######## led_scan_controller ########
Figure 1. The metal 3 layer (led_scan_controller).
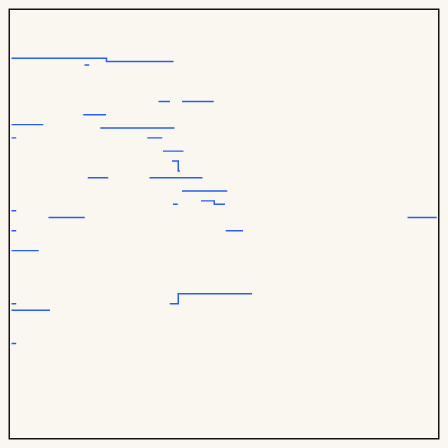

**src/rtl/led_scan_controller.sv**
```systemverilog
// LED bar scanner: IDLE/RUN sequencer, prescaled step tick, bounce/wrap/blink patterns,
// and a ready/valid config port whose RUN-time updates take effect on the next tick.
module led_scan_controller #(
  parameter int TICK_DIV_W = 23,
  parameter int NUM_LEDS   = 10
) (
  input  logic                CLOCK_50,
  input  logic                reset,
  input  logic                run,
  input  logic [1:0]          cfg_mode,
  input  logic [2:0]          cfg_speed,
  input  logic                cfg_valid,
  output logic                cfg_ready,
  output logic [NUM_LEDS-1:0] LEDR,
  output logic [3:0]          pos,
  output logic                tick,
  output logic                busy
);

  typedef enum logic {S_IDLE, S_RUN} state_t;

  localparam logic [3:0]            LAST     = 4'(NUM_LEDS - 1);
  localparam logic [TICK_DIV_W-1:0] PRESC_MAX = '1;
  localparam logic [NUM_LEDS-1:0]   LED_ONE  = NUM_LEDS'(1);

  state_t                state_q, state_d;
  logic [TICK_DIV_W-1:0] presc_q, presc_d;
  logic [3:0]            pos_q, pos_d;
  logic                  dir_up_q, dir_up_d;
  logic                  tick_q, tick_d;
  logic                  busy_q, busy_d;
  logic [NUM_LEDS-1:0]   led_q, led_d;
  logic [1:0]            mode_act_q, mode_act_d;
  logic [2:0]            speed_act_q, speed_act_d;
  logic                  pend_q, pend_d;
  logic [1:0]            pend_mode_q, pend_mode_d;
  logic [2:0]            pend_speed_q, pend_speed_d;

  logic                  accept;
  logic                  term_cnt;
  logic [TICK_DIV_W-1:0] limit;

  assign cfg_ready = (state_q == S_IDLE) || !pend_q;
  assign accept    = cfg_valid && cfg_ready;
  assign limit     = PRESC_MAX >> speed_act_q;
  assign term_cnt  = (presc_q == limit);

  always_comb begin
    state_d      = state_q;
    presc_d      = presc_q;
    pos_d        = pos_q;
    dir_up_d     = dir_up_q;
    tick_d       = 1'b0;
    mode_act_d   = mode_act_q;
    speed_act_d  = speed_act_q;
    pend_d       = pend_q;
    pend_mode_d  = pend_mode_q;
    pend_speed_d = pend_speed_q;

    case (state_q)
      S_IDLE: begin
        presc_d  = '0;
        pos_d    = '0;
        dir_up_d = 1'b1;
        if (accept) begin
          mode_act_d  = cfg_mode;
          speed_act_d = cfg_speed;
        end
        if (run) state_d = S_RUN;
      end
      S_RUN: begin
        if (!run) begin
          state_d  = S_IDLE;
          presc_d  = '0;
          pos_d    = '0;
          dir_up_d = 1'b1;
          // Leaving RUN: a pending or simultaneous config goes live immediately.
          if (pend_q) begin
            mode_act_d  = pend_mode_q;
            speed_act_d = pend_speed_q;
            pend_d      = 1'b0;
          end else if (accept) begin
            mode_act_d  = cfg_mode;
            speed_act_d = cfg_speed;
          end
        end else begin
          presc_d = presc_q + 1'b1;
          if (accept) begin
            pend_d       = 1'b1;
            pend_mode_d  = cfg_mode;
            pend_speed_d = cfg_speed;
          end
          if (term_cnt) begin
            presc_d = '0;
            tick_d  = 1'b1;
            if (pend_q) begin
              mode_act_d  = pend_mode_q;
              speed_act_d = pend_speed_q;
              pend_d      = 1'b0;
              pos_d       = '0;
              dir_up_d    = 1'b1;
            end else begin
              case (mode_act_q)
                2'b00: begin
                  if (dir_up_q) begin
                    if (pos_q >= LAST) begin
                      pos_d    = LAST - 4'd1;
                      dir_up_d = 1'b0;
                    end else begin
                      pos_d = pos_q + 4'd1;
                    end
                  end else begin
                    if (pos_q == 4'd0) begin
                      pos_d    = 4'd1;
                      dir_up_d = 1'b1;
                    end else begin
                      pos_d = pos_q - 4'd1;
                    end
                  end
                end
                2'b01:   pos_d = (pos_q >= LAST) ? 4'd0 : pos_q + 4'd1;
                2'b10:   pos_d = (pos_q == 4'd0 || pos_q > LAST) ? LAST : pos_q - 4'd1;
                default: pos_d = (pos_q == 4'd0) ? 4'd1 : 4'd0;
              endcase
            end
          end
        end
      end
      default: state_d = S_IDLE;
    endcase

    busy_d = (state_d == S_RUN);
    if (state_d != S_RUN) begin
      led_d = '0;
    end else if (mode_act_d == 2'b11) begin
      led_d = (pos_d == 4'd0) ? '1 : '0;
    end else begin
      led_d = LED_ONE << pos_d;
    end
  end

  always_ff @(posedge CLOCK_50 or posedge reset) begin
    if (reset) begin
      state_q      <= S_IDLE;
      presc_q      <= '0;
      pos_q        <= '0;
      dir_up_q     <= 1'b1;
      tick_q       <= 1'b0;
      busy_q       <= 1'b0;
      led_q        <= '0;
      mode_act_q   <= 2'b00;
      speed_act_q  <= 3'd0;
      pend_q       <= 1'b0;
      pend_mode_q  <= 2'b00;
      pend_speed_q <= 3'd0;
    end else begin
      state_q      <= state_d;
      presc_q      <= presc_d;
      pos_q        <= pos_d;
      dir_up_q     <= dir_up_d;
      tick_q       <= tick_d;
      busy_q       <= busy_d;
      led_q        <= led_d;
      mode_act_q   <= mode_act_d;
      speed_act_q  <= speed_act_d;
      pend_q       <= pend_d;
      pend_mode_q  <= pend_mode_d;
      pend_speed_q <= pend_speed_d;
    end
  end

  assign LEDR = led_q;
  assign pos  = pos_q;
  assign tick = tick_q;
  assign busy = busy_q;

endmodule

```
**config.mk**
```make
export PLATFORM = sky130hd
export DESIGN_NAME = led_scan_controller
export DESIGN_NICKNAME = d
export VERILOG_FILES = /design/src/rtl/led_scan_controller.sv
export SDC_FILE = /design/constraint.sdc
export NUM_CORES = 1
export LEC_CHECK = 0
export CAP_MARGIN = 20
export CELL_PAD_IN_SITES_DETAIL_PLACEMENT = 1
export CELL_PAD_IN_SITES_GLOBAL_PLACEMENT = 1
export CORE_MARGIN = 4
export CORE_UTILIZATION = 46
export CTS_BUF_LIST = sky130_fd_sc_hd__clkbuf_8
export CTS_CLUSTER_DIAMETER = 100
export DETAILED_ROUTE_END_ITERATION = 10
export GPL_ROUTABILITY_DRIVEN = 0
export GPL_TIMING_DRIVEN = 0
export PLACE_DENSITY_LB_ADDON = 0.3
export SETUP_SLACK_MARGIN = 0.15
export SYNTH_ARGS = -nofsm -noshare
export SYNTH_HDL_FRONTEND = slang
export SYNTH_SLANG_ARGS = --single-unit
```
**constraint.sdc**
```tcl
create_clock -name CLOCK_50 -period 3.32 [get_ports CLOCK_50]
set_input_delay 0.498 -clock CLOCK_50 [delete_from_list [all_inputs] [get_ports CLOCK_50]]
set_output_delay 0.498 -clock CLOCK_50 [all_outputs]
set_load 0.05 [all_outputs]
```
######## vga_timing_gen ########
`config.mk`:
```
export PLATFORM = sky130hd
export DESIGN_NAME = vga_timing_gen
export DESIGN_NICKNAME = d
export VERILOG_FILES = /design/src/rtl/vga_timing_gen.sv
export SDC_FILE = /design/constraint.sdc
export NUM_CORES = 1
export LEC_CHECK = 0
export CORE_UTILIZATION = 40
export CTS_CLUSTER_SIZE = 28
export DETAILED_ROUTE_END_ITERATION = 6
export PLACE_DENSITY = 0.62
export SLEW_MARGIN = 0
export SYNTH_ARGS = -nofsm -noshare
export SYNTH_HDL_FRONTEND = slang
export SYNTH_SLANG_ARGS = --single-unit
```
`constraint.sdc`:
```
create_clock -name CLK_100MHz -period 2.4 [get_ports CLK_100MHz]
set_clock_uncertainty 0.2 [all_clocks]
set_input_delay 0.72 -clock CLK_100MHz [delete_from_list [all_inputs] [get_ports CLK_100MHz]]
set_output_delay 0.72 -clock CLK_100MHz [all_outputs]
set_load 0.1 [all_outputs]
```
`src/rtl/vga_timing_gen.sv`:
```
// ----------------------------------------------------------------------------
// vga_timing_gen
//   800x600 @72 Hz raster timing generator for the snake game, running on the
//   100 MHz board clock with a 50 MHz pixel-rate clock enable. It also
//   produces update_clock, a one-cycle game-step strobe issued once every
//   FRAMES_PER_UPDATE whole frames.
//
// Ports
//   CLK_100MHz   in   1  system clock (100 MHz)
//   reset        in   1  asynchronous active-low reset (0 = in reset)
//   CurrentX     out 10  horizontal pixel counter, 0..H_TOT-1
//   CurrentY     out 10  vertical line counter, 0..V_TOT-1
//   HS           out  1  horizontal sync, active level SYNC_POL
//   VS           out  1  vertical sync, active level SYNC_POL (whole lines)
//   displayArea  out  1  high while (CurrentX,CurrentY) is in the visible area
//   update_clock out  1  one-CLK pulse every FRAMES_PER_UPDATE frames
//   pix_en       out  1  pixel-rate enable, high every second CLK cycle
// ----------------------------------------------------------------------------
module vga_timing_gen #(
    parameter int unsigned H_VIS             = 800,
    parameter int unsigned H_FP              = 56,
    parameter int unsigned H_SYNC            = 120,
    parameter int unsigned H_BP              = 64,
    parameter int unsigned V_VIS             = 600,
    parameter int unsigned V_FP              = 37,
    parameter int unsigned V_SYNC            = 6,
    parameter int unsigned V_BP              = 23,
    parameter bit          SYNC_POL          = 1'b1,
    parameter int unsigned FRAMES_PER_UPDATE = 6
) (
    input  logic       CLK_100MHz,
    input  logic       reset,
    output logic [9:0] CurrentX,
    output logic [9:0] CurrentY,
    output logic       HS,
    output logic       VS,
    output logic       displayArea,
    output logic       update_clock,
    output logic       pix_en
);

    localparam int unsigned H_TOT = H_VIS + H_FP + H_SYNC + H_BP;
    localparam int unsigned V_TOT = V_VIS + V_FP + V_SYNC + V_BP;

    localparam logic [9:0] H_LAST     = 10'(H_TOT - 1);
    localparam logic [9:0] V_LAST     = 10'(V_TOT - 1);
    localparam logic [9:0] H_VIS_END  = 10'(H_VIS);
    localparam logic [9:0] V_VIS_END  = 10'(V_VIS);
    localparam logic [9:0] HS_FIRST   = 10'(H_VIS + H_FP);
    localparam logic [9:0] HS_LAST    = 10'(H_VIS + H_FP + H_SYNC - 1);
    localparam logic [9:0] VS_FIRST   = 10'(V_VIS + V_FP);
    localparam logic [9:0] VS_LAST    = 10'(V_VIS + V_FP + V_SYNC - 1);
    localparam logic [7:0] FRAME_LAST = 8'(FRAMES_PER_UPDATE - 1);
    localparam logic       SYNC_ON    = SYNC_POL;
    localparam logic       SYNC_OFF   = ~SYNC_POL;

    // Inclusive range test used for the sync window decodes.
    function automatic logic in_window(input logic [9:0] v,
                                       input logic [9:0] lo,
                                       input logic [9:0] hi);
        return (v >= lo) && (v <= hi);
    endfunction

    logic       pix_en_r;
    logic [9:0] x_r;
    logic [9:0] y_r;
    logic       hs_r;
    logic       vs_r;
    logic       da_r;
    logic       upd_r;
    logic [7:0] frame_cnt_r;

    logic [9:0] x_next_s;
    logic [9:0] y_next_s;
    logic       eof_s;
    logic       hs_next_s;
    logic       vs_next_s;
    logic       da_next_s;
    logic [7:0] frame_next_s;
    logic       upd_next_s;

    // Next raster position: advance one pixel on pixel-enable cycles, wrapping
    // line and frame at their last positions.
    always_comb begin
        x_next_s = x_r;
        y_next_s = y_r;
        eof_s    = 1'b0;
        if (pix_en_r) begin
            if (x_r == H_LAST) begin
                x_next_s = 10'd0;
                if (y_r == V_LAST) begin
                    y_next_s = 10'd0;
                    eof_s    = 1'b1;
                end else begin
                    y_next_s = y_r + 10'd1;
                end
            end else begin
                x_next_s = x_r + 10'd1;
            end
        end else begin
            x_next_s = x_r;
            y_next_s = y_r;
        end
    end

    // Decodes are taken from the next position so the registered syncs and
    // visible flag change on the same edge as the coordinates. VS follows
    // y_next only, so it can only change when the line wraps.
    always_comb begin
        hs_next_s = in_window(x_next_s, HS_FIRST, HS_LAST) ? SYNC_ON : SYNC_OFF;
        vs_next_s = in_window(y_next_s, VS_FIRST, VS_LAST) ? SYNC_ON : SYNC_OFF;
        da_next_s = (x_next_s < H_VIS_END) && (y_next_s < V_VIS_END);
    end

    // Frame divider for the game-step strobe; the pulse lands on the edge
    // where the raster returns to (0,0).
    always_comb begin
        frame_next_s = frame_cnt_r;
        upd_next_s   = 1'b0;
        if (eof_s) begin
            if (frame_cnt_r == FRAME_LAST) begin
                frame_next_s = 8'd0;
                upd_next_s   = 1'b1;
            end else begin
                frame_next_s = frame_cnt_r + 8'd1;
            end
        end else begin
            frame_next_s = frame_cnt_r;
        end
    end

    // State and output registers.
    always_ff @(posedge CLK_100MHz or negedge reset) begin
        if (!reset) begin
            pix_en_r    <= 1'b0;
            x_r         <= 10'd0;
            y_r         <= 10'd0;
            hs_r        <= SYNC_OFF;
            vs_r        <= SYNC_OFF;
            da_r        <= 1'b1;
            upd_r       <= 1'b0;
            frame_cnt_r <= 8'd0;
        end else begin
            pix_en_r    <= ~pix_en_r;
            x_r         <= x_next_s;
            y_r         <= y_next_s;
            hs_r        <= hs_next_s;
            vs_r        <= vs_next_s;
            da_r        <= da_next_s;
            upd_r       <= upd_next_s;
            frame_cnt_r <= frame_next_s;
        end
    end

    assign pix_en       = pix_en_r;
    assign CurrentX     = x_r;
    assign CurrentY     = y_r;
    assign HS           = hs_r;
    assign VS           = vs_r;
    assign displayArea  = da_r;
    assign update_clock = upd_r;

endmodule

```
######## bus_demux_regbank_flat ########
**src/rtl/bus_demux_regbank_pkg.sv**
```systemverilog
// rtl/bus_demux_regbank_pkg.sv - shared widths, stage states and flat-slice helper
package bus_demux_regbank_pkg;

    localparam int DATA_W_DEF   = 32;
    localparam int NUM_DEST_DEF = 32;
    localparam int SEL_W_DEF    = 5;

    typedef enum logic {
        ST_EMPTY = 1'b0,
        ST_FULL  = 1'b1
    } stage_state_e;

    // Low bit of register k inside a flat bank vector; the read mux uses the same mapping.
    function automatic int flat_lo(input int k, input int data_w);
        return k * data_w;
    endfunction

endpackage

```
**src/rtl/bus_demux_regbank_if.sv**
```systemverilog
// rtl/bus_demux_regbank_if.sv - write request handshake bundle
interface bus_demux_regbank_if
    import bus_demux_regbank_pkg::*;
#(
    parameter int DATA_W = DATA_W_DEF,
    parameter int SEL_W  = SEL_W_DEF
) ();

    logic              wr_valid;
    logic              wr_ready;
    logic [SEL_W-1:0]  wr_sel;
    logic [DATA_W-1:0] wr_data;

    modport master (
        output wr_valid,
        output wr_sel,
        output wr_data,
        input  wr_ready
    );

    modport slave (
        input  wr_valid,
        input  wr_sel,
        input  wr_data,
        output wr_ready
    );

endinterface

```
**src/rtl/bus_demux_regbank_dest_decoder.sv**
```systemverilog
// rtl/bus_demux_regbank_dest_decoder.sv - select-to-one-hot decoder with enable and range flag
module bus_demux_regbank_dest_decoder
    import bus_demux_regbank_pkg::*;
#(
    parameter int SEL_W    = SEL_W_DEF,
    parameter int NUM_DEST = NUM_DEST_DEF
) (
    input  logic [SEL_W-1:0]    sel,
    input  logic                en,
    output logic [NUM_DEST-1:0] onehot,
    output logic                out_of_range
);

    always_comb begin
        onehot = '0;
        for (int k = 0; k < NUM_DEST; k++) begin
            if (en && (sel == SEL_W'(k))) begin
                onehot[k] = 1'b1;
            end
        end
        // Extra headroom bit so NUM_DEST == 2**SEL_W compares correctly.
        out_of_range = en && ({1'b0, sel} >= (SEL_W + 1)'(NUM_DEST));
    end

endmodule

```
**src/rtl/bus_demux_regbank.sv**
```systemverilog
// rtl/bus_demux_regbank.sv - single-entry write stage demuxed into a flat-exported register bank
module bus_demux_regbank
    import bus_demux_regbank_pkg::*;
#(
    parameter int DATA_W     = DATA_W_DEF,
    parameter int NUM_DEST   = NUM_DEST_DEF,
    parameter int SEL_W      = SEL_W_DEF,
    parameter bit ZERO_DEST0 = 1'b1
) (
    input  logic                         clk,
    input  logic                         clr,
    bus_demux_regbank_if.slave           wr,
    input  logic                         commit_en,
    output logic [NUM_DEST-1:0]          dest_ld,
    output logic                         pend_valid,
    output logic [SEL_W-1:0]             pend_sel,
    output logic [NUM_DEST*DATA_W-1:0]   regs_flat,
    output logic                         sel_err,
    output logic [15:0]                  wr_count
);

    localparam logic [NUM_DEST-1:0] ZERO_MASK = ZERO_DEST0 ? NUM_DEST'(1) : '0;

    stage_state_e        state_q, state_d;
    logic [SEL_W-1:0]    pend_sel_q, pend_sel_d;
    logic [DATA_W-1:0]   pend_data_q, pend_data_d;
    logic [DATA_W-1:0]   regs_q [NUM_DEST];
    logic [DATA_W-1:0]   regs_d [NUM_DEST];
    logic [NUM_DEST-1:0] dest_ld_q, dest_ld_d;
    logic                sel_err_q, sel_err_d;
    logic [15:0]         wr_count_q, wr_count_d;

    logic                accept;
    logic                commit;
    logic [NUM_DEST-1:0] dec_onehot;
    logic                dec_oor;
    logic [NUM_DEST-1:0] load_vec;

    assign wr.wr_ready = (state_q == ST_EMPTY) || commit_en;
    assign accept      = wr.wr_valid && wr.wr_ready;
    assign commit      = (state_q == ST_FULL) && commit_en;

    bus_demux_regbank_dest_decoder #(
        .SEL_W    (SEL_W),
        .NUM_DEST (NUM_DEST)
    ) u_dest_decoder (
        .sel          (pend_sel_q),
        .en           (commit),
        .onehot       (dec_onehot),
        .out_of_range (dec_oor)
    );

    // A hardwired-zero destination consumes the commit without loading or counting.
    assign load_vec = dec_onehot & ~ZERO_MASK;

    always_comb begin
        state_d     = state_q;
        pend_sel_d  = pend_sel_q;
        pend_data_d = pend_data_q;
        regs_d      = regs_q;
        dest_ld_d   = load_vec;
        sel_err_d   = sel_err_q | dec_oor;
        wr_count_d  = wr_count_q + {15'd0, |load_vec};

        for (int k = 0; k < NUM_DEST; k++) begin
            if (load_vec[k]) begin
                regs_d[k] = pend_data_q;
            end
        end

        if (accept) begin
            pend_sel_d  = wr.wr_sel;
            pend_data_d = wr.wr_data;
        end

        case (state_q)
            ST_EMPTY: if (accept) state_d = ST_FULL;
            ST_FULL:  if (commit && !accept) state_d = ST_EMPTY;
            default:  state_d = ST_EMPTY;
        endcase
    end

    always_ff @(posedge clk or posedge clr) begin
        if (clr) begin
            state_q     <= ST_EMPTY;
            pend_sel_q  <= '0;
            pend_data_q <= '0;
            dest_ld_q   <= '0;
            sel_err_q   <= 1'b0;
            wr_count_q  <= '0;
            for (int k = 0; k < NUM_DEST; k++) begin
                regs_q[k] <= '0;
            end
        end else begin
            state_q     <= state_d;
            pend_sel_q  <= pend_sel_d;
            pend_data_q <= pend_data_d;
            dest_ld_q   <= dest_ld_d;
            sel_err_q   <= sel_err_d;
            wr_count_q  <= wr_count_d;
            regs_q      <= regs_d;
        end
    end

    assign pend_valid = (state_q == ST_FULL);
    assign pend_sel   = pend_sel_q;
    assign dest_ld    = dest_ld_q;
    assign sel_err    = sel_err_q;
    assign wr_count   = wr_count_q;

    for (genvar k = 0; k < NUM_DEST; k++) begin : g_flat
        assign regs_flat[flat_lo(k, DATA_W) +: DATA_W] = regs_q[k];
    end

endmodule

```
**src/flat_wrapper.sv**
```systemverilog
// flat-port wrapper written by rule: the top's interface ports become plain ports
module bus_demux_regbank_flat import bus_demux_regbank_pkg::*;
#(
    parameter int DATA_W     = DATA_W_DEF,
    parameter int NUM_DEST   = NUM_DEST_DEF,
    parameter int SEL_W      = SEL_W_DEF,
    parameter bit ZERO_DEST0 = 1'b1
)
  (clk, clr, commit_en, dest_ld, pend_valid, pend_sel, regs_flat, sel_err, wr_count, wr_wr_valid, wr_wr_sel, wr_wr_data, wr_wr_ready);
  bus_demux_regbank_if #(.DATA_W(DATA_W), .SEL_W(SEL_W)) wr_i ();
  input  logic clk;
  input  logic clr;
  input  logic commit_en;
  output logic [NUM_DEST-1:0] dest_ld;
  output logic pend_valid;
  output logic [SEL_W-1:0] pend_sel;
  output logic [NUM_DEST*DATA_W-1:0] regs_flat;
  output logic sel_err;
  output logic [15:0] wr_count;
  input wire logic [$bits(wr_i.wr_valid)-1:0] wr_wr_valid;
  input wire logic [$bits(wr_i.wr_sel)-1:0] wr_wr_sel;
  input wire logic [$bits(wr_i.wr_data)-1:0] wr_wr_data;
  output wire logic [$bits(wr_i.wr_ready)-1:0] wr_wr_ready;
  assign wr_i.wr_valid = wr_wr_valid;
  assign wr_i.wr_sel = wr_wr_sel;
  assign wr_i.wr_data = wr_wr_data;
  assign wr_wr_ready = wr_i.wr_ready;
  bus_demux_regbank #(.DATA_W(DATA_W), .NUM_DEST(NUM_DEST), .SEL_W(SEL_W), .ZERO_DEST0(ZERO_DEST0)) u_core (.clk(clk), .clr(clr), .wr(wr_i), .commit_en(commit_en), .dest_ld(dest_ld), .pend_valid(pend_valid), .pend_sel(pend_sel), .regs_flat(regs_flat), .sel_err(sel_err), .wr_count(wr_count));
endmodule
```
**config.mk**
```make
export PLATFORM = sky130hd
export DESIGN_NAME = bus_demux_regbank_flat
export DESIGN_NICKNAME = d
export VERILOG_FILES = /design/src/rtl/bus_demux_regbank_pkg.sv /design/src/rtl/bus_demux_regbank_if.sv /design/src/rtl/bus_demux_regbank_dest_decoder.sv /design/src/rtl/bus_demux_regbank.sv /design/src/flat_wrapper.sv
export SDC_FILE = /design/constraint.sdc
export NUM_CORES = 2
export LEC_CHECK = 0
export CELL_PAD_IN_SITES_DETAIL_PLACEMENT = 1
export CELL_PAD_IN_SITES_GLOBAL_PLACEMENT = 2
export CORE_AREA = 4 4 431 433
export CTS_CLUSTER_DIAMETER = 80
export DETAILED_ROUTE_END_ITERATION = 7
export DIE_AREA = 0 0 435 437
export GPL_TIMING_DRIVEN = 1
export PLACE_DENSITY = 0.66
export SETUP_SLACK_MARGIN = 0.2
export SKIP_LAST_GASP = 1
export SLEW_MARGIN = 20
export SYNTH_ARGS = -nofsm -noshare
export SYNTH_HDL_FRONTEND = slang
export SYNTH_SLANG_ARGS = --single-unit
```
**constraint.sdc**
```tcl
create_clock -name clk -period 95.6 [get_ports clk]
set_input_delay 19.12 -clock clk [delete_from_list [all_inputs] [get_ports clk]]
set_output_delay 19.12 -clock clk [all_outputs]
set_load 0.02 [all_outputs]
```
Figure 2. The metal 3 layer (vga_timing_gen).
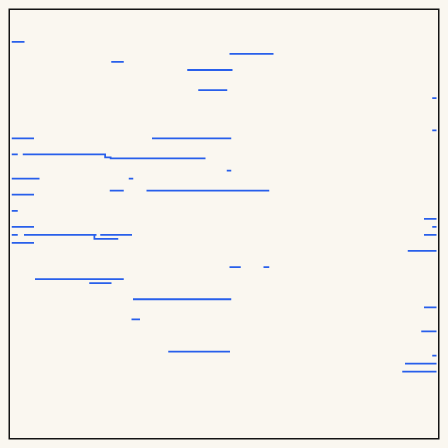
longest straight run	20.5 µm
nets with wire on the layer	31
wire length on this layer	205 µm
share of all routed wire	3.8%
WL final: 5.38 mm
GR Util met3: 4.72%
via count: 1888

==> changes_impl.md, vga_timing_gen <==
### Changed

* Status: finished, violations left
* Failing checks: negative setup slack
* Sw Share at roughly 20%
* Hold Slack at between 300 and 400 ps
* Top cell excl fill/tap: buf_4
* Setup WS post-layout at -208 ps
* Main logic family: simple AND/OR/NAND/NOR gates
* Die Height at 72.4 µm
* Design Power at 1.12 mW
* CTS tree: yes
* Hold_sp: frame_cnt_r[6]
* Mux share at 2.08%
* Setup violators final at 3
* Ys async rst share at 100%
* Yosys chip area at between 1500 and 2000 µm²
* H-tree depth at 2
* Vias in the first global route at around 1800
* Row cnt at 25
* Post-synth EDFFs at 0
vga_timing_gen: final cells by class:
type	count	area, µm²
Multi-Input combinational cell	152	1160
Timing Repair Buffer	75	873
Tap cell	67	83.8
Inverter	12	47.5
Clock inverter	1	30.0
Sequential cell	33	873
Clock buffer	7	86.3
Fill cell	382	1600
vga_timing_gen: per-layer routing:
layer / vias up / share of wire [%] / track usage (%)
met5: - / 0 / 0
met4: 0 / 2.1 / 8.93
met3: 13 / 3.8 / 4.72
met2: 47 / 51 / 35.4
met1: 926 / 43 / 27.4
li1: 902 / - / -
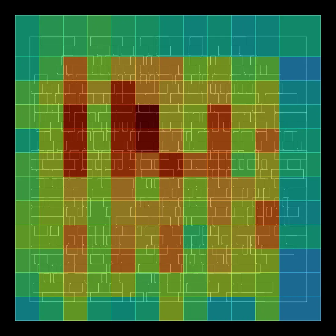
Figure 3: led_scan_controller, routing congestion map.
met2 global-route usage: 34.9%
wire per inst: 17.4 µm
Post-Route Utilization: 57.2%
grt met1 use: 26.1%

## Picture notes: Figure 1
share of all routed wire	2.1%
main direction	horizontal

==> changes_impl.md, led_scan_controller <==
### Changed

* Status: finished clean
* Largest Register: presc_q
* Slowest cell delay on critical path at 510 ps
* Logic area at 1570 µm²
* Clock Latency Late Sink at about 320 ps
* Root Buffer: clkbuf_8
* Die Area at 7700 µm²
* Ys flops at 51
* I/O pin cnt at 26
* Yosys top cell by instances: dfrtp_1
* Final-layout non-clock buffer area share at 10.3%
* Flop share of the area at between 30% and 40%
* Via count at 2434
* Sw Share at 32.2%
* P_clk at 0.452 mW
## led_scan_controller: metrics by stage
stage	utilization, %	setup WS [ps]
floorplan	-	465
global placement	54.0	-218
detailed placement	54.3	-336
CTS	56.2	212
global route	57.2	159
finish	57.2	311
## led_scan_controller: cells by family (layout without fill, tap and decap cells)
kind of cell,after synthesis,after routing,share of synthesized area (%)
compound gates,55,55,14.2
buf+inv,26,64,3.81
fa+ha+maj,4,4,1.71
xor+xnor,26,26,7.78
simple gates,141,141,24.4
flops,51,51,43.7
mux,12,12,4.45
Figure 4. Routing congestion map (bus_demux_regbank_flat).
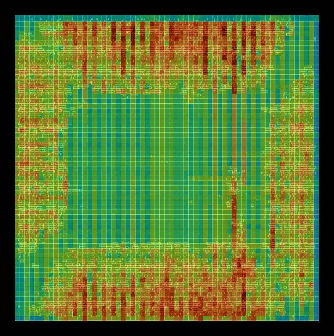
Post-Route Utilization: 32.0%
wire per inst: 27.1 µm
global-route layer with the greatest usage: met2

Figure 5. The metal 3 layer (bus_demux_regbank_flat).
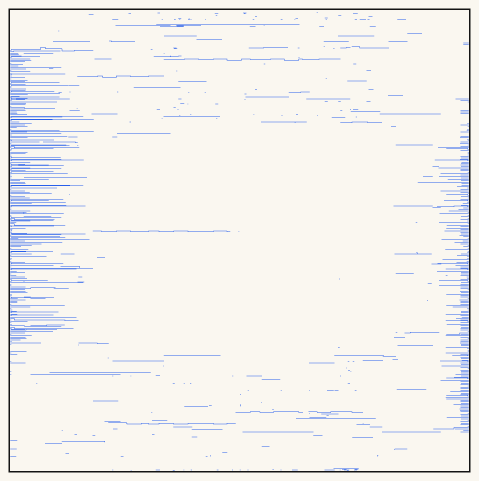
nets with wire on the layer	539
wire length on this layer	10900 µm
main direction	horizontal
share of all routed wire	6.7%
longest straight run	136 µm
GR Util met3: 5.52%
WL final: 163 mm

==> changes_impl.md, bus_demux_regbank_flat <==
### Changed

* WHS Endpoint: u_core.wr_count[15]
* Peak supply drop at 0.0197 mV
* Pwr per Cell Area at between 30 and 40 nW/µm²
* Number of buffers added on ports at ~1100
* Fill count at 19200
* I/O pin cnt at 1121
* Top cell excl fill/tap: clkdlybuf4s50_1
* Status: finished clean
* Grt ovf at 0
* Layout clock buffer count at 185
* DR iter-0 viols at 984
* Placed insts at 5792
* Max Freq at about 25 MHz
* Setup violators final at 0
* Worst reg-to-reg path cell count at 5
* DP HPWL at approximately 110 mm
* Clk sinks at 1077
* Yosys top cell by instances: dfrtp_1
* Post-Synthesis Cell Area at 40600 µm²
* # diodes at 9
* Number of flip-flops in the largest register at around 990
==> bus_demux_regbank_flat: cell families (layout without fill, tap and decap cells) <==
logic type	Yosys count	after routing	synth area share, %
adder cells (fa/ha/maj)	2	2	0.0616
buffers and inverters	255	1398	3.26
flip-flops	1077	1077	66.4
multiplexers	1029	1029	28.8
AND-OR/OR-AND	1	1	0.0246
XOR/XNOR	14	14	0.302
AND/OR/NAND/NOR	81	81	1.18
other	1	43	0.00923
==> bus_demux_regbank_flat: critical path, cell delays in order <==
cell and delay, ps:
clkdlybuf4s50_1 670, nand2b_1 280, clkdlybuf4s50_1 670

==> screenshots <==
Metal layers overlaid.
Only two layers are drawn.
Plate I
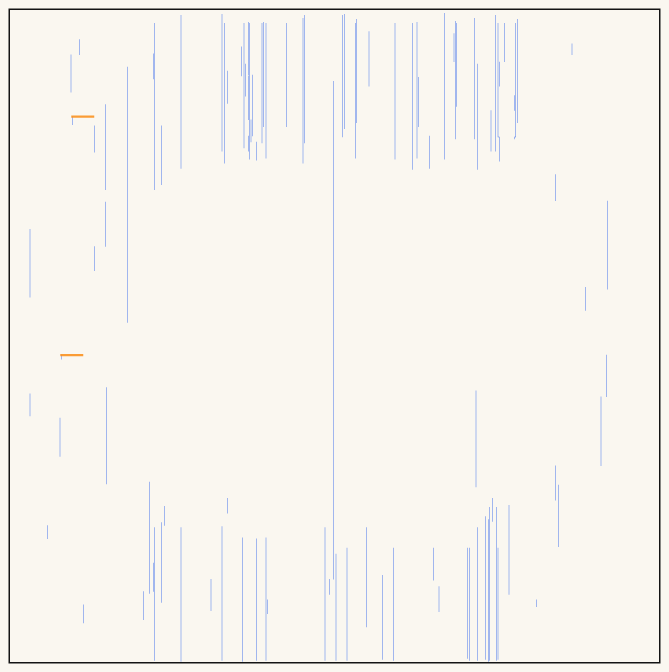
Plate II
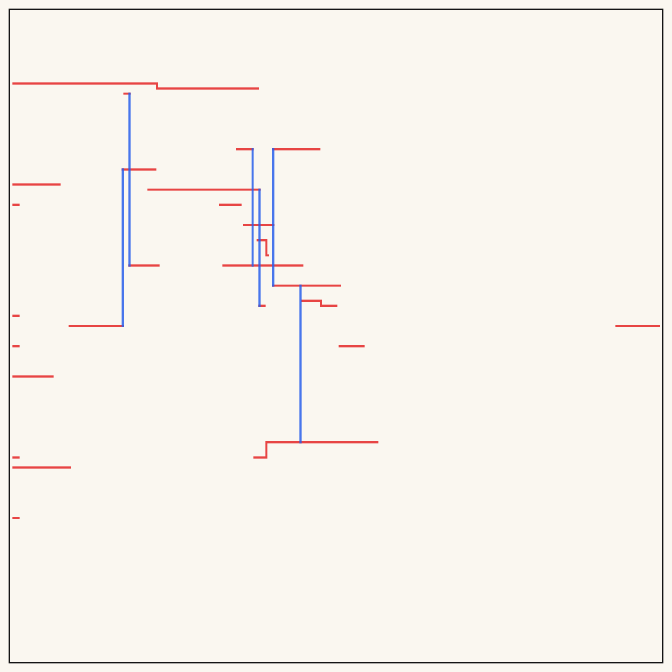
Plate III
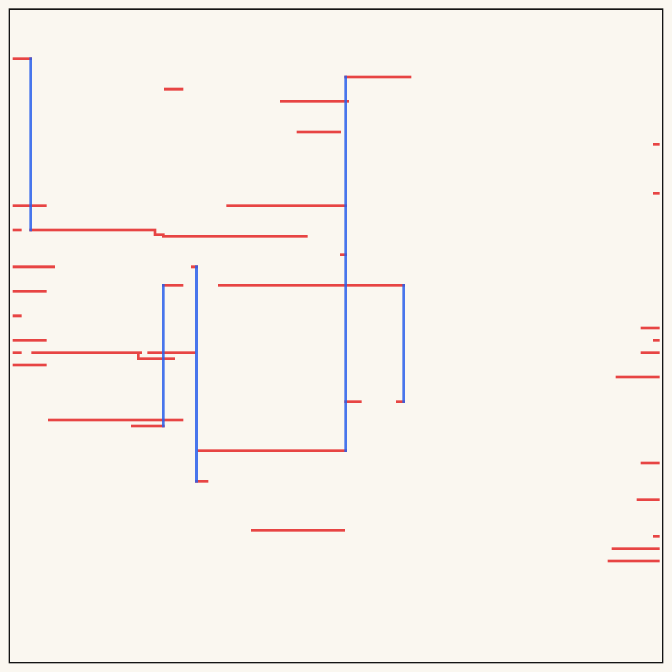
Plate II comes from led_scan_controller.
Plate I comes from bus_demux_regbank_flat.
Plate III comes from vga_timing_gen.
Of these, least wire: Plate III
Of these, most wire: Plate I

Key to Plate I:
layer	colour	wire length
met4	blue	5990 µm
met5	orange	27.6 µm


######## ppu_vram_bus_sequencer ########
Figure 6. Where the registers sit (ppu_vram_bus_sequencer).
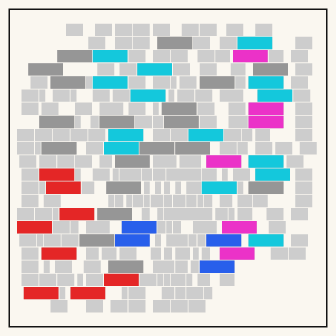

`src/rtl/ppu_vram_pkg.sv`:
```
// Shared types for the PPU VRAM bus sequencer.
// State and owner encodings plus default bus widths.
package ppu_vram_pkg;

    localparam int ADDR_W_DEF = 14;
    localparam int DATA_W_DEF = 8;

    typedef enum logic [1:0] {
        ST_IDLE   = 2'd0,
        ST_ALE    = 2'd1,
        ST_STROBE = 2'd2
    } state_e;

    typedef enum logic {
        OWN_REND = 1'b0,
        OWN_CPU  = 1'b1
    } owner_e;

endpackage

```
`src/rtl/ppu_vram_bus_sequencer_arb.sv`:
```
// Render/CPU bus arbiter with a starvation counter
// that forces a CPU slot after STARVE_MAX render wins.
module ppu_vram_arb
    import ppu_vram_pkg::*;
#(
    parameter int STARVE_MAX = 4
) (
    input  logic   clk,
    input  logic   rst,
    input  logic   rend_elig,
    input  logic   cpu_elig,
    input  logic   accept,
    output logic   grant_valid,
    output owner_e grant_owner
);

    localparam logic [3:0] MAX_CNT = 4'(STARVE_MAX);

    logic [3:0] starve_q;
    logic [3:0] starve_d;
    logic       cpu_win;
    logic       rend_win;

    // Priority decision and next starve count
    always_comb begin
        cpu_win     = cpu_elig && (!rend_elig || starve_q == MAX_CNT);
        rend_win    = rend_elig && !cpu_win;
        grant_valid = accept && (cpu_win || rend_win);
        grant_owner = cpu_win ? OWN_CPU : OWN_REND;
        starve_d    = starve_q;
        if (!cpu_elig || (accept && cpu_win)) begin
            starve_d = 4'd0;
        end else if (accept && rend_win && starve_q != MAX_CNT) begin
            starve_d = starve_q + 4'd1;
        end
    end

    // Starve counter register
    always_ff @(posedge clk) begin
        if (rst) begin
            starve_q <= 4'd0;
        end else begin
            starve_q <= starve_d;
        end
    end

endmodule

```
`src/rtl/ppu_vram_bus_sequencer.sv`:
```
// PPU external VRAM bus sequencer: ALE phase then RD/WR
// strobe, shared between render fetches and CPU $2007.
module ppu_vram_bus_sequencer
    import ppu_vram_pkg::*;
#(
    parameter int ADDR_W     = ADDR_W_DEF,
    parameter int DATA_W     = DATA_W_DEF,
    parameter int STARVE_MAX = 4
) (
    input  logic              PCLK,
    input  logic              RES,
    input  logic              render_en,
    input  logic              rend_req,
    input  logic [ADDR_W-1:0] rend_addr,
    output logic              rend_ack,
    output logic              rend_rvalid,
    input  logic              cpu_rd_req,
    input  logic              cpu_wr_req,
    input  logic [ADDR_W-1:0] cpu_addr,
    input  logic [DATA_W-1:0] cpu_wdata,
    output logic              cpu_ack,
    output logic              cpu_rvalid,
    output logic [DATA_W-1:0] rdata,
    input  logic [DATA_W-1:0] PD_in,
    output logic              n_ALE_topad,
    output logic              RD_topad,
    output logic              WR_topad,
    output logic [ADDR_W-1:0] n_PA
);

    state_e            state_q, state_d;
    owner_e            owner_q, owner_d;
    logic              is_wr_q, is_wr_d;
    logic [ADDR_W-1:0] addr_q, addr_d;
    logic [DATA_W-1:0] wdata_q, wdata_d;
    logic              n_ale_q, n_ale_d;
    logic              rd_q, rd_d;
    logic              wr_q, wr_d;
    logic [ADDR_W-1:0] n_pa_q, n_pa_d;
    logic              rend_ack_q, rend_ack_d;
    logic              cpu_ack_q, cpu_ack_d;
    logic              rend_rv_q, rend_rv_d;
    logic              cpu_rv_q, cpu_rv_d;
    logic [DATA_W-1:0] rdata_q, rdata_d;

    logic   grant_valid;
    owner_e grant_owner;
    logic   accept;

    assign accept = (state_q != ST_ALE);

    ppu_vram_arb #(
        .STARVE_MAX (STARVE_MAX)
    ) u_arb (
        .clk         (PCLK),
        .rst         (RES),
        .rend_elig   (rend_req && render_en),
        .cpu_elig    (cpu_rd_req || cpu_wr_req),
        .accept      (accept),
        .grant_valid (grant_valid),
        .grant_owner (grant_owner)
    );

    // Sequencing FSM, access latch and pad output next-values
    always_comb begin
        state_d    = ST_IDLE;
        owner_d    = owner_q;
        is_wr_d    = is_wr_q;
        addr_d     = addr_q;
        wdata_d    = wdata_q;
        n_ale_d    = 1'b1;
        rd_d       = 1'b0;
        wr_d       = 1'b0;
        n_pa_d     = '1;
        rend_ack_d = 1'b0;
        cpu_ack_d  = 1'b0;
        rend_rv_d  = 1'b0;
        cpu_rv_d   = 1'b0;
        rdata_d    = rdata_q;

        if (state_q == ST_STROBE && !is_wr_q) begin
            rdata_d   = PD_in;
            rend_rv_d = (owner_q == OWN_REND);
            cpu_rv_d  = (owner_q == OWN_CPU);
        end

        unique case (state_q)
            ST_ALE: begin
                state_d = ST_STROBE;
                rd_d    = !is_wr_q;
                wr_d    = is_wr_q;
                if (is_wr_q) begin
                    n_pa_d = ~{addr_q[ADDR_W-1:DATA_W], wdata_q};
                end else begin
                    n_pa_d = ~{addr_q[ADDR_W-1:DATA_W], {DATA_W{1'b0}}};
                end
            end
            default: begin
                if (grant_valid) begin
                    state_d = ST_ALE;
                    owner_d = grant_owner;
                    if (grant_owner == OWN_CPU) begin
                        addr_d    = cpu_addr;
                        wdata_d   = cpu_wdata;
                        is_wr_d   = cpu_wr_req;
                        cpu_ack_d = 1'b1;
                    end else begin
                        addr_d     = rend_addr;
                        is_wr_d    = 1'b0;
                        rend_ack_d = 1'b1;
                    end
                    n_ale_d = 1'b0;
                    n_pa_d  = ~addr_d;
                end
            end
        endcase
    end

    // State and registered pad/handshake outputs
    always_ff @(posedge PCLK) begin
        if (RES) begin
            state_q    <= ST_IDLE;
            owner_q    <= OWN_REND;
            is_wr_q    <= 1'b0;
            addr_q     <= '0;
            wdata_q    <= '0;
            n_ale_q    <= 1'b1;
            rd_q       <= 1'b0;
            wr_q       <= 1'b0;
            n_pa_q     <= '1;
            rend_ack_q <= 1'b0;
            cpu_ack_q  <= 1'b0;
            rend_rv_q  <= 1'b0;
            cpu_rv_q   <= 1'b0;
            rdata_q    <= '0;
        end else begin
            state_q    <= state_d;
            owner_q    <= owner_d;
            is_wr_q    <= is_wr_d;
            addr_q     <= addr_d;
            wdata_q    <= wdata_d;
            n_ale_q    <= n_ale_d;
            rd_q       <= rd_d;
            wr_q       <= wr_d;
            n_pa_q     <= n_pa_d;
            rend_ack_q <= rend_ack_d;
            cpu_ack_q  <= cpu_ack_d;
            rend_rv_q  <= rend_rv_d;
            cpu_rv_q   <= cpu_rv_d;
            rdata_q    <= rdata_d;
        end
    end

    assign n_ALE_topad = n_ale_q;
    assign RD_topad    = rd_q;
    assign WR_topad    = wr_q;
    assign n_PA        = n_pa_q;
    assign rend_ack    = rend_ack_q;
    assign cpu_ack     = cpu_ack_q;
    assign rend_rvalid = rend_rv_q;
    assign cpu_rvalid  = cpu_rv_q;
    assign rdata       = rdata_q;

endmodule

```
`config.mk`:
```
export PLATFORM = sky130hd
export DESIGN_NAME = ppu_vram_bus_sequencer
export DESIGN_NICKNAME = d
export VERILOG_FILES = /design/src/rtl/ppu_vram_pkg.sv /design/src/rtl/ppu_vram_bus_sequencer_arb.sv /design/src/rtl/ppu_vram_bus_sequencer.sv
export SDC_FILE = /design/constraint.sdc
export NUM_CORES = 1
export LEC_CHECK = 0
export ABC_CLOCK_PERIOD_IN_PS = 3200
export CAP_MARGIN = 0
export CORE_UTILIZATION = 47
export CTS_BUF_LIST = sky130_fd_sc_hd__clkbuf_4 sky130_fd_sc_hd__clkbuf_8
export DETAILED_ROUTE_END_ITERATION = 10
export GPL_ROUTABILITY_DRIVEN = 0
export PLACE_DENSITY = 0.95
export SLEW_MARGIN = 5
export SYNTH_ARGS = -nofsm -noshare
export SYNTH_HDL_FRONTEND = slang
export SYNTH_SLANG_ARGS = --single-unit
```
`constraint.sdc`:
```
create_clock -name PCLK -period 3.2 [get_ports PCLK]
set_clock_uncertainty 0.1 [all_clocks]
set_input_delay 0.64 -clock PCLK [delete_from_list [all_inputs] [get_ports PCLK]]
set_output_delay 0.64 -clock PCLK [all_outputs]
set_load 0.005 [all_outputs]
```
######## pc_sequencer_flat ########
==> src/rtl/pc_sequencer_if.sv <==
// Fetch-stage PC sequencer bus: hazard/branch controls in, NPC + strobes out.
// master = control side driving requests, slave = the pc_sequencer itself.
interface pc_sequencer_if #(
  parameter int ADDR_W = 8
);
  logic              stall;
  logic              jmp;
  logic [ADDR_W-1:0] jmp_target;
  logic              br_taken;
  logic [ADDR_W-1:0] br_target;
  logic              halt_req;
  logic [ADDR_W-1:0] NPC;
  logic              fetch_valid;
  logic              flush;
  logic [2:0]        state;
`ifdef PC_BOUNDS_CHECK_EN
  logic              pc_err;
`endif

  modport master (
`ifdef PC_BOUNDS_CHECK_EN
    input  pc_err,
`endif
    output stall,
    output jmp,
    output jmp_target,
    output br_taken,
    output br_target,
    output halt_req,
    input  NPC,
    input  fetch_valid,
    input  flush,
    input  state
  );

  modport slave (
`ifdef PC_BOUNDS_CHECK_EN
    output pc_err,
`endif
    input  stall,
    input  jmp,
    input  jmp_target,
    input  br_taken,
    input  br_target,
    input  halt_req,
    output NPC,
    output fetch_valid,
    output flush,
    output state
  );
endinterface

==> src/rtl/pc_sequencer.sv <==
// Next-PC sequencer: increment/stall/jump/branch/halt arbitration for IF.
// Ports: clk, rst (sync, high), bus (pc_sequencer_if.slave). Opt: PC_BOUNDS_CHECK_EN.
module pc_sequencer #(
  parameter int ADDR_W       = 8,
  parameter int RESET_PC     = 0,
  parameter int FLUSH_CYCLES = 2,
  parameter int PC_LIMIT     = 255
) (
  input logic           clk,
  input logic           rst,
  pc_sequencer_if.slave bus
);

  typedef enum logic [2:0] {
    S_RESET = 3'd0,
    S_RUN   = 3'd1,
    S_STALL = 3'd2,
    S_FLUSH = 3'd3,
    S_HALT  = 3'd4
  } state_e;

  typedef enum logic [2:0] {
    A_IDLE,
    A_START,
    A_REDIR,
    A_INC,
    A_ERR
  } act_e;

  localparam logic [ADDR_W-1:0] RST_PC =
    ADDR_W'(RESET_PC);
  localparam logic [2:0] CNT_LD =
    3'(FLUSH_CYCLES - 1);
  localparam state_e REDIR_ST =
    (FLUSH_CYCLES > 1) ? S_FLUSH : S_RUN;

  state_e            state_q, state_d;
  act_e              act;
  logic [ADDR_W-1:0] npc_q, npc_d;
  logic [ADDR_W-1:0] tgt, nxt;
  logic              fv_q, fv_d;
  logic              flush_q, flush_d;
  logic [2:0]        cnt_q, cnt_d;

`ifdef PC_BOUNDS_CHECK_EN
  localparam logic [ADDR_W:0] LIMIT =
    (ADDR_W+1)'(PC_LIMIT);
  logic [ADDR_W:0]   wide;
  logic              err_q, err_d;
`endif

  always_ff @(posedge clk) begin
    if (rst) state_q <= S_RESET;
    else     state_q <= state_d;
  end

  // Picks the action for this edge; the older EX branch beats the ID jump.
  always_comb begin
    act     = A_IDLE;
    state_d = state_q;
    tgt     = bus.br_taken ? bus.br_target
                           : bus.jmp_target;
    unique case (state_q)
      S_RESET: begin
        act     = A_START;
        state_d = S_RUN;
      end
      S_RUN, S_STALL: begin
        priority case (1'b1)
          bus.br_taken, bus.jmp: begin
            act     = A_REDIR;
            state_d = REDIR_ST;
          end
          bus.halt_req: state_d = S_HALT;
          bus.stall:    state_d = S_STALL;
          default: begin
            act     = A_INC;
            state_d = S_RUN;
          end
        endcase
      end
      // The jumping instruction is being squashed, so only branches count.
      S_FLUSH: begin
        if (bus.br_taken) begin
          act     = A_REDIR;
          state_d = REDIR_ST;
        end else begin
          act     = A_INC;
          state_d = (cnt_q == 3'd0) ? S_RUN
                                    : S_FLUSH;
        end
      end
      S_HALT:  state_d = S_HALT;
      default: state_d = S_RESET;
    endcase
    nxt = (act == A_REDIR) ? tgt
                           : npc_q + 1'b1;
`ifdef PC_BOUNDS_CHECK_EN
    // One extra bit so the all-ones wrap also counts as out of range.
    wide = (act == A_REDIR) ? {1'b0, tgt}
                            : {1'b0, npc_q} + 1'b1;
    if ((act == A_REDIR || act == A_INC)
        && wide > LIMIT) begin
      act     = A_ERR;
      state_d = S_HALT;
    end
`endif
  end

  always_comb begin
    npc_d   = npc_q;
    fv_d    = 1'b0;
    flush_d = 1'b0;
    cnt_d   = cnt_q;
    unique case (act)
      A_START: fv_d = 1'b1;
      A_REDIR: begin
        npc_d   = nxt;
        fv_d    = 1'b1;
        flush_d = 1'b1;
        cnt_d   = CNT_LD;
      end
      A_INC: begin
        npc_d = nxt;
        fv_d  = 1'b1;
        if (state_q == S_FLUSH
            && cnt_q != 3'd0) begin
          flush_d = 1'b1;
          cnt_d   = cnt_q - 3'd1;
        end
      end
      default: ;
    endcase
  end

`ifdef PC_BOUNDS_CHECK_EN
  always_comb begin
    err_d = err_q | (act == A_ERR);
  end

  always_ff @(posedge clk) begin
    if (rst) err_q <= 1'b0;
    else     err_q <= err_d;
  end

  assign bus.pc_err = err_q;
`endif

  always_ff @(posedge clk) begin
    if (rst) begin
      npc_q   <= RST_PC;
      fv_q    <= 1'b0;
      flush_q <= 1'b0;
      cnt_q   <= 3'd0;
    end else begin
      npc_q   <= npc_d;
      fv_q    <= fv_d;
      flush_q <= flush_d;
      cnt_q   <= cnt_d;
    end
  end

  assign bus.NPC         = npc_q;
  assign bus.fetch_valid = fv_q;
  assign bus.flush       = flush_q;
  assign bus.state       = state_q;

endmodule

==> src/flat_wrapper.sv <==
// flat-port wrapper written by rule: the top's interface ports become plain ports
module pc_sequencer_flat 
#(
  parameter int ADDR_W       = 8,
  parameter int RESET_PC     = 0,
  parameter int FLUSH_CYCLES = 2,
  parameter int PC_LIMIT     = 255
)
  (clk, rst, bus_stall, bus_jmp, bus_jmp_target, bus_br_taken, bus_br_target, bus_halt_req, bus_NPC, bus_fetch_valid, bus_flush, bus_state);
  pc_sequencer_if #(.ADDR_W(ADDR_W)) bus_i ();
  input logic clk;
  input logic rst;
  input wire logic [$bits(bus_i.stall)-1:0] bus_stall;
  input wire logic [$bits(bus_i.jmp)-1:0] bus_jmp;
  input wire logic [$bits(bus_i.jmp_target)-1:0] bus_jmp_target;
  input wire logic [$bits(bus_i.br_taken)-1:0] bus_br_taken;
  input wire logic [$bits(bus_i.br_target)-1:0] bus_br_target;
  input wire logic [$bits(bus_i.halt_req)-1:0] bus_halt_req;
  output wire logic [$bits(bus_i.NPC)-1:0] bus_NPC;
  output wire logic [$bits(bus_i.fetch_valid)-1:0] bus_fetch_valid;
  output wire logic [$bits(bus_i.flush)-1:0] bus_flush;
  output wire logic [$bits(bus_i.state)-1:0] bus_state;
  assign bus_i.stall = bus_stall;
  assign bus_i.jmp = bus_jmp;
  assign bus_i.jmp_target = bus_jmp_target;
  assign bus_i.br_taken = bus_br_taken;
  assign bus_i.br_target = bus_br_target;
  assign bus_i.halt_req = bus_halt_req;
  assign bus_NPC = bus_i.NPC;
  assign bus_fetch_valid = bus_i.fetch_valid;
  assign bus_flush = bus_i.flush;
  assign bus_state = bus_i.state;
  pc_sequencer #(.ADDR_W(ADDR_W), .RESET_PC(RESET_PC), .FLUSH_CYCLES(FLUSH_CYCLES), .PC_LIMIT(PC_LIMIT)) u_core (.clk(clk), .rst(rst), .bus(bus_i));
endmodule
==> config.mk <==
export PLATFORM = sky130hd
export DESIGN_NAME = pc_sequencer_flat
export DESIGN_NICKNAME = d
export VERILOG_FILES = /design/src/rtl/pc_sequencer_if.sv /design/src/rtl/pc_sequencer.sv /design/src/flat_wrapper.sv
export SDC_FILE = /design/constraint.sdc
export NUM_CORES = 1
export LEC_CHECK = 0
export CAP_MARGIN = 20
export CORE_MARGIN = 5
export CORE_UTILIZATION = 35
export DETAILED_ROUTE_END_ITERATION = 10
export SYNTH_ARGS = -nofsm -noshare
export SYNTH_HDL_FRONTEND = slang
export SYNTH_SLANG_ARGS = --single-unit
==> constraint.sdc <==
create_clock -name clk -period 5.2 [get_ports clk]
set_clock_uncertainty 0.15 [all_clocks]
set_input_delay 1.04 -clock clk [delete_from_list [all_inputs] [get_ports clk]]
set_output_delay 1.04 -clock clk [all_outputs]
set_load 0.005 [all_outputs]
######## rv32_clint ########
## src/rtl/rv32_pkg.sv

```systemverilog
`default_nettype none
// ============================================================================
// Module   : rv32_pkg
// Brief    : Shared register offsets and reset constants for the RV32 CLINT.
// Revision : 1.0 - initial release
// ============================================================================
package rv32_pkg;

  // Byte offsets of the CLINT registers within the 64 KiB window
  localparam logic [15:0] CLINT_MSIP        = 16'h0000;
  localparam logic [15:0] CLINT_MTIMECMP_LO = 16'h4000;
  localparam logic [15:0] CLINT_MTIMECMP_HI = 16'h4004;
  localparam logic [15:0] CLINT_MTIME_LO    = 16'hBFF8;
  localparam logic [15:0] CLINT_MTIME_HI    = 16'hBFFC;

  // mtimecmp resets to all ones so the timer interrupt stays quiet until programmed
  localparam logic [63:0] CLINT_MTIMECMP_RST = 64'hFFFF_FFFF_FFFF_FFFF;

endpackage : rv32_pkg
`default_nettype wire

```

## src/rtl/rv32_clint_prescaler.sv

```systemverilog
`default_nettype none
// ============================================================================
// Module   : rv32_clint_prescaler
// Brief    : Divides clk by TICK_DIV and pulses o_tick on each counter wrap.
// Revision : 1.0 - initial release
// ============================================================================
module rv32_clint_prescaler #(
  parameter int unsigned TICK_DIV = 1
) (
  input  logic clk,
  input  logic rst_n,
  input  logic i_restart,
  output logic o_tick
);

  localparam logic [15:0] C_LAST = 16'(TICK_DIV - 1);

  logic [15:0] r_cnt;
  logic        w_wrap;

  assign w_wrap = (r_cnt == C_LAST);
  assign o_tick = w_wrap;

  // Count 0..TICK_DIV-1; a restart (mtime written) forces the phase back to 0
  always_ff @(posedge clk or negedge rst_n) begin
    if (!rst_n) begin
      r_cnt <= 16'd0;
    end else if (i_restart || w_wrap) begin
      r_cnt <= 16'd0;
    end else begin
      r_cnt <= r_cnt + 16'd1;
    end
  end

endmodule : rv32_clint_prescaler
`default_nettype wire

```

## src/rtl/rv32_clint.sv

```systemverilog
`default_nettype none
// ============================================================================
// Module   : rv32_clint
// Brief    : RV32 core-local interruptor: MSIP, 64-bit mtime/mtimecmp,
//            single-cycle register bus, registered interrupt lines.
// Revision : 1.0 - initial release
// ============================================================================
module rv32_clint
  import rv32_pkg::*;
#(
  parameter int unsigned TICK_DIV = 1
) (
  input  logic        clk,
  input  logic        rst_n,
  input  logic        bus_req,
  input  logic        bus_we,
  input  logic [15:0] bus_addr,
  input  logic [31:0] bus_wdata,
  output logic [31:0] bus_rdata,
  output logic        bus_ready,
  output logic        irq_software,
  output logic        irq_timer
);

  logic [63:0] r_mtime;
  logic [63:0] r_mtimecmp;
  logic [31:0] r_shadow;
  logic        r_msip;
  logic [31:0] r_rdata;
  logic        r_ready;
  logic        r_irq_sw;
  logic        r_irq_tm;

  logic [15:0] w_word;
  logic        w_wr;
  logic        w_rd;
  logic        w_wr_mtime_lo;
  logic        w_wr_mtime_hi;
  logic        w_tick;
  logic [31:0] w_rdata;

  // Low address bits are masked off so sub-word offsets alias to their word
  assign w_word        = bus_addr & 16'hFFFC;
  assign w_wr          = bus_req &  bus_we;
  assign w_rd          = bus_req & ~bus_we;
  assign w_wr_mtime_lo = w_wr && (w_word == CLINT_MTIME_LO);
  assign w_wr_mtime_hi = w_wr && (w_word == CLINT_MTIME_HI);

  rv32_clint_prescaler #(
    .TICK_DIV (TICK_DIV)
  ) u_prescaler (
    .clk       (clk),
    .rst_n     (rst_n),
    .i_restart (w_wr_mtime_lo | w_wr_mtime_hi),
    .o_tick    (w_tick)
  );

  // mtime: a software write to either half beats the tick in the same cycle
  always_ff @(posedge clk or negedge rst_n) begin
    if (!rst_n) begin
      r_mtime <= 64'd0;
    end else if (w_wr_mtime_lo) begin
      r_mtime[31:0] <= bus_wdata;
    end else if (w_wr_mtime_hi) begin
      r_mtime[63:32] <= bus_wdata;
    end else if (w_tick) begin
      r_mtime <= r_mtime + 64'd1;
    end
  end

  // mtimecmp halves are written independently
  always_ff @(posedge clk or negedge rst_n) begin
    if (!rst_n) begin
      r_mtimecmp <= CLINT_MTIMECMP_RST;
    end else if (w_wr && (w_word == CLINT_MTIMECMP_LO)) begin
      r_mtimecmp[31:0] <= bus_wdata;
    end else if (w_wr && (w_word == CLINT_MTIMECMP_HI)) begin
      r_mtimecmp[63:32] <= bus_wdata;
    end
  end

  // MSIP keeps only bit 0 of the written word
  always_ff @(posedge clk or negedge rst_n) begin
    if (!rst_n) begin
      r_msip <= 1'b0;
    end else if (w_wr && (w_word == CLINT_MSIP)) begin
      r_msip <= bus_wdata[0];
    end
  end

  // Reading MTIME_LO captures the upper half so a following HI read is coherent
  always_ff @(posedge clk or negedge rst_n) begin
    if (!rst_n) begin
      r_shadow <= 32'd0;
    end else if (w_rd && (w_word == CLINT_MTIME_LO)) begin
      r_shadow <= r_mtime[63:32];
    end
  end

  // Read-data selection; MTIME_HI returns the shadow, unmapped offsets read 0
  always_comb begin
    w_rdata = 32'd0;
    case (w_word)
      CLINT_MSIP:        w_rdata = {31'd0, r_msip};
      CLINT_MTIMECMP_LO: w_rdata = r_mtimecmp[31:0];
      CLINT_MTIMECMP_HI: w_rdata = r_mtimecmp[63:32];
      CLINT_MTIME_LO:    w_rdata = r_mtime[31:0];
      CLINT_MTIME_HI:    w_rdata = r_shadow;
      default:           w_rdata = 32'd0;
    endcase
  end

  // Bus response: one ready pulse per sampled request, data zero otherwise
  always_ff @(posedge clk or negedge rst_n) begin
    if (!rst_n) begin
      r_ready <= 1'b0;
      r_rdata <= 32'd0;
    end else begin
      r_ready <= bus_req;
      r_rdata <= w_rd ? w_rdata : 32'd0;
    end
  end

  // Interrupt lines are registered from the architectural state
  always_ff @(posedge clk or negedge rst_n) begin
    if (!rst_n) begin
      r_irq_sw <= 1'b0;
      r_irq_tm <= 1'b0;
    end else begin
      r_irq_sw <= r_msip;
      r_irq_tm <= (r_mtime >= r_mtimecmp);
    end
  end

  assign bus_ready    = r_ready;
  assign bus_rdata    = r_rdata;
  assign irq_software = r_irq_sw;
  assign irq_timer    = r_irq_tm;

endmodule : rv32_clint
`default_nettype wire

```

## config.mk

```make
export PLATFORM = sky130hd
export DESIGN_NAME = rv32_clint
export DESIGN_NICKNAME = d
export VERILOG_FILES = /design/src/rtl/rv32_pkg.sv /design/src/rtl/rv32_clint_prescaler.sv /design/src/rtl/rv32_clint.sv
export SDC_FILE = /design/constraint.sdc
export NUM_CORES = 1
export LEC_CHECK = 0
export CAP_MARGIN = 10
export CORE_ASPECT_RATIO = 0.8
export CORE_MARGIN = 2
export CORE_UTILIZATION = 63
export CTS_BUF_LIST = sky130_fd_sc_hd__clkbuf_16
export CTS_CLUSTER_SIZE = 8
export DETAILED_ROUTE_END_ITERATION = 12
export MAX_ROUTING_LAYER = met4
export PLACE_DENSITY = 0.85
export SKIP_CTS_REPAIR_TIMING = 1
export SLEW_MARGIN = 20
export SYNTH_ARGS = -nofsm -noshare
export SYNTH_HDL_FRONTEND = slang
export SYNTH_HIERARCHICAL = 1
export SYNTH_SLANG_ARGS = --single-unit
```

## constraint.sdc

```tcl
create_clock -name clk -period 5.7 [get_ports clk]
set_clock_uncertainty 0.1 [all_clocks]
set_input_delay 1.71 -clock clk [delete_from_list [all_inputs] [get_ports clk]]
set_output_delay 1.71 -clock clk [all_outputs]
set_load 0.05 [all_outputs]
```


==> layout pictures side by side <==
The metal 3 layer.
shot_01.png
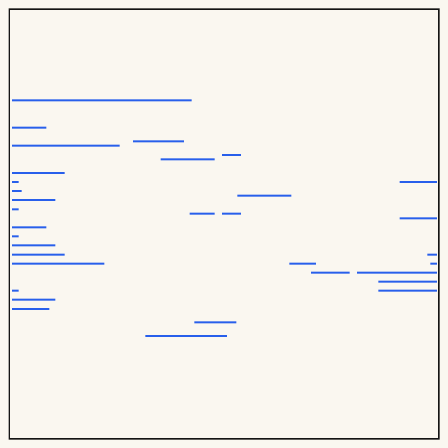
shot_02.png
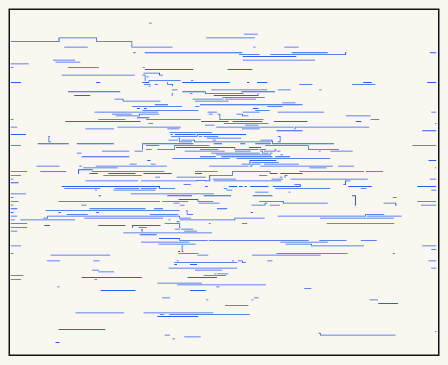
shot_03.png
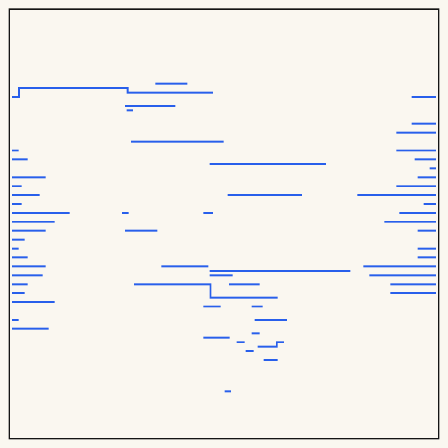
ppu_vram_bus_sequencer: shot_03.png
rv32_clint: shot_02.png
pc_sequencer_flat: shot_01.png

Figure 7. Pin map (ppu_vram_bus_sequencer).
Pins as bars across the die edge, other pins in grey.
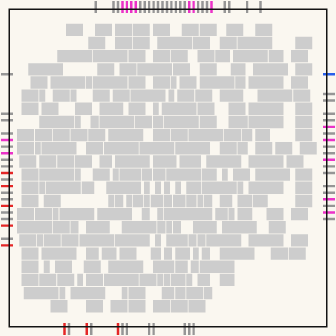
port	colour	pins	direction	edge
rend_addr	magenta	14	input	7 top, 5 right, 2 left
cpu_ack	blue	1	output	right
rdata	red	8	output	5 left, 3 bottom
all pins by edge	28 top, 20 left, 19 right, 12 bottom
Die X: 65.3 µm
number of buffers added on ports: 78
Die Height: 65.3 µm

Figure 8. Metal layers overlaid (ppu_vram_bus_sequencer).
Only two layers are drawn.
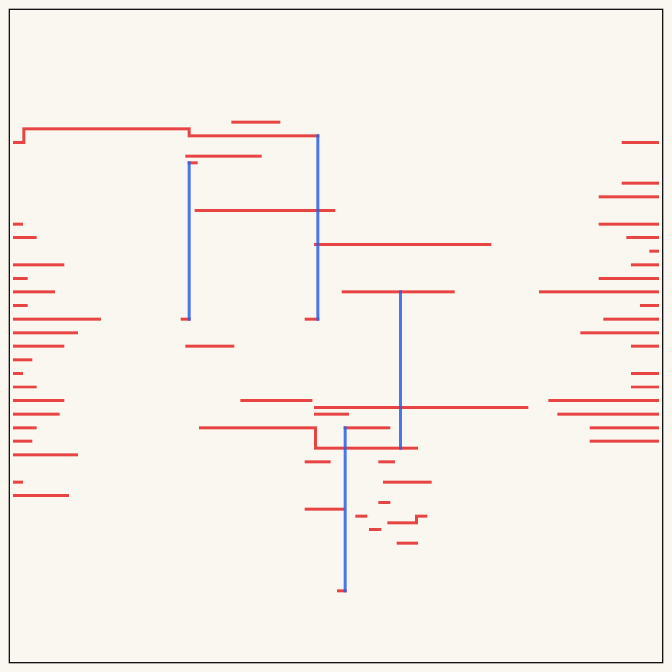
layer	colour	wire length
met4	blue	66.0 µm
met3	red	336 µm
via count: 1608
wire per inst: 15.2 µm
GRT Overall Usage: 23.6%
WL final: 4.55 mm

Notes on Figure 6 above:
netlist name	colour	sequential cells
addr_q	magenta	6
rdata	red	8
u_arb.starve_q	blue	4
n_PA	cyan	14
not coloured	19

==> changes_impl.md, ppu_vram_bus_sequencer <==
### Changed

* Top cells, area: dfxtp_1 (54%), mux2i_1 (9.6%), nor2_1 (5.2%), a222oi_1 (4.3%), a221oi_1 (1.9%)
* Clk pwr share at around 29%
* Int Power at 0.969 mW
* Max Freq at 395 MHz
* Post-layout period usage at around four fifths
* Peak supply drop at 0.411 mV
* Synth Area in Compound Gates at 17.3%
* R2r startpoint: u_arb.starve_q[0]
* Final net count at 303
* Hold crit path type: register to register
* Synth warn at 0
* Clock Latency Late Sink at about 310 ps
* Top delay family on crit path: AND-OR/OR-AND gates
* Worst setup SP type: input port
* Final Slew Violations at 0
* Post-Route Utilization at 74.4%
* # diodes at 0
* Max-slew headroom at 43.4%
* Fill count at between 200 and 300
* Design Power at 1.29 mW
* Synth unique cells at 38
* # hold bufs at CTS at 0
* Row cnt at 22
* Combinational fraction of design power at 17.4%
* Status: finished clean
* Syn_area_per_cell at 10.9 µm²
* Top cell area share at a little over half
* Share of post-route cells with drive strength above 1 at 7.54%
* Synth cell count leaders: dfxtp_1 (51), nor2_1 (26), mux2i_1 (18)
* Yosys top cell by instances: dfxtp_1
* Reg power frac at between 50% and 60%
* Critical path startpoint: RES
* Syn_nets at ~220
* CP max FO at 17
* Xor/xnor share of the synthesized area at 0%
* CP Class: input port to register
* Reg2Reg Setup Slack at 1050 ps
* Combinational Power at 0.224 mW
* DP HPWL at about 3.3 mm
==> ppu_vram_bus_sequencer: area by class of cell <==
cell class                      instances  area [µm²]  share of cell area [%]
Inverter                                4        15.0                   0.539
Tap cell                               48        60.1                    2.16
Clock inverter                          3        18.8                   0.674
Timing Repair Buffer                   81         803                    28.9
Clock buffer                            5        68.8                    2.47
Sequential cell                        51        1020                    36.7
Multi-Input combinational cell        108         797                    28.6
Figure 9. Metal layers overlaid (rv32_clint).
Only two layers are drawn.
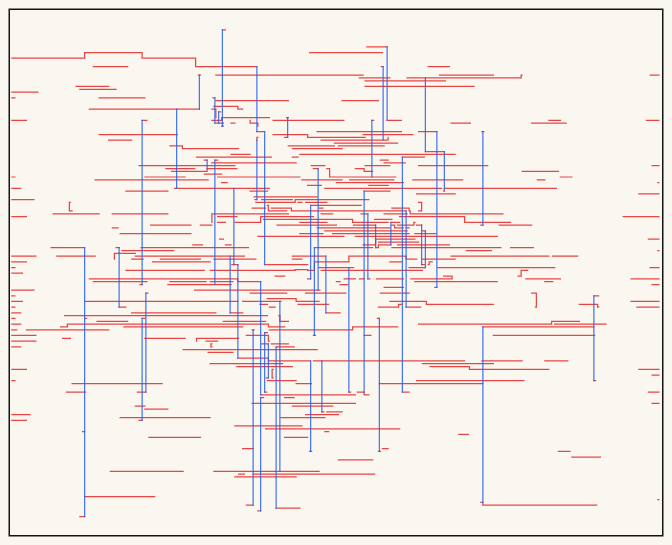
layer	colour	wire length
met3	red	3370 µm
met4	blue	1130 µm
GRT Overall Usage: 35.1%
WL final: 33.3 mm
wire per inst: 20.6 µm
via count: 10300

Figure 10. Where the registers sit (rv32_clint).
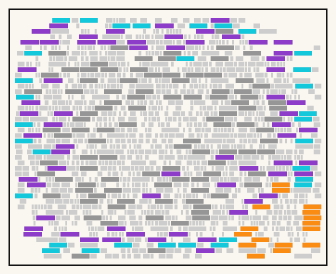
netlist name	colour	sequential cells	where
u_prescaler/r_cnt	orange	16	bottom right
bus_rdata	cyan	32	widely spread
r_mtimecmp	purple	64	widely spread
not coloured	100

==> changes_impl.md, rv32_clint <==
### Changed

* Max-slew headroom at 33.0%
* GR Util met3 at around 6.2%
* Adder share at under 10%
* DP Worst Slack at 980 ps
* Status: finished clean
* Clk buf depth at 3
* Top cell area share at 31.5%
* Row cnt at 44
* CTS buffer count at 30
* Worst Path Required at around 6000 ps
* Post-layout period usage at between 70% and 80%
* Gpl congestion at just under 1
* Critical path startpoint: bus_addr[4]
* Hold Fails Final Rpt at 0
* R2r startpoint: u_prescaler/r_cnt[0]
* Design Power at 3.63 mW
* Hold Path Cell Cnt at 0
* WL met2 at between 15 and 20 mm
* Pwr per Cell Area at 264 nW/µm²
* Area leader, netlist: dfrtp_1
* CP cell instances: clkdlybuf4s50_1, nand4_1, nor4_4, buf_4, nand2_1, inv_1, or2_1, nor2_1
* Reg clk slew, reported paths at approximately 50 ps
* Register area at ~5400 µm²
* Final net count at approximately 1500
* DP HPWL at 22.9 mm
* Final instance area at roughly 14000 µm²
* Clk sinks at about 210
* Die Height at approximately 130 µm
* CP Class: input port to register
* Share of post-route cells with drive strength above 1 at 14.4%
* Hold crit path type: register to register
* Top Layout Cells: nand2_1 (206), dfrtp_1 (148), o21ai_0 (129), inv_1 (104), clkdlybuf4s50_1 (82)
==> rv32_clint: power by group through the flow <==
stage	combinational [mW]	clock, mW	sequential [mW]
6_report	0.328	1.66	1.64
2_1_floorplan	0.186	0	1.64
3_5_place_dp	0.320	0	1.66
4_1_cts	0.326	1.66	1.64
5_1_grt	0.365	1.75	1.65
3_3_place_gp	0.308	0	1.66
==> rv32_clint: state kept, by name (all words and copies together) (netlist names) <==
register and count:
bus_rdata 32, bus_ready 1, irq_software 1, irq_timer 1, r_msip 1, r_mtime 64, r_mtimecmp 64, r_shadow 32
u_prescaler/r_cnt 16
Figure 11. Metal layers overlaid (pc_sequencer_flat).
Only two layers are drawn.
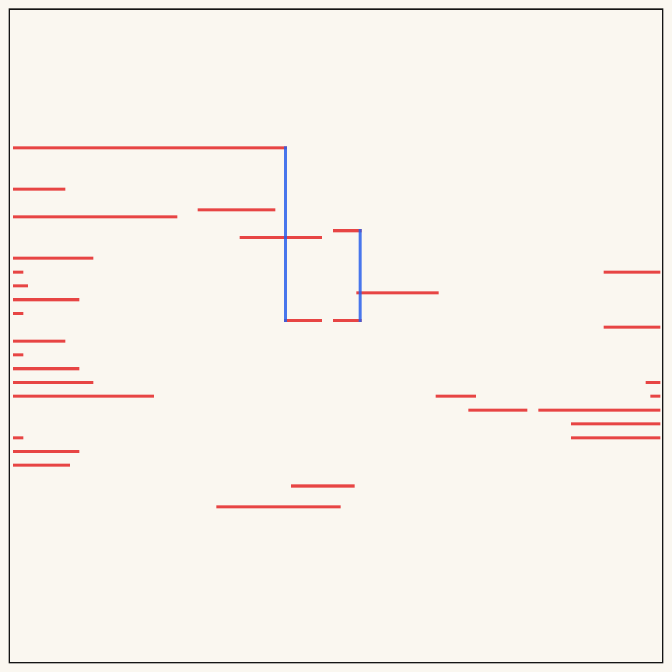
layer	colour	wire length
met4	blue	25.8 µm
met3	red	209 µm

Figure 12. Where the registers sit (pc_sequencer_flat).
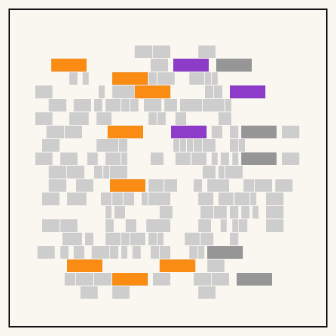
netlist name	colour	sequential cells
u_core.cnt_q	purple	3
u_core.bus.NPC	orange	8
register area: 320 µm²
Post-Route Utilization: 50.5%
sequential logic power: 0.178 mW
flop share of the area: 22.8%

==> changes_impl.md, pc_sequencer_flat <==
### Changed

* Status: finished clean
* Ys flop type: dfxtp_1
* Number of flip-flops in the largest register at 8
* Top delay family on crit path: simple AND/OR/NAND/NOR gates
* CP Class: input port to register
* Hold crit path type: register to register
* Post-synth EDFFs at 0
* Worst reg-to-reg path cell count at 4
* Unrepaired setup endpoints after global routing: no
* DR iter-0 viols at between 40 and 50
* Area leader, netlist: dfxtp_1
* Top cell area share at between 30% and 40%
* Cell Count, Final, Fillers Out at 187
* Reg2Reg Capture Point: u_core.bus.NPC[3]
* Area after DPL at 1370 µm²
* Highest metal used: met4
* Final worst path period need at 3270 ps
* Top cells, area: dfxtp_1 (31%), mux2i_1 (4.9%), o21ai_0 (4.4%), a21oi_1 (3.9%), ha_1 (3.6%)
* Initial Utilization at 37.0%
* P_clk at 0.0862 mW
* Antenna-violating nets left at 0
* Max Freq at 306 MHz
* Core Region at 2780 µm²
* Reg clk slew, reported paths at 100 ps
* Critical path endpoint category: register
* H-tree depth at 1
* Logic area at between 600 and 700 µm²
* Pre-antenna DRT Iters at 4
* Post-Synthesis Cell Area at 1030 µm²
* Syn_nets at between 150 and 200
pc_sequencer_flat: area by class of cell:
type | instances | share of cell area [%]
multi-input combinational | 95 | 45.8
inverter | 7 | 1.87
timing repair buffer | 34 | 24.2
tap | 31 | 2.76
sequential | 16 | 22.8
clock buffer | 4 | 2.58
pc_sequencer_flat: cell families after synthesis:
family / synth area share [%]
adders and majority gates: 3.65
xor gates and xnor gates: 0.851
DFF: 31.1
muxes: 8.14
and+or+nand+nor: 21.5
buffers and inverters: 6.44
AOI/OAI and AO/OA: 28.3

######## bist_mem_responder ########
## src/rtl/bist_pkg.sv

```systemverilog
// Shared definitions for the march-test BIST controller and its memory responder.
// Direction encoding and default address width.
package bist_pkg;
    localparam int BIST_ADDR_W = 4;

    localparam logic DIR_UP   = 1'b1;
    localparam logic DIR_DOWN = 1'b0;
endpackage

```

## src/rtl/bist_addr_cnt.sv

```systemverilog
// Up/down address counter with reset > preset > en priority.
// carry flags the terminal count for the current direction.
module bist_addr_cnt
    import bist_pkg::*;
#(
    parameter int ADDR_W = BIST_ADDR_W
) (
    input  logic              clk,
    input  logic              rst,
    input  logic              reset,
    input  logic              preset,
    input  logic              en,
    input  logic              up_down,
    output logic [ADDR_W-1:0] addr,
    output logic              carry
);
    localparam logic [ADDR_W-1:0] ADDR_MAX = {ADDR_W{1'b1}};
    localparam logic [ADDR_W-1:0] ADDR_ONE = {{(ADDR_W-1){1'b0}}, 1'b1};

    logic [ADDR_W-1:0] r_addr;
    logic [ADDR_W-1:0] w_next;
    logic              w_at_top;
    logic              w_at_bot;

    assign w_at_top = (r_addr == ADDR_MAX);
    assign w_at_bot = (r_addr == '0);

    always_comb begin
        w_next = r_addr;
        if (reset) begin
            w_next = '0;
        end else if (preset) begin
            w_next = ADDR_MAX;
        end else if (en) begin
            // Modular arithmetic gives the wrap in both directions.
            if (up_down == DIR_UP) begin
                w_next = r_addr + ADDR_ONE;
            end else begin
                w_next = r_addr - ADDR_ONE;
            end
        end
    end

    always_ff @(posedge clk) begin
        if (rst) begin
            r_addr <= '0;
        end else begin
            r_addr <= w_next;
        end
    end

    assign addr  = r_addr;
    assign carry = en & (((up_down == DIR_UP) & w_at_top)
                       | ((up_down == DIR_DOWN) & w_at_bot));
endmodule

```

## src/rtl/bist_mem_responder.sv

```systemverilog
// Memory-side BIST responder: address counter, 1-bit test RAM with a
// stuck-at fault injector, and a one-deep pipelined read-compare stage.
module bist_mem_responder
    import bist_pkg::*;
#(
    parameter int ADDR_W = BIST_ADDR_W,
    parameter int DEPTH  = 2**ADDR_W
) (
    input  logic              clk,
    input  logic              rst,
    input  logic              reset,
    input  logic              preset,
    input  logic              en,
    input  logic              up_down,
    input  logic              read,
    input  logic              write,
    input  logic              data,
    output logic              carry,
    output logic              is_equal,
    output logic [ADDR_W-1:0] addr,
    output logic              proto_err,
    input  logic              flt_en,
    input  logic [ADDR_W-1:0] flt_addr,
    input  logic              flt_val
);
    logic [ADDR_W-1:0] w_addr;
    logic              w_hit;
    logic              w_rd;
    logic              w_wr;
    logic              w_wdata;
    logic              w_rdata;

    logic [DEPTH-1:0]  r_mem;
    logic              r_pend;
    logic              r_rdata;
    logic              r_exp;
    logic              r_is_eq;
    logic              r_proto;

    bist_addr_cnt #(
        .ADDR_W (ADDR_W)
    ) u_cnt (
        .clk     (clk),
        .rst     (rst),
        .reset   (reset),
        .preset  (preset),
        .en      (en),
        .up_down (up_down),
        .addr    (w_addr),
        .carry   (carry)
    );

    // The faulty cell is stuck on both the write and the read path.
    assign w_hit   = flt_en & (w_addr == flt_addr);
    assign w_rd    = read & ~write;
    assign w_wr    = write & ~read;
    assign w_wdata = w_hit ? flt_val : data;
    assign w_rdata = w_hit ? flt_val : r_mem[w_addr];

    always_ff @(posedge clk) begin
        if (rst) begin
            r_mem   <= '0;
            r_pend  <= 1'b0;
            r_rdata <= 1'b0;
            r_exp   <= 1'b0;
            r_is_eq <= 1'b1;
            r_proto <= 1'b0;
        end else begin
            if (w_wr) begin
                r_mem[w_addr] <= w_wdata;
            end
            r_pend <= w_rd;
            if (w_rd) begin
                r_rdata <= w_rdata;
                r_exp   <= data;
            end
            r_is_eq <= r_pend ? (r_rdata == r_exp) : 1'b1;
            if (read & write) begin
                r_proto <= 1'b1;
            end
        end
    end

    assign addr      = w_addr;
    assign is_equal  = r_is_eq;
    assign proto_err = r_proto;
endmodule

```

## config.mk

```make
export PLATFORM = sky130hd
export DESIGN_NAME = bist_mem_responder
export DESIGN_NICKNAME = d
export VERILOG_FILES = /design/src/rtl/bist_pkg.sv /design/src/rtl/bist_addr_cnt.sv /design/src/rtl/bist_mem_responder.sv
export SDC_FILE = /design/constraint.sdc
export NUM_CORES = 1
export LEC_CHECK = 0
export ABC_AREA = 1
export CAP_MARGIN = 10
export CORE_UTILIZATION = 45
export CTS_CLUSTER_DIAMETER = 80
export DETAILED_ROUTE_END_ITERATION = 16
export PLACE_DENSITY = 0.65
export SYNTH_ARGS = -nofsm -noshare
export SYNTH_HDL_FRONTEND = slang
export SYNTH_SLANG_ARGS = --single-unit
```

## constraint.sdc

```tcl
create_clock -name clk -period 2.2 [get_ports clk]
set_input_delay 0.22 -clock clk [delete_from_list [all_inputs] [get_ports clk]]
set_output_delay 0.22 -clock clk [all_outputs]
set_load 0.005 [all_outputs]
```

######## shift_streamer_arb ########
$ cat config.mk
export PLATFORM = sky130hd
export DESIGN_NAME = shift_streamer_arb
export DESIGN_NICKNAME = d
export VERILOG_FILES = /design/src/rtl/ebpc_pkg.sv /design/src/rtl/shift_streamer_arb_rr_arb2.sv /design/src/rtl/shift_streamer_arb.sv
export SDC_FILE = /design/constraint.sdc
export NUM_CORES = 1
export LEC_CHECK = 0
export ABC_AREA = 0
export ABC_CLOCK_PERIOD_IN_PS = 1600
export CORE_ASPECT_RATIO = 0.7
export CORE_MARGIN = 3
export CORE_UTILIZATION = 30
export CTS_BUF_LIST = sky130_fd_sc_hd__clkbuf_4
export DETAILED_ROUTE_END_ITERATION = 10
export PLACE_DENSITY_LB_ADDON = 0.05
export SLEW_MARGIN = 20
export SYNTH_ARGS = -nofsm -noshare
export SYNTH_HDL_FRONTEND = slang
export SYNTH_SLANG_ARGS = --single-unit
$ cat constraint.sdc
create_clock -name clk_i -period 1.6 [get_ports clk_i]
set_clock_uncertainty 0.05 [all_clocks]
set_input_delay 0.32 -clock clk_i [delete_from_list [all_inputs] [get_ports clk_i]]
set_output_delay 0.32 -clock clk_i [all_outputs]
set_load 0.02 [all_outputs]
$ cat src/rtl/ebpc_pkg.sv
// Shared encoder definitions for the shift-streamer arbiter: word and
// length widths, the arbiter state encoding and the code beat record.
package ebpc_pkg;

    localparam int unsigned DATA_W = 8;
    localparam int unsigned LW     = $clog2(DATA_W + 1);

    // Largest legal code length, in the width of a length field.
    localparam logic [LW-1:0] LEN_MAX = LW'(DATA_W);

    typedef enum logic [1:0] {
        IDLE  = 2'd0,
        LOCK  = 2'd1,
        FLUSH = 2'd2,
        DRAIN = 2'd3
    } arb_state_t;

    typedef struct packed {
        logic [DATA_W-1:0] data;
        logic [LW-1:0]     len;
        logic              last;
    } code_beat_t;

    // Lengths above DATA_W are illegal; saturate them so the streamer never
    // sees a shift it cannot perform.
    function automatic logic [LW-1:0] clamp_len(input logic [LW-1:0] len);
        return (len > LEN_MAX) ? LEN_MAX : len;
    endfunction

endpackage

$ cat src/rtl/shift_streamer_arb_rr_arb2.sv
// Two-way round-robin grant. The grant itself is combinational; the
// priority pointer only moves when a packet finishes (last-beat handshake),
// so a packet is never preempted.
module rr_arb2 (
    input  logic       clk_i,
    input  logic       rst_ni,
    input  logic [1:0] req_i,
    input  logic       upd_i,
    input  logic       upd_src_i,
    output logic       gnt_o,
    output logic       gnt_vld_o
);

    logic ptr_q;

    // Pointer register: after source g completes a packet, the other source
    // gets priority.
    always_ff @(posedge clk_i or negedge rst_ni) begin
        if (!rst_ni) begin
            ptr_q <= 1'b0;
        end else if (upd_i) begin
            ptr_q <= ~upd_src_i;
        end
    end

    // Grant the pointed-to source if it requests, otherwise the other one.
    always_comb begin
        gnt_vld_o = |req_i;
        gnt_o     = req_i[ptr_q] ? ptr_q : ~ptr_q;
    end

endmodule

$ cat src/rtl/shift_streamer_arb.sv
// Shares one shift_streamer between the ZNZ coder (source 0) and the
// bit-plane coder (source 1). Packets are granted round-robin and forwarded
// with no added latency; end-of-block requests are turned into a flush beat
// and the arbiter waits for the streamer to go idle before the next block.
// Optional per-source statistics counters: define EBPC_ARB_STATS_EN.
//
// Handshake: a beat moves when str_vld_o && str_rdy_i. str_rdy_i is routed
// only to the granted source; the others see rdy = 0. A source must hold
// vld/data/len/last stable until its beat is accepted.
module shift_streamer_arb
    import ebpc_pkg::*;
(
    input  logic                   clk_i,
    input  logic                   rst_ni,
    input  logic [1:0][DATA_W-1:0] src_data_i,
    input  logic [1:0][LW-1:0]     src_len_i,
    input  logic [1:0]             src_last_i,
    input  logic [1:0]             src_vld_i,
    output logic [1:0]             src_rdy_o,
    input  logic                   blk_end_i,
    output logic                   blk_done_o,
    output logic [2*DATA_W-1:0]    str_data_o,
    output logic [LW-1:0]          str_shift_o,
    output logic                   str_flush_o,
    output logic                   str_vld_o,
    input  logic                   str_rdy_i,
    input  logic                   str_idle_i,
    output arb_state_t             state_o
`ifdef EBPC_ARB_STATS_EN
    ,
    input  logic                   stat_clr_i,
    output logic [1:0][31:0]       stat_bits_o,
    output logic [1:0][15:0]       stat_pkts_o
`endif
);

    arb_state_t state_q, state_d;
    logic       lock_q, lock_d;
    logic       flush_pend_q;
    logic       dirty_q;
    logic       done_q;

    logic       gnt;
    logic       gnt_vld;
    logic       sel;
    logic       fwd;
    logic       fwd_vld;
    logic       xfer;
    logic       last_xfer;
    logic       done_set;
    code_beat_t beat;

    rr_arb2 u_rr_arb2 (
        .clk_i     (clk_i),
        .rst_ni    (rst_ni),
        .req_i     (src_vld_i),
        .upd_i     (last_xfer),
        .upd_src_i (sel),
        .gnt_o     (gnt),
        .gnt_vld_o (gnt_vld)
    );

    // In IDLE the fresh grant is used directly so the first beat can move in
    // the grant cycle; while locked the registered owner is used.
    assign sel       = (state_q == LOCK) ? lock_q : gnt;
    assign fwd       = (state_q == LOCK) || ((state_q == IDLE) && !flush_pend_q && gnt_vld);
    assign beat.data = src_data_i[sel];
    assign beat.len  = clamp_len(src_len_i[sel]);
    assign beat.last = src_last_i[sel];
    assign fwd_vld   = fwd && src_vld_i[sel];
    assign xfer      = fwd_vld && str_rdy_i;
    assign last_xfer = xfer && beat.last;

    // Block completes either when a drained flush finds the streamer idle, or
    // immediately when nothing was written since the last block.
    assign done_set  = ((state_q == IDLE) && flush_pend_q && !dirty_q) ||
                       ((state_q == DRAIN) && str_idle_i);

    // State register.
    always_ff @(posedge clk_i or negedge rst_ni) begin
        if (!rst_ni) begin
            state_q <= IDLE;
            lock_q  <= 1'b0;
        end else begin
            state_q <= state_d;
            lock_q  <= lock_d;
        end
    end

    // Next-state logic.
    always_comb begin
        state_d = state_q;
        lock_d  = lock_q;
        case (state_q)
            IDLE: begin
                if (flush_pend_q) begin
                    if (dirty_q) begin
                        state_d = FLUSH;
                    end
                end else if (gnt_vld) begin
                    lock_d = gnt;
                    if (!last_xfer) begin
                        state_d = LOCK;
                    end
                end
            end
            LOCK: begin
                if (last_xfer) begin
                    state_d = IDLE;
                end
            end
            FLUSH: begin
                if (str_rdy_i) begin
                    state_d = DRAIN;
                end
            end
            DRAIN: begin
                if (str_idle_i) begin
                    state_d = IDLE;
                end
            end
            default: state_d = IDLE;
        endcase
    end

    // Output logic: forward the selected source, or present the flush beat.
    always_comb begin
        src_rdy_o   = '0;
        str_vld_o   = 1'b0;
        str_flush_o = 1'b0;
        str_data_o  = '0;
        str_shift_o = '0;
        if (state_q == FLUSH) begin
            str_vld_o   = 1'b1;
            str_flush_o = 1'b1;
        end else if (fwd) begin
            src_rdy_o[sel] = str_rdy_i;
            str_vld_o      = fwd_vld;
            str_data_o     = {beat.data, {DATA_W{1'b0}}};
            str_shift_o    = beat.len;
        end
    end

    // Block bookkeeping: pending flush, written-since-flush flag, done pulse.
    always_ff @(posedge clk_i or negedge rst_ni) begin
        if (!rst_ni) begin
            flush_pend_q <= 1'b0;
            dirty_q      <= 1'b0;
            done_q       <= 1'b0;
        end else begin
            done_q <= done_set;
            if (done_set) begin
                flush_pend_q <= 1'b0;
            end else if (blk_end_i) begin
                flush_pend_q <= 1'b1;
            end
            if (done_set) begin
                dirty_q <= 1'b0;
            end else if (xfer && (beat.len != '0)) begin
                dirty_q <= 1'b1;
            end
        end
    end

    assign blk_done_o = done_q;
    assign state_o    = state_q;

    // Illegal code length on a forwarded beat (the datapath clamps it).
    len_legal_a : assert property (@(posedge clk_i) disable iff (!rst_ni)
        !(fwd_vld && (src_len_i[sel] > LEN_MAX)));

`ifdef EBPC_ARB_STATS_EN
    logic [1:0][31:0] stat_bits_q;
    logic [1:0][15:0] stat_pkts_q;

    // Per-source bit and packet counters; clear wins over an increment.
    always_ff @(posedge clk_i or negedge rst_ni) begin
        if (!rst_ni) begin
            stat_bits_q <= '0;
            stat_pkts_q <= '0;
        end else if (stat_clr_i) begin
            stat_bits_q <= '0;
            stat_pkts_q <= '0;
        end else if (xfer) begin
            stat_bits_q[sel] <= stat_bits_q[sel] + 32'(beat.len);
            if (beat.last) begin
                stat_pkts_q[sel] <= stat_pkts_q[sel] + 16'd1;
            end
        end
    end

    assign stat_bits_o = stat_bits_q;
    assign stat_pkts_o = stat_pkts_q;
`endif

endmodule

######## step_pulse_monitor_flat ########
<file path="config.mk">
export PLATFORM = sky130hd
export DESIGN_NAME = step_pulse_monitor_flat
export DESIGN_NICKNAME = d
export VERILOG_FILES = /design/src/rtl/step_pulse_monitor_pkg.sv /design/src/rtl/step_pulse_monitor_if.sv /design/src/rtl/step_edge_chan.sv /design/src/rtl/step_pulse_monitor.sv /design/src/flat_wrapper.sv
export SDC_FILE = /design/constraint.sdc
export NUM_CORES = 1
export LEC_CHECK = 0
export ABC_AREA = 1
export CAP_MARGIN = 20
export CORE_ASPECT_RATIO = 1.25
export CORE_UTILIZATION = 60
export DETAILED_ROUTE_END_ITERATION = 8
export DONT_BUFFER_PORTS = 1
export GPL_TIMING_DRIVEN = 0
export PLACE_DENSITY = 0.84
export SYNTH_ARGS = -nofsm -noshare
export SYNTH_HDL_FRONTEND = slang
export SYNTH_HIERARCHICAL = 1
export SYNTH_SLANG_ARGS = --single-unit
</file>
<file path="constraint.sdc">
create_clock -name sysclk -period 2.2 [get_ports sysclk]
set_input_delay 0.33 -clock sysclk [delete_from_list [all_inputs] [get_ports sysclk]]
set_output_delay 0.33 -clock sysclk [all_outputs]
set_load 0.01 [all_outputs]
</file>
<file path="src/rtl/step_pulse_monitor_pkg.sv">
// Shared types and constants for the six-motor step pulse monitor.
package step_pulse_monitor_pkg;

    localparam int unsigned N_MOTOR      = 6;
    localparam int unsigned MOT_W        = 3;
    localparam int unsigned CNT_W_DEF    = 10;
    localparam int unsigned MIN_HALF_DEF = 40;

    typedef enum logic [1:0] {
        IDLE   = 2'd0,
        ACTIVE = 2'd1,
        REPORT = 2'd2
    } state_t;

    function automatic logic is_onehot(input logic [N_MOTOR-1:0] v);
        return (v != '0) && ((v & (v - N_MOTOR'(1))) == '0);
    endfunction

    function automatic logic [MOT_W-1:0] onehot_idx(input logic [N_MOTOR-1:0] v);
        logic [MOT_W-1:0] idx;
        idx = '0;
        for (int i = 0; i < int'(N_MOTOR); i++) begin
            if (v[i]) idx = MOT_W'(i);
        end
        return idx;
    endfunction

endpackage

</file>
<file path="src/rtl/step_pulse_monitor_if.sv">
// Motor-side pulse/enable/limit inputs and move/position/error reporting outputs.
interface step_pulse_monitor_if
    import step_pulse_monitor_pkg::*;
#(
    parameter int unsigned CNT_W = CNT_W_DEF
);
    logic [N_MOTOR-1:0] PU;
    logic [N_MOTOR-1:0] MF;
    logic [N_MOTOR-1:0] Stop;
    logic [MOT_W-1:0]   PosSel;
    logic               ErrClr;
    logic               Busy;
    logic               Done;
    logic [MOT_W-1:0]   DoneMotor;
    logic [CNT_W-1:0]   DoneCount;
    logic [CNT_W-1:0]   Pos;
    logic [N_MOTOR-1:0] Homed;
    logic               ErrMulti;
    logic               ErrStray;
    logic               ErrWidth;

    modport master (
        output PU, MF, Stop, PosSel, ErrClr,
        input  Busy, Done, DoneMotor, DoneCount, Pos, Homed, ErrMulti, ErrStray, ErrWidth
    );

    modport slave (
        input  PU, MF, Stop, PosSel, ErrClr,
        output Busy, Done, DoneMotor, DoneCount, Pos, Homed, ErrMulti, ErrStray, ErrWidth
    );
endinterface

</file>
<file path="src/rtl/step_edge_chan.sv">
// One motor channel: 2-FF synchronizers, PU falling-edge detect, Stop rising-edge
// detect and PU phase-width check; all outputs are aligned to the same cycle.
module step_edge_chan #(
    parameter int unsigned MIN_HALF = 40
) (
    input  logic sysclk,
    input  logic rst_n,
    input  logic pu,
    input  logic mf,
    input  logic stop,
    output logic step,
    output logic en,
    output logic stop_rise,
    output logic short_phase
);
    localparam int unsigned PH_W = $clog2(MIN_HALF + 1);

    logic [2:0]      pu_sh;
    logic [1:0]      mf_sh;
    logic [2:0]      stop_sh;
    logic [PH_W-1:0] ph_cnt;
    logic            pu_trans;
    logic            pu_fall;

    assign pu_trans = pu_sh[1] ^ pu_sh[2];
    assign pu_fall  = pu_sh[2] & ~pu_sh[1];

    // Phase counter starts saturated so the first edge after reset is never short.
    always_ff @(posedge sysclk or negedge rst_n) begin
        if (!rst_n) begin
            pu_sh       <= '1;
            mf_sh       <= '0;
            stop_sh     <= '0;
            en          <= 1'b0;
            step        <= 1'b0;
            stop_rise   <= 1'b0;
            short_phase <= 1'b0;
            ph_cnt      <= PH_W'(MIN_HALF);
        end else begin
            pu_sh       <= {pu_sh[1:0], pu};
            mf_sh       <= {mf_sh[0], mf};
            stop_sh     <= {stop_sh[1:0], stop};
            en          <= mf_sh[1];
            step        <= pu_fall;
            stop_rise   <= stop_sh[1] & ~stop_sh[2];
            short_phase <= pu_trans & mf_sh[1] & (ph_cnt < PH_W'(MIN_HALF));
            if (pu_trans) begin
                ph_cnt <= PH_W'(1);
            end else if (ph_cnt < PH_W'(MIN_HALF)) begin
                ph_cnt <= ph_cnt + PH_W'(1);
            end
        end
    end

endmodule

</file>
<file path="src/rtl/step_pulse_monitor.sv">
// Counts step pulses of the single enabled motor per move, tracks per-motor
// position and homing, and flags enable, stray-pulse and pulse-width errors.
module step_pulse_monitor
    import step_pulse_monitor_pkg::*;
#(
    parameter int unsigned CNT_W    = CNT_W_DEF,
    parameter int unsigned MIN_HALF = MIN_HALF_DEF
) (
    input  logic                 sysclk,
    input  logic                 rst_n,
    step_pulse_monitor_if.slave  bus
);
    logic [N_MOTOR-1:0] step;
    logic [N_MOTOR-1:0] en;
    logic [N_MOTOR-1:0] stop_rise;
    logic [N_MOTOR-1:0] short_ph;

    for (genvar g = 0; g < int'(N_MOTOR); g++) begin : g_chan
        step_edge_chan #(.MIN_HALF(MIN_HALF)) u_chan (
            .sysclk      (sysclk),
            .rst_n       (rst_n),
            .pu          (bus.PU[g]),
            .mf          (bus.MF[g]),
            .stop        (bus.Stop[g]),
            .step        (step[g]),
            .en          (en[g]),
            .stop_rise   (stop_rise[g]),
            .short_phase (short_ph[g])
        );
    end

    state_t             state, state_d;
    logic [MOT_W-1:0]   motor, motor_d;
    logic [CNT_W-1:0]   mcount, mcount_d;
    logic [N_MOTOR-1:0] sel;
    logic [N_MOTOR-1:0] cnt_mask;
    logic               count_c;
    logic               multi_c;
    logic               stray_c;
    logic               width_c;
    logic [CNT_W-1:0]   pos [N_MOTOR];

    assign sel      = N_MOTOR'(1) << motor;
    assign cnt_mask = count_c ? sel : '0;
    assign stray_c  = |(step & ~en & ~cnt_mask);
    assign width_c  = |short_ph;

    // A step on the latched motor in ACTIVE counts even in the cycle its enable drops.
    always_comb begin
        state_d  = state;
        motor_d  = motor;
        mcount_d = mcount;
        count_c  = 1'b0;
        multi_c  = 1'b0;
        unique case (state)
            IDLE: begin
                if (is_onehot(en)) begin
                    state_d  = ACTIVE;
                    motor_d  = onehot_idx(en);
                    mcount_d = '0;
                end else if (en != '0) begin
                    multi_c = 1'b1;
                end
            end
            ACTIVE: begin
                if (step[motor]) begin
                    count_c = 1'b1;
                    if (mcount != '1) mcount_d = mcount + CNT_W'(1);
                end
                if (en != sel) begin
                    state_d = REPORT;
                    if (en != '0) multi_c = 1'b1;
                end
            end
            REPORT:  state_d = IDLE;
            default: state_d = IDLE;
        endcase
    end

    always_ff @(posedge sysclk or negedge rst_n) begin
        if (!rst_n) begin
            state         <= IDLE;
            motor         <= '0;
            mcount        <= '0;
            bus.Busy      <= 1'b0;
            bus.Done      <= 1'b0;
            bus.DoneMotor <= '0;
            bus.DoneCount <= '0;
            bus.Homed     <= '0;
            bus.ErrMulti  <= 1'b0;
            bus.ErrStray  <= 1'b0;
            bus.ErrWidth  <= 1'b0;
            for (int i = 0; i < int'(N_MOTOR); i++) pos[i] <= '0;
        end else begin
            state    <= state_d;
            motor    <= motor_d;
            mcount   <= mcount_d;
            bus.Busy <= (state_d == ACTIVE);
            bus.Done <= (state_d == REPORT);
            if (state_d == REPORT) begin
                bus.DoneMotor <= motor_d;
                bus.DoneCount <= mcount_d;
            end
            bus.Homed <= bus.Homed | stop_rise;
            // Stop clear takes priority over a coincident step.
            for (int i = 0; i < int'(N_MOTOR); i++) begin
                if (stop_rise[i]) begin
                    pos[i] <= '0;
                end else if (count_c && (motor == MOT_W'(i))) begin
                    pos[i] <= pos[i] + CNT_W'(1);
                end
            end
            if (multi_c)         bus.ErrMulti <= 1'b1;
            else if (bus.ErrClr) bus.ErrMulti <= 1'b0;
            if (stray_c)         bus.ErrStray <= 1'b1;
            else if (bus.ErrClr) bus.ErrStray <= 1'b0;
            if (width_c)         bus.ErrWidth <= 1'b1;
            else if (bus.ErrClr) bus.ErrWidth <= 1'b0;
        end
    end

    always_comb begin
        bus.Pos = '0;
        for (int i = 0; i < int'(N_MOTOR); i++) begin
            if (bus.PosSel == MOT_W'(i)) bus.Pos = pos[i];
        end
    end

endmodule
</file>
<file path="src/flat_wrapper.sv">
// flat-port wrapper written by rule: the top's interface ports become plain ports
module step_pulse_monitor_flat import step_pulse_monitor_pkg::*;
#(
    parameter int unsigned CNT_W    = CNT_W_DEF,
    parameter int unsigned MIN_HALF = MIN_HALF_DEF
)
  (sysclk, rst_n, bus_PU, bus_MF, bus_Stop, bus_PosSel, bus_ErrClr, bus_Busy, bus_Done, bus_DoneMotor, bus_DoneCount, bus_Pos, bus_Homed, bus_ErrMulti, bus_ErrStray, bus_ErrWidth);
  step_pulse_monitor_if #(.CNT_W(CNT_W)) bus_i ();
  input  logic sysclk;
  input  logic rst_n;
  input wire logic [$bits(bus_i.PU)-1:0] bus_PU;
  input wire logic [$bits(bus_i.MF)-1:0] bus_MF;
  input wire logic [$bits(bus_i.Stop)-1:0] bus_Stop;
  input wire logic [$bits(bus_i.PosSel)-1:0] bus_PosSel;
  input wire logic [$bits(bus_i.ErrClr)-1:0] bus_ErrClr;
  output wire logic [$bits(bus_i.Busy)-1:0] bus_Busy;
  output wire logic [$bits(bus_i.Done)-1:0] bus_Done;
  output wire logic [$bits(bus_i.DoneMotor)-1:0] bus_DoneMotor;
  output wire logic [$bits(bus_i.DoneCount)-1:0] bus_DoneCount;
  output wire logic [$bits(bus_i.Pos)-1:0] bus_Pos;
  output wire logic [$bits(bus_i.Homed)-1:0] bus_Homed;
  output wire logic [$bits(bus_i.ErrMulti)-1:0] bus_ErrMulti;
  output wire logic [$bits(bus_i.ErrStray)-1:0] bus_ErrStray;
  output wire logic [$bits(bus_i.ErrWidth)-1:0] bus_ErrWidth;
  assign bus_i.PU = bus_PU;
  assign bus_i.MF = bus_MF;
  assign bus_i.Stop = bus_Stop;
  assign bus_i.PosSel = bus_PosSel;
  assign bus_i.ErrClr = bus_ErrClr;
  assign bus_Busy = bus_i.Busy;
  assign bus_Done = bus_i.Done;
  assign bus_DoneMotor = bus_i.DoneMotor;
  assign bus_DoneCount = bus_i.DoneCount;
  assign bus_Pos = bus_i.Pos;
  assign bus_Homed = bus_i.Homed;
  assign bus_ErrMulti = bus_i.ErrMulti;
  assign bus_ErrStray = bus_i.ErrStray;
  assign bus_ErrWidth = bus_i.ErrWidth;
  step_pulse_monitor #(.CNT_W(CNT_W), .MIN_HALF(MIN_HALF)) u_core (.sysclk(sysclk), .rst_n(rst_n), .bus(bus_i));
endmodule
</file>
######## grn_node_lut ########
===== config.mk =====
export PLATFORM = sky130hd
export DESIGN_NAME = grn_node_lut
export DESIGN_NICKNAME = d
export VERILOG_FILES = /design/src/rtl/grn_pkg.sv /design/src/rtl/grn_node_ch.sv /design/src/rtl/grn_node_lut.sv
export SDC_FILE = /design/constraint.sdc
export NUM_CORES = 1
export LEC_CHECK = 0
export CORE_UTILIZATION = 38
export CTS_CLUSTER_DIAMETER = 120
export DETAILED_ROUTE_END_ITERATION = 12
export HOLD_SLACK_MARGIN = 0.06
export PLACE_DENSITY = 0.58
export SYNTH_ARGS = -nofsm -noshare
export SYNTH_HDL_FRONTEND = slang
export SYNTH_SLANG_ARGS = --single-unit

===== constraint.sdc =====
create_clock -name clk -period 3.76 [get_ports clk]
set_clock_uncertainty 0.15 [all_clocks]
set_input_delay 0.752 -clock clk [delete_from_list [all_inputs] [get_ports clk]]
set_output_delay 0.752 -clock clk [all_outputs]
set_load 0.01 [all_outputs]

===== src/rtl/grn_pkg.sv =====
// Shared definitions for the Boolean gene-regulatory-network node.
package grn_pkg;

  // Per-channel perturbation mode applied at each update event.
  typedef enum logic [1:0] {
    MODE_NORMAL = 2'b00,  // follow the truth table
    MODE_KO     = 2'b01,  // knockout: force 0
    MODE_OE     = 2'b10,  // overexpression: force 1
    MODE_HOLD   = 2'b11   // keep current state, phase still advances
  } grn_mode_e;

  // Next gene state for one update event under the given mode.
  function automatic logic grn_next_state(input grn_mode_e mode,
                                          input logic      lut_bit,
                                          input logic      cur);
    logic nxt;
    case (mode)
      MODE_NORMAL: nxt = lut_bit;
      MODE_KO:     nxt = 1'b0;
      MODE_OE:     nxt = 1'b1;
      MODE_HOLD:   nxt = cur;
      default:     nxt = cur;
    endcase
    return nxt;
  endfunction

endpackage


===== src/rtl/grn_node_ch.sv =====
// One simulation channel: strobe divider, next-state select, saturating
// flip counter and stability flag. The truth-table bit is supplied by the top.
module grn_node_ch
  import grn_pkg::*;
#(
  parameter int DIV_W = 4,
  parameter int CNT_W = 16
) (
  input  logic             clk,
  input  logic             rst,
  input  logic             reset_nos,
  input  logic             init_state,
  input  logic             start,
  input  logic [DIV_W-1:0] ch_div,
  input  logic [1:0]       ch_mode,
  input  logic             lut_bit,
  output logic             s,
  output logic [CNT_W-1:0] flip_cnt,
  output logic             stable
);

  localparam logic [DIV_W-1:0] PH_ZERO = {DIV_W{1'b0}};
  localparam logic [DIV_W-1:0] PH_ONE  = {{(DIV_W-1){1'b0}}, 1'b1};
  localparam logic [CNT_W-1:0] CNT_ZERO = {CNT_W{1'b0}};
  localparam logic [CNT_W-1:0] CNT_ONE  = {{(CNT_W-1){1'b0}}, 1'b1};
  localparam logic [CNT_W-1:0] CNT_MAX  = {CNT_W{1'b1}};

  logic             s_r;
  logic             stable_r;
  logic [DIV_W-1:0] phase_r;
  logic [CNT_W-1:0] cnt_r;
  logic             upd_s;
  logic             nxt_s;

  // Decide whether this strobe is an update event and what the new state is.
  always_comb begin
    upd_s = 1'b0;
    nxt_s = grn_next_state(grn_mode_e'(ch_mode), lut_bit, s_r);
    if (start && (phase_r == PH_ZERO)) begin
      upd_s = 1'b1;
    end else begin
      upd_s = 1'b0;
    end
  end

  // Channel state: reset, reload from init, or advance on a strobe.
  always_ff @(posedge clk) begin
    if (rst) begin
      s_r      <= 1'b0;
      stable_r <= 1'b0;
      phase_r  <= PH_ZERO;
      cnt_r    <= CNT_ZERO;
    end else if (reset_nos) begin
      s_r      <= init_state;
      stable_r <= 1'b0;
      phase_r  <= PH_ZERO;
      cnt_r    <= CNT_ZERO;
    end else if (upd_s) begin
      // Divider reload happens only here, so a changed ch_div never
      // disturbs a countdown already in progress.
      phase_r <= ch_div;
      s_r     <= nxt_s;
      if (nxt_s != s_r) begin
        stable_r <= 1'b0;
        cnt_r    <= (cnt_r == CNT_MAX) ? cnt_r : (cnt_r + CNT_ONE);
      end else begin
        stable_r <= 1'b1;
      end
    end else if (start) begin
      phase_r <= phase_r - PH_ONE;
    end
  end

  assign s        = s_r;
  assign flip_cnt = cnt_r;
  assign stable   = stable_r;

endmodule


===== src/rtl/grn_node_lut.sv =====
// Boolean GRN node: runtime-loadable truth table shared by NUM_CH
// independent simulation channels.
module grn_node_lut
  import grn_pkg::*;
#(
  parameter int NUM_IN = 4,
  parameter int NUM_CH = 2,
  parameter int DIV_W  = 4,
  parameter int CNT_W  = 16
) (
  input  logic                    clk,
  input  logic                    rst,
  input  logic                    reset_nos,
  input  logic [NUM_CH-1:0]       init_state,
  input  logic [NUM_CH-1:0]       start,
  input  logic [NUM_CH*DIV_W-1:0] ch_div,
  input  logic [NUM_CH*2-1:0]     ch_mode,
  input  logic [NUM_CH*NUM_IN-1:0] in_state,
  input  logic                    cfg_we,
  input  logic [NUM_IN-1:0]       cfg_addr,
  input  logic                    cfg_data,
  output logic [NUM_CH-1:0]       s,
  output logic [NUM_CH*CNT_W-1:0] flip_cnt,
  output logic [NUM_CH-1:0]       stable
);

  localparam int LUT_N = 1 << NUM_IN;

  logic [LUT_N-1:0]  lut_r;
  logic [NUM_CH-1:0] lut_bit_s;

  // Truth-table storage; a same-cycle update still reads the old entry.
  always_ff @(posedge clk) begin
    if (rst) begin
      lut_r <= {LUT_N{1'b0}};
    end else if (cfg_we) begin
      lut_r[cfg_addr] <= cfg_data;
    end
  end

  for (genvar c = 0; c < NUM_CH; c++) begin : g_ch
    assign lut_bit_s[c] = lut_r[in_state[c*NUM_IN +: NUM_IN]];

    grn_node_ch #(
      .DIV_W (DIV_W),
      .CNT_W (CNT_W)
    ) u_ch (
      .clk        (clk),
      .rst        (rst),
      .reset_nos  (reset_nos),
      .init_state (init_state[c]),
      .start      (start[c]),
      .ch_div     (ch_div[c*DIV_W +: DIV_W]),
      .ch_mode    (ch_mode[c*2 +: 2]),
      .lut_bit    (lut_bit_s[c]),
      .s          (s[c]),
      .flip_cnt   (flip_cnt[c*CNT_W +: CNT_W]),
      .stable     (stable[c])
    );
  end

endmodule



==> layout pictures side by side <==
Routing congestion map.
panel A
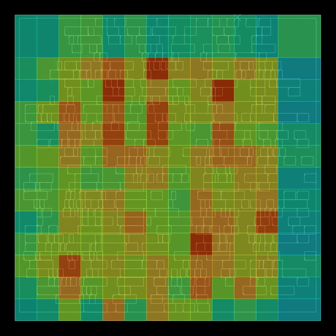
panel B
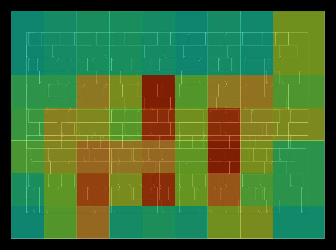
panel C
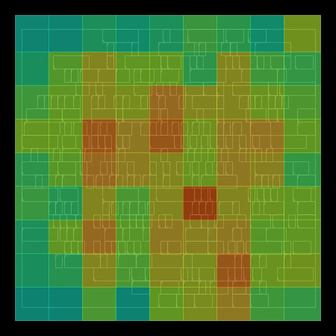
panel D
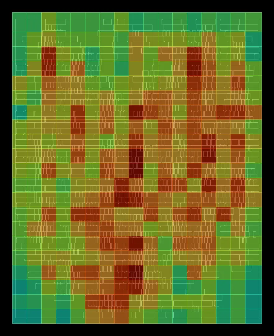
panel A: grn_node_lut
panel D: step_pulse_monitor_flat
panel B: shift_streamer_arb
panel C: bist_mem_responder
- highest utilization: panel B
- least wire per cell: panel C

Figure 13. Metal layers overlaid (grn_node_lut).
Only two layers are drawn.
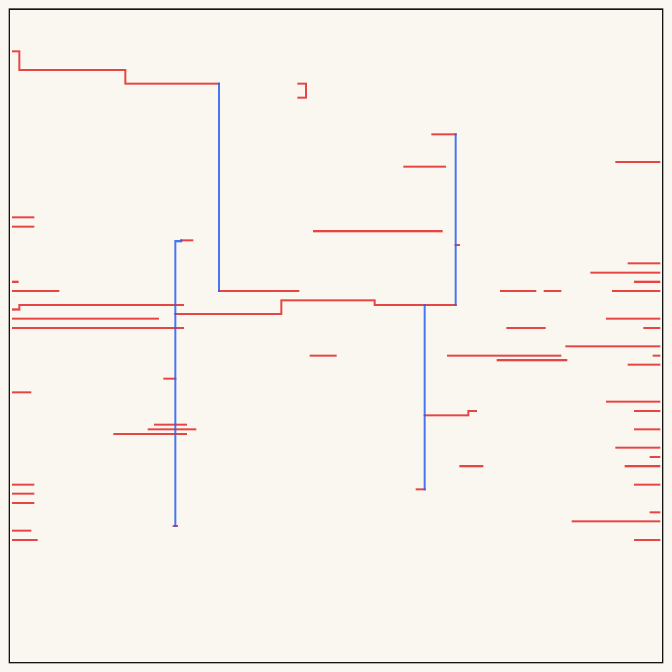
layer	colour	wire length
met3	red	417 µm
met4	blue	126 µm
GRT Overall Usage: 18.8%
WL final: 8.14 mm
via count: 3195

==> changes_impl.md, grn_node_lut <==
### Changed

* Xor/xnor share of the synthesized area at 0.260%
* Mux share at 10.6%
* Critical path startpoint: in_state[4]
* Worst reg-to-reg path cell count at 7
* Register area at 1200 µm²
* Failing checks: design-rule violations
* Post-CTS setup buffer count at 0
* Area after DPL at slightly above 4000 µm²
* DRC viols at 1
* Bufs w/o clock at 73
* WHS Endpoint: lut_r[9]
* Status: finished, violations left
* Area leader, netlist: dfxtp_1
* Reg2Reg Capture Point: g_ch[0].u_ch.flip_cnt[13]
* Pwr per Cell Area at 350 nW/µm²
* Ys flops at ~60
* Hold Path Cell Cnt at 2
* Initial antenna violation count at 0
* DR iter-0 viols at 157
* Clock Latency Late Sink at 350 ps
* Setup TNS at 0 ps
* Ys cells at ~400
* CP cell instances: clkdlybuf4s50_1, mux4_1, mux2i_1, mux2i_1, o211ai_4, buf_4, or3_1, a21oi_1
* Tally of OpenROAD warnings at 28
-- grn_node_lut: stage by stage --
stage / worst slack, ps / cells / hold slack, ps
final: 403 / 574 / 342
after global routing: 196 / 574 / 363
after global placement: 64.7 / 558 / 326
after detailed placement: 32.3 / 558 / 336
after floorplan: 890 / 403 / 292
after CTS: 394 / 574 / 345
-- grn_node_lut: critical path, delay by kind of cell --
| family | cells | cell delay [ps] |
|---|---|---|
| and+or+nand+nor | 1 | 310 |
| buffers and inverters | 2 | 830 |
| muxes | 3 | 1180 |
| AOI/OAI and AO/OA | 2 | 410 |
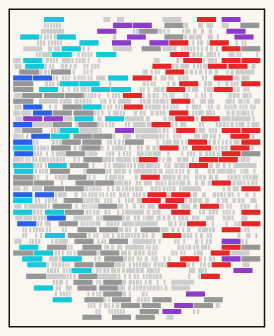
Figure 14: step_pulse_monitor_flat, where the registers sit.
netlist name	colour	sequential cells
u_core/pos	red	60
u_core/g_chan.u_chan/mf_sh	blue	12
u_core/g_chan.u_chan/stop_sh	purple	18
u_core/g_chan.u_chan/ph_cnt	cyan	36
not coloured	81
register area: 5220 µm²
flop share of the area: 46.0%
sequential logic power: 4.55 mW
Post-Route Utilization: 69.4%

==> changes_impl.md, step_pulse_monitor_flat <==
### Changed

* Number of flip-flops in the largest register at roughly 60
* Failing checks: negative hold slack
* Via count at 8179
* Status: finished, violations left
* Buf/Inv on CP at 1
* Slowest cell delay on critical path at 410 ps
* End of the critical path: bus_Pos[7]
* R2r startpoint: u_core/mcount[0]
* Setup TNS at 0 ps
* Num sequential at 207
* Die Height at 147 µm
* Final Slew Violations at 0
* Final-layout non-clock buffer area share at 2.65%
* Grt met1 use at 32.0%
* Die Area at 17400 µm²
* Sw power at approximately 2.6 mW
* P_clk at 3.85 mW
* GR Util met3 at under 10%
* Ys async rst share at 100%
* Clock Latency Late Sink at a little under 500 ps
* Biggest regs: u_core/pos x60, u_core/g_chan.u_chan/ph_cnt x36
* Top cells, area: dfrtp_1 (44%), nand2_1 (12%), dfstp_2 (7.8%), inv_1 (6.3%), nand3_1 (5.6%)
* Crit path DAT at roughly 1600 ps
* Critical path startpoint: u_core/pos[57]
* Metal-1 WL at 8.75 mm
* #MultiIn Comb at 826
* Antenna-violating nets left at 0
* DP HPWL at 14.8 mm
* Highest metal used: met4
* CP Class: register to output port
* CTS buffer count at 20
* Clk_skew at 7.66 ps
* Hold Fails Final Rpt at 207
* Worst setup SP type: register
* Clk pwr share at 39.8%
* Post-CTS sizing at 0
* Comb/total area at between 30 and 40%
* Ys flops at 207
* Hold Slack at -459 ps
* Ys flop type: dfrtp_1
step_pulse_monitor_flat: kinds of logic after synthesis:
logic type	count (synthesis)	share of synthesized area, %
adder cells (fa/ha/maj)	19	2.35
AND/OR/NAND/NOR	660	28.7
AND-OR/OR-AND	108	6.31
buffers and inverters	193	7.76
flip-flops	207	51.5
XOR/XNOR	39	3.37
step_pulse_monitor_flat: metrics by stage:
stage               worst slack, ps  hold slack (ps)
floorplan                       571             34.4
global placement                266             42.7
detailed placement              239             44.1
CTS                             226             -473
global route                   68.6             -488
finish                          247             -459
Figure 15. The metal 3 layer (bist_mem_responder).
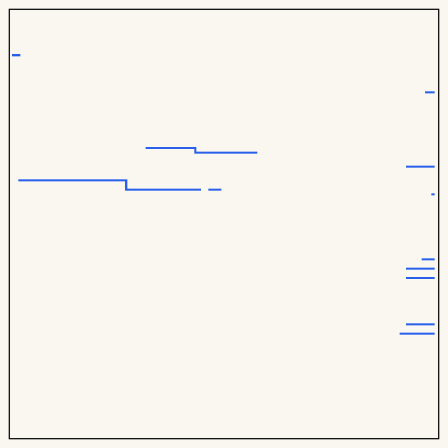
main direction	horizontal
nets with wire on the layer	10
wire length on this layer	70.6 µm
share of all routed wire	2.0%
longest straight run	15.6 µm

==> changes_impl.md, bist_mem_responder <==
### Changed

* WL met2 at roughly 1.6 mm
* #MultiIn Comb at between 150 and 200
* Post-Route Utilization at between 50 and 60%
* Worst setup SP type: register
* Initial antenna violation count at 0
* Cell depth of the worst setup path at 4
* Combinational fraction of design power at 18.9%
* WL final at 3.47 mm
* Antenna-violating nets left at 0
* Adder share at 2.71%
* Pre-antenna DRT Iters at 4
* Max-cap violations at 0
* Worst reg-to-reg path cell count at 10
* Die Height at 62.7 µm
* Number of buffers added on ports at 21
* Ys cells at between 200 and 300
* Hold Slack at approximately 450 ps
* Bufs w/o clock at 25
* Clock Latency Late Sink at 270 ps
* Clk pwr share at 30.0%
* Vias/cell at roughly 4.6
* Clk_skew at 10.5 ps
* DP HPWL at approximately 2.6 mm
* Status: finished clean
* GRT Overall Usage at 19.0%
* Share of post-route cells with drive strength above 1 at 10.0%
* Fill count at around 380
* Setup violators final at 0
* Setup TNS at 0 ps
* Top cell excl fill/tap: nand2_1
* H-tree depth at 1
* Hold Fails Final Rpt at 0
* Top delay family on crit path: buffers and inverters
* Non-Clock Inverter Count at around 48
* Critical path startpoint: u_cnt.addr[2]
* Unrepaired setup endpoints after global routing: no
* DR iter-0 viols at around 49
* Die Area at ~3900 µm²
[bist_mem_responder: power groups by stage]
stage	registers, mW	logic (mW)	clock network (mW)
final	0.478	0.177	0.281
after global routing	0.481	0.197	0.305
after CTS	0.478	0.178	0.290
after detailed placement	0.489	0.177	0
after global placement	0.489	0.177	0
after floorplan	0.486	0.114	0
[bist_mem_responder: through the flow]
stage                     instance area, µm²  cells
after floorplan                         1660    257
after global placement                  1900    321
after detailed placement                1900    321
after CTS                               1940    325
after global routing                    1950    325
final                                   1950    325
Figure 16. Metal layers overlaid (shift_streamer_arb).
Only two layers are drawn.
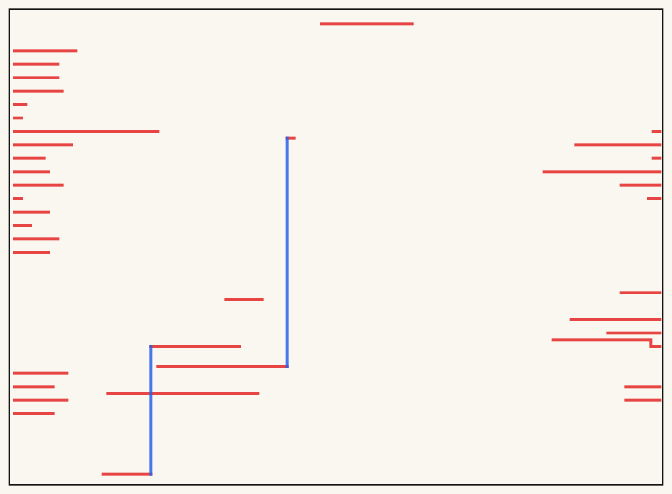
layer	colour	wire length
met3	red	204 µm
met4	blue	36.0 µm

==> changes_impl.md, shift_streamer_arb <==
### Changed

* Status: finished, violations left
* Failing checks: negative setup slack
* Syn_area_per_cell at 7.87 µm²
* Sw power at 1.46 mW
* Highest metal used: met4
* H-tree depth at 1
* # hold bufs at CTS at 0
* CP max FO at 8
* Combinational fraction of design power at 84.6%
* Placed insts at 196
* Post-CTS setup buffer count at 4
* Setup violators final at 18
* Clk pwr share at between 5 and 6%
* Pwr per Cell Area at roughly 1800 nW/µm²
* Post-CTS sizing at around 130
* Share of post-route cells with drive strength above 1 at between 50% and 60%
* I/O pin cnt at 60
* Critical path endpoint category: output port
* Clk sinks at 7
* Flop share of the area at 9.63%
* Setup WS post-layout at -592 ps
* Final net count at 211
* Comb/total area at 41.3%
* Ys flops at 7
==> shift_streamer_arb: cell families (layout without fill, tap and decap cells) <==
| family | Yosys count | in the layout | synth area share (%) |
|---|---|---|---|
| other cells | 1 | 8 | 0.496 |
| mux | 11 | 11 | 14.9 |
| flops | 7 | 7 | 23.2 |
| compound gates | 15 | 15 | 14.1 |
| simple gates | 46 | 46 | 32.8 |
| buf+inv | 16 | 90 | 14.6 |
==> shift_streamer_arb: critical path, stage by stage, from the launching register on <==
cell	delay, ps
dfrtp_2	420
and3b_2	240
a31oi_4	260
buf_12	210
mux2i_4	250
nor2_4	50
buf_6	120


==> gallery <==
Where the registers sit.
image #1
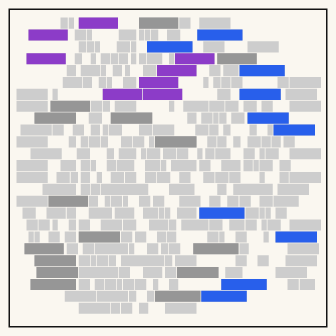
image #2
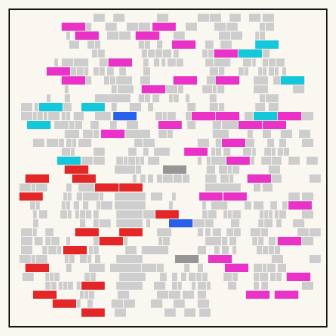
image #3
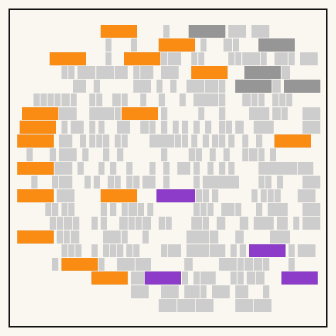
image #4
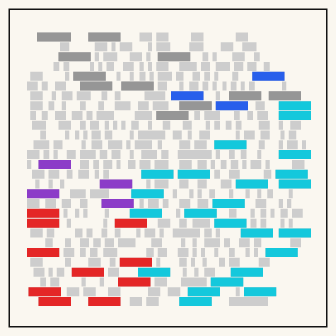
image #5
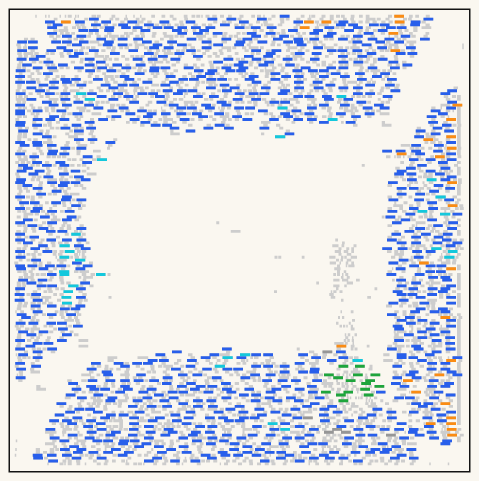
| picture | from |
|---|---|
| image #1 | vga_timing_gen |
| image #3 | bist_mem_responder |
| image #2 | grn_node_lut |
| image #4 | led_scan_controller |
| image #5 | bus_demux_regbank_flat |


## Gallery

Routing congestion map.
(a)
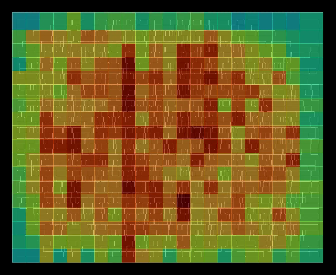
(b)
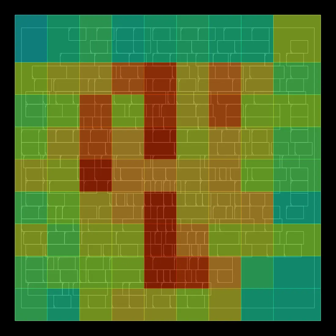
(c)
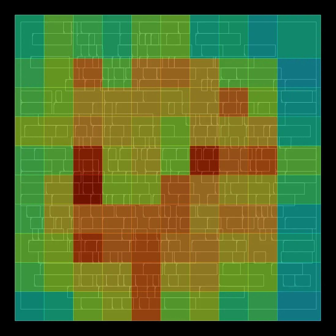
(d)
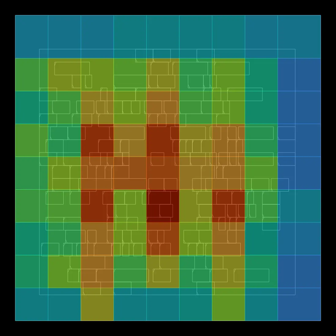
| picture | from |
|---|---|
| (b) | ppu_vram_bus_sequencer |
| (c) | vga_timing_gen |
| (a) | rv32_clint |
| (d) | pc_sequencer_flat |

Power figures rest on the tool's default switching activity, not on a simulated workload.
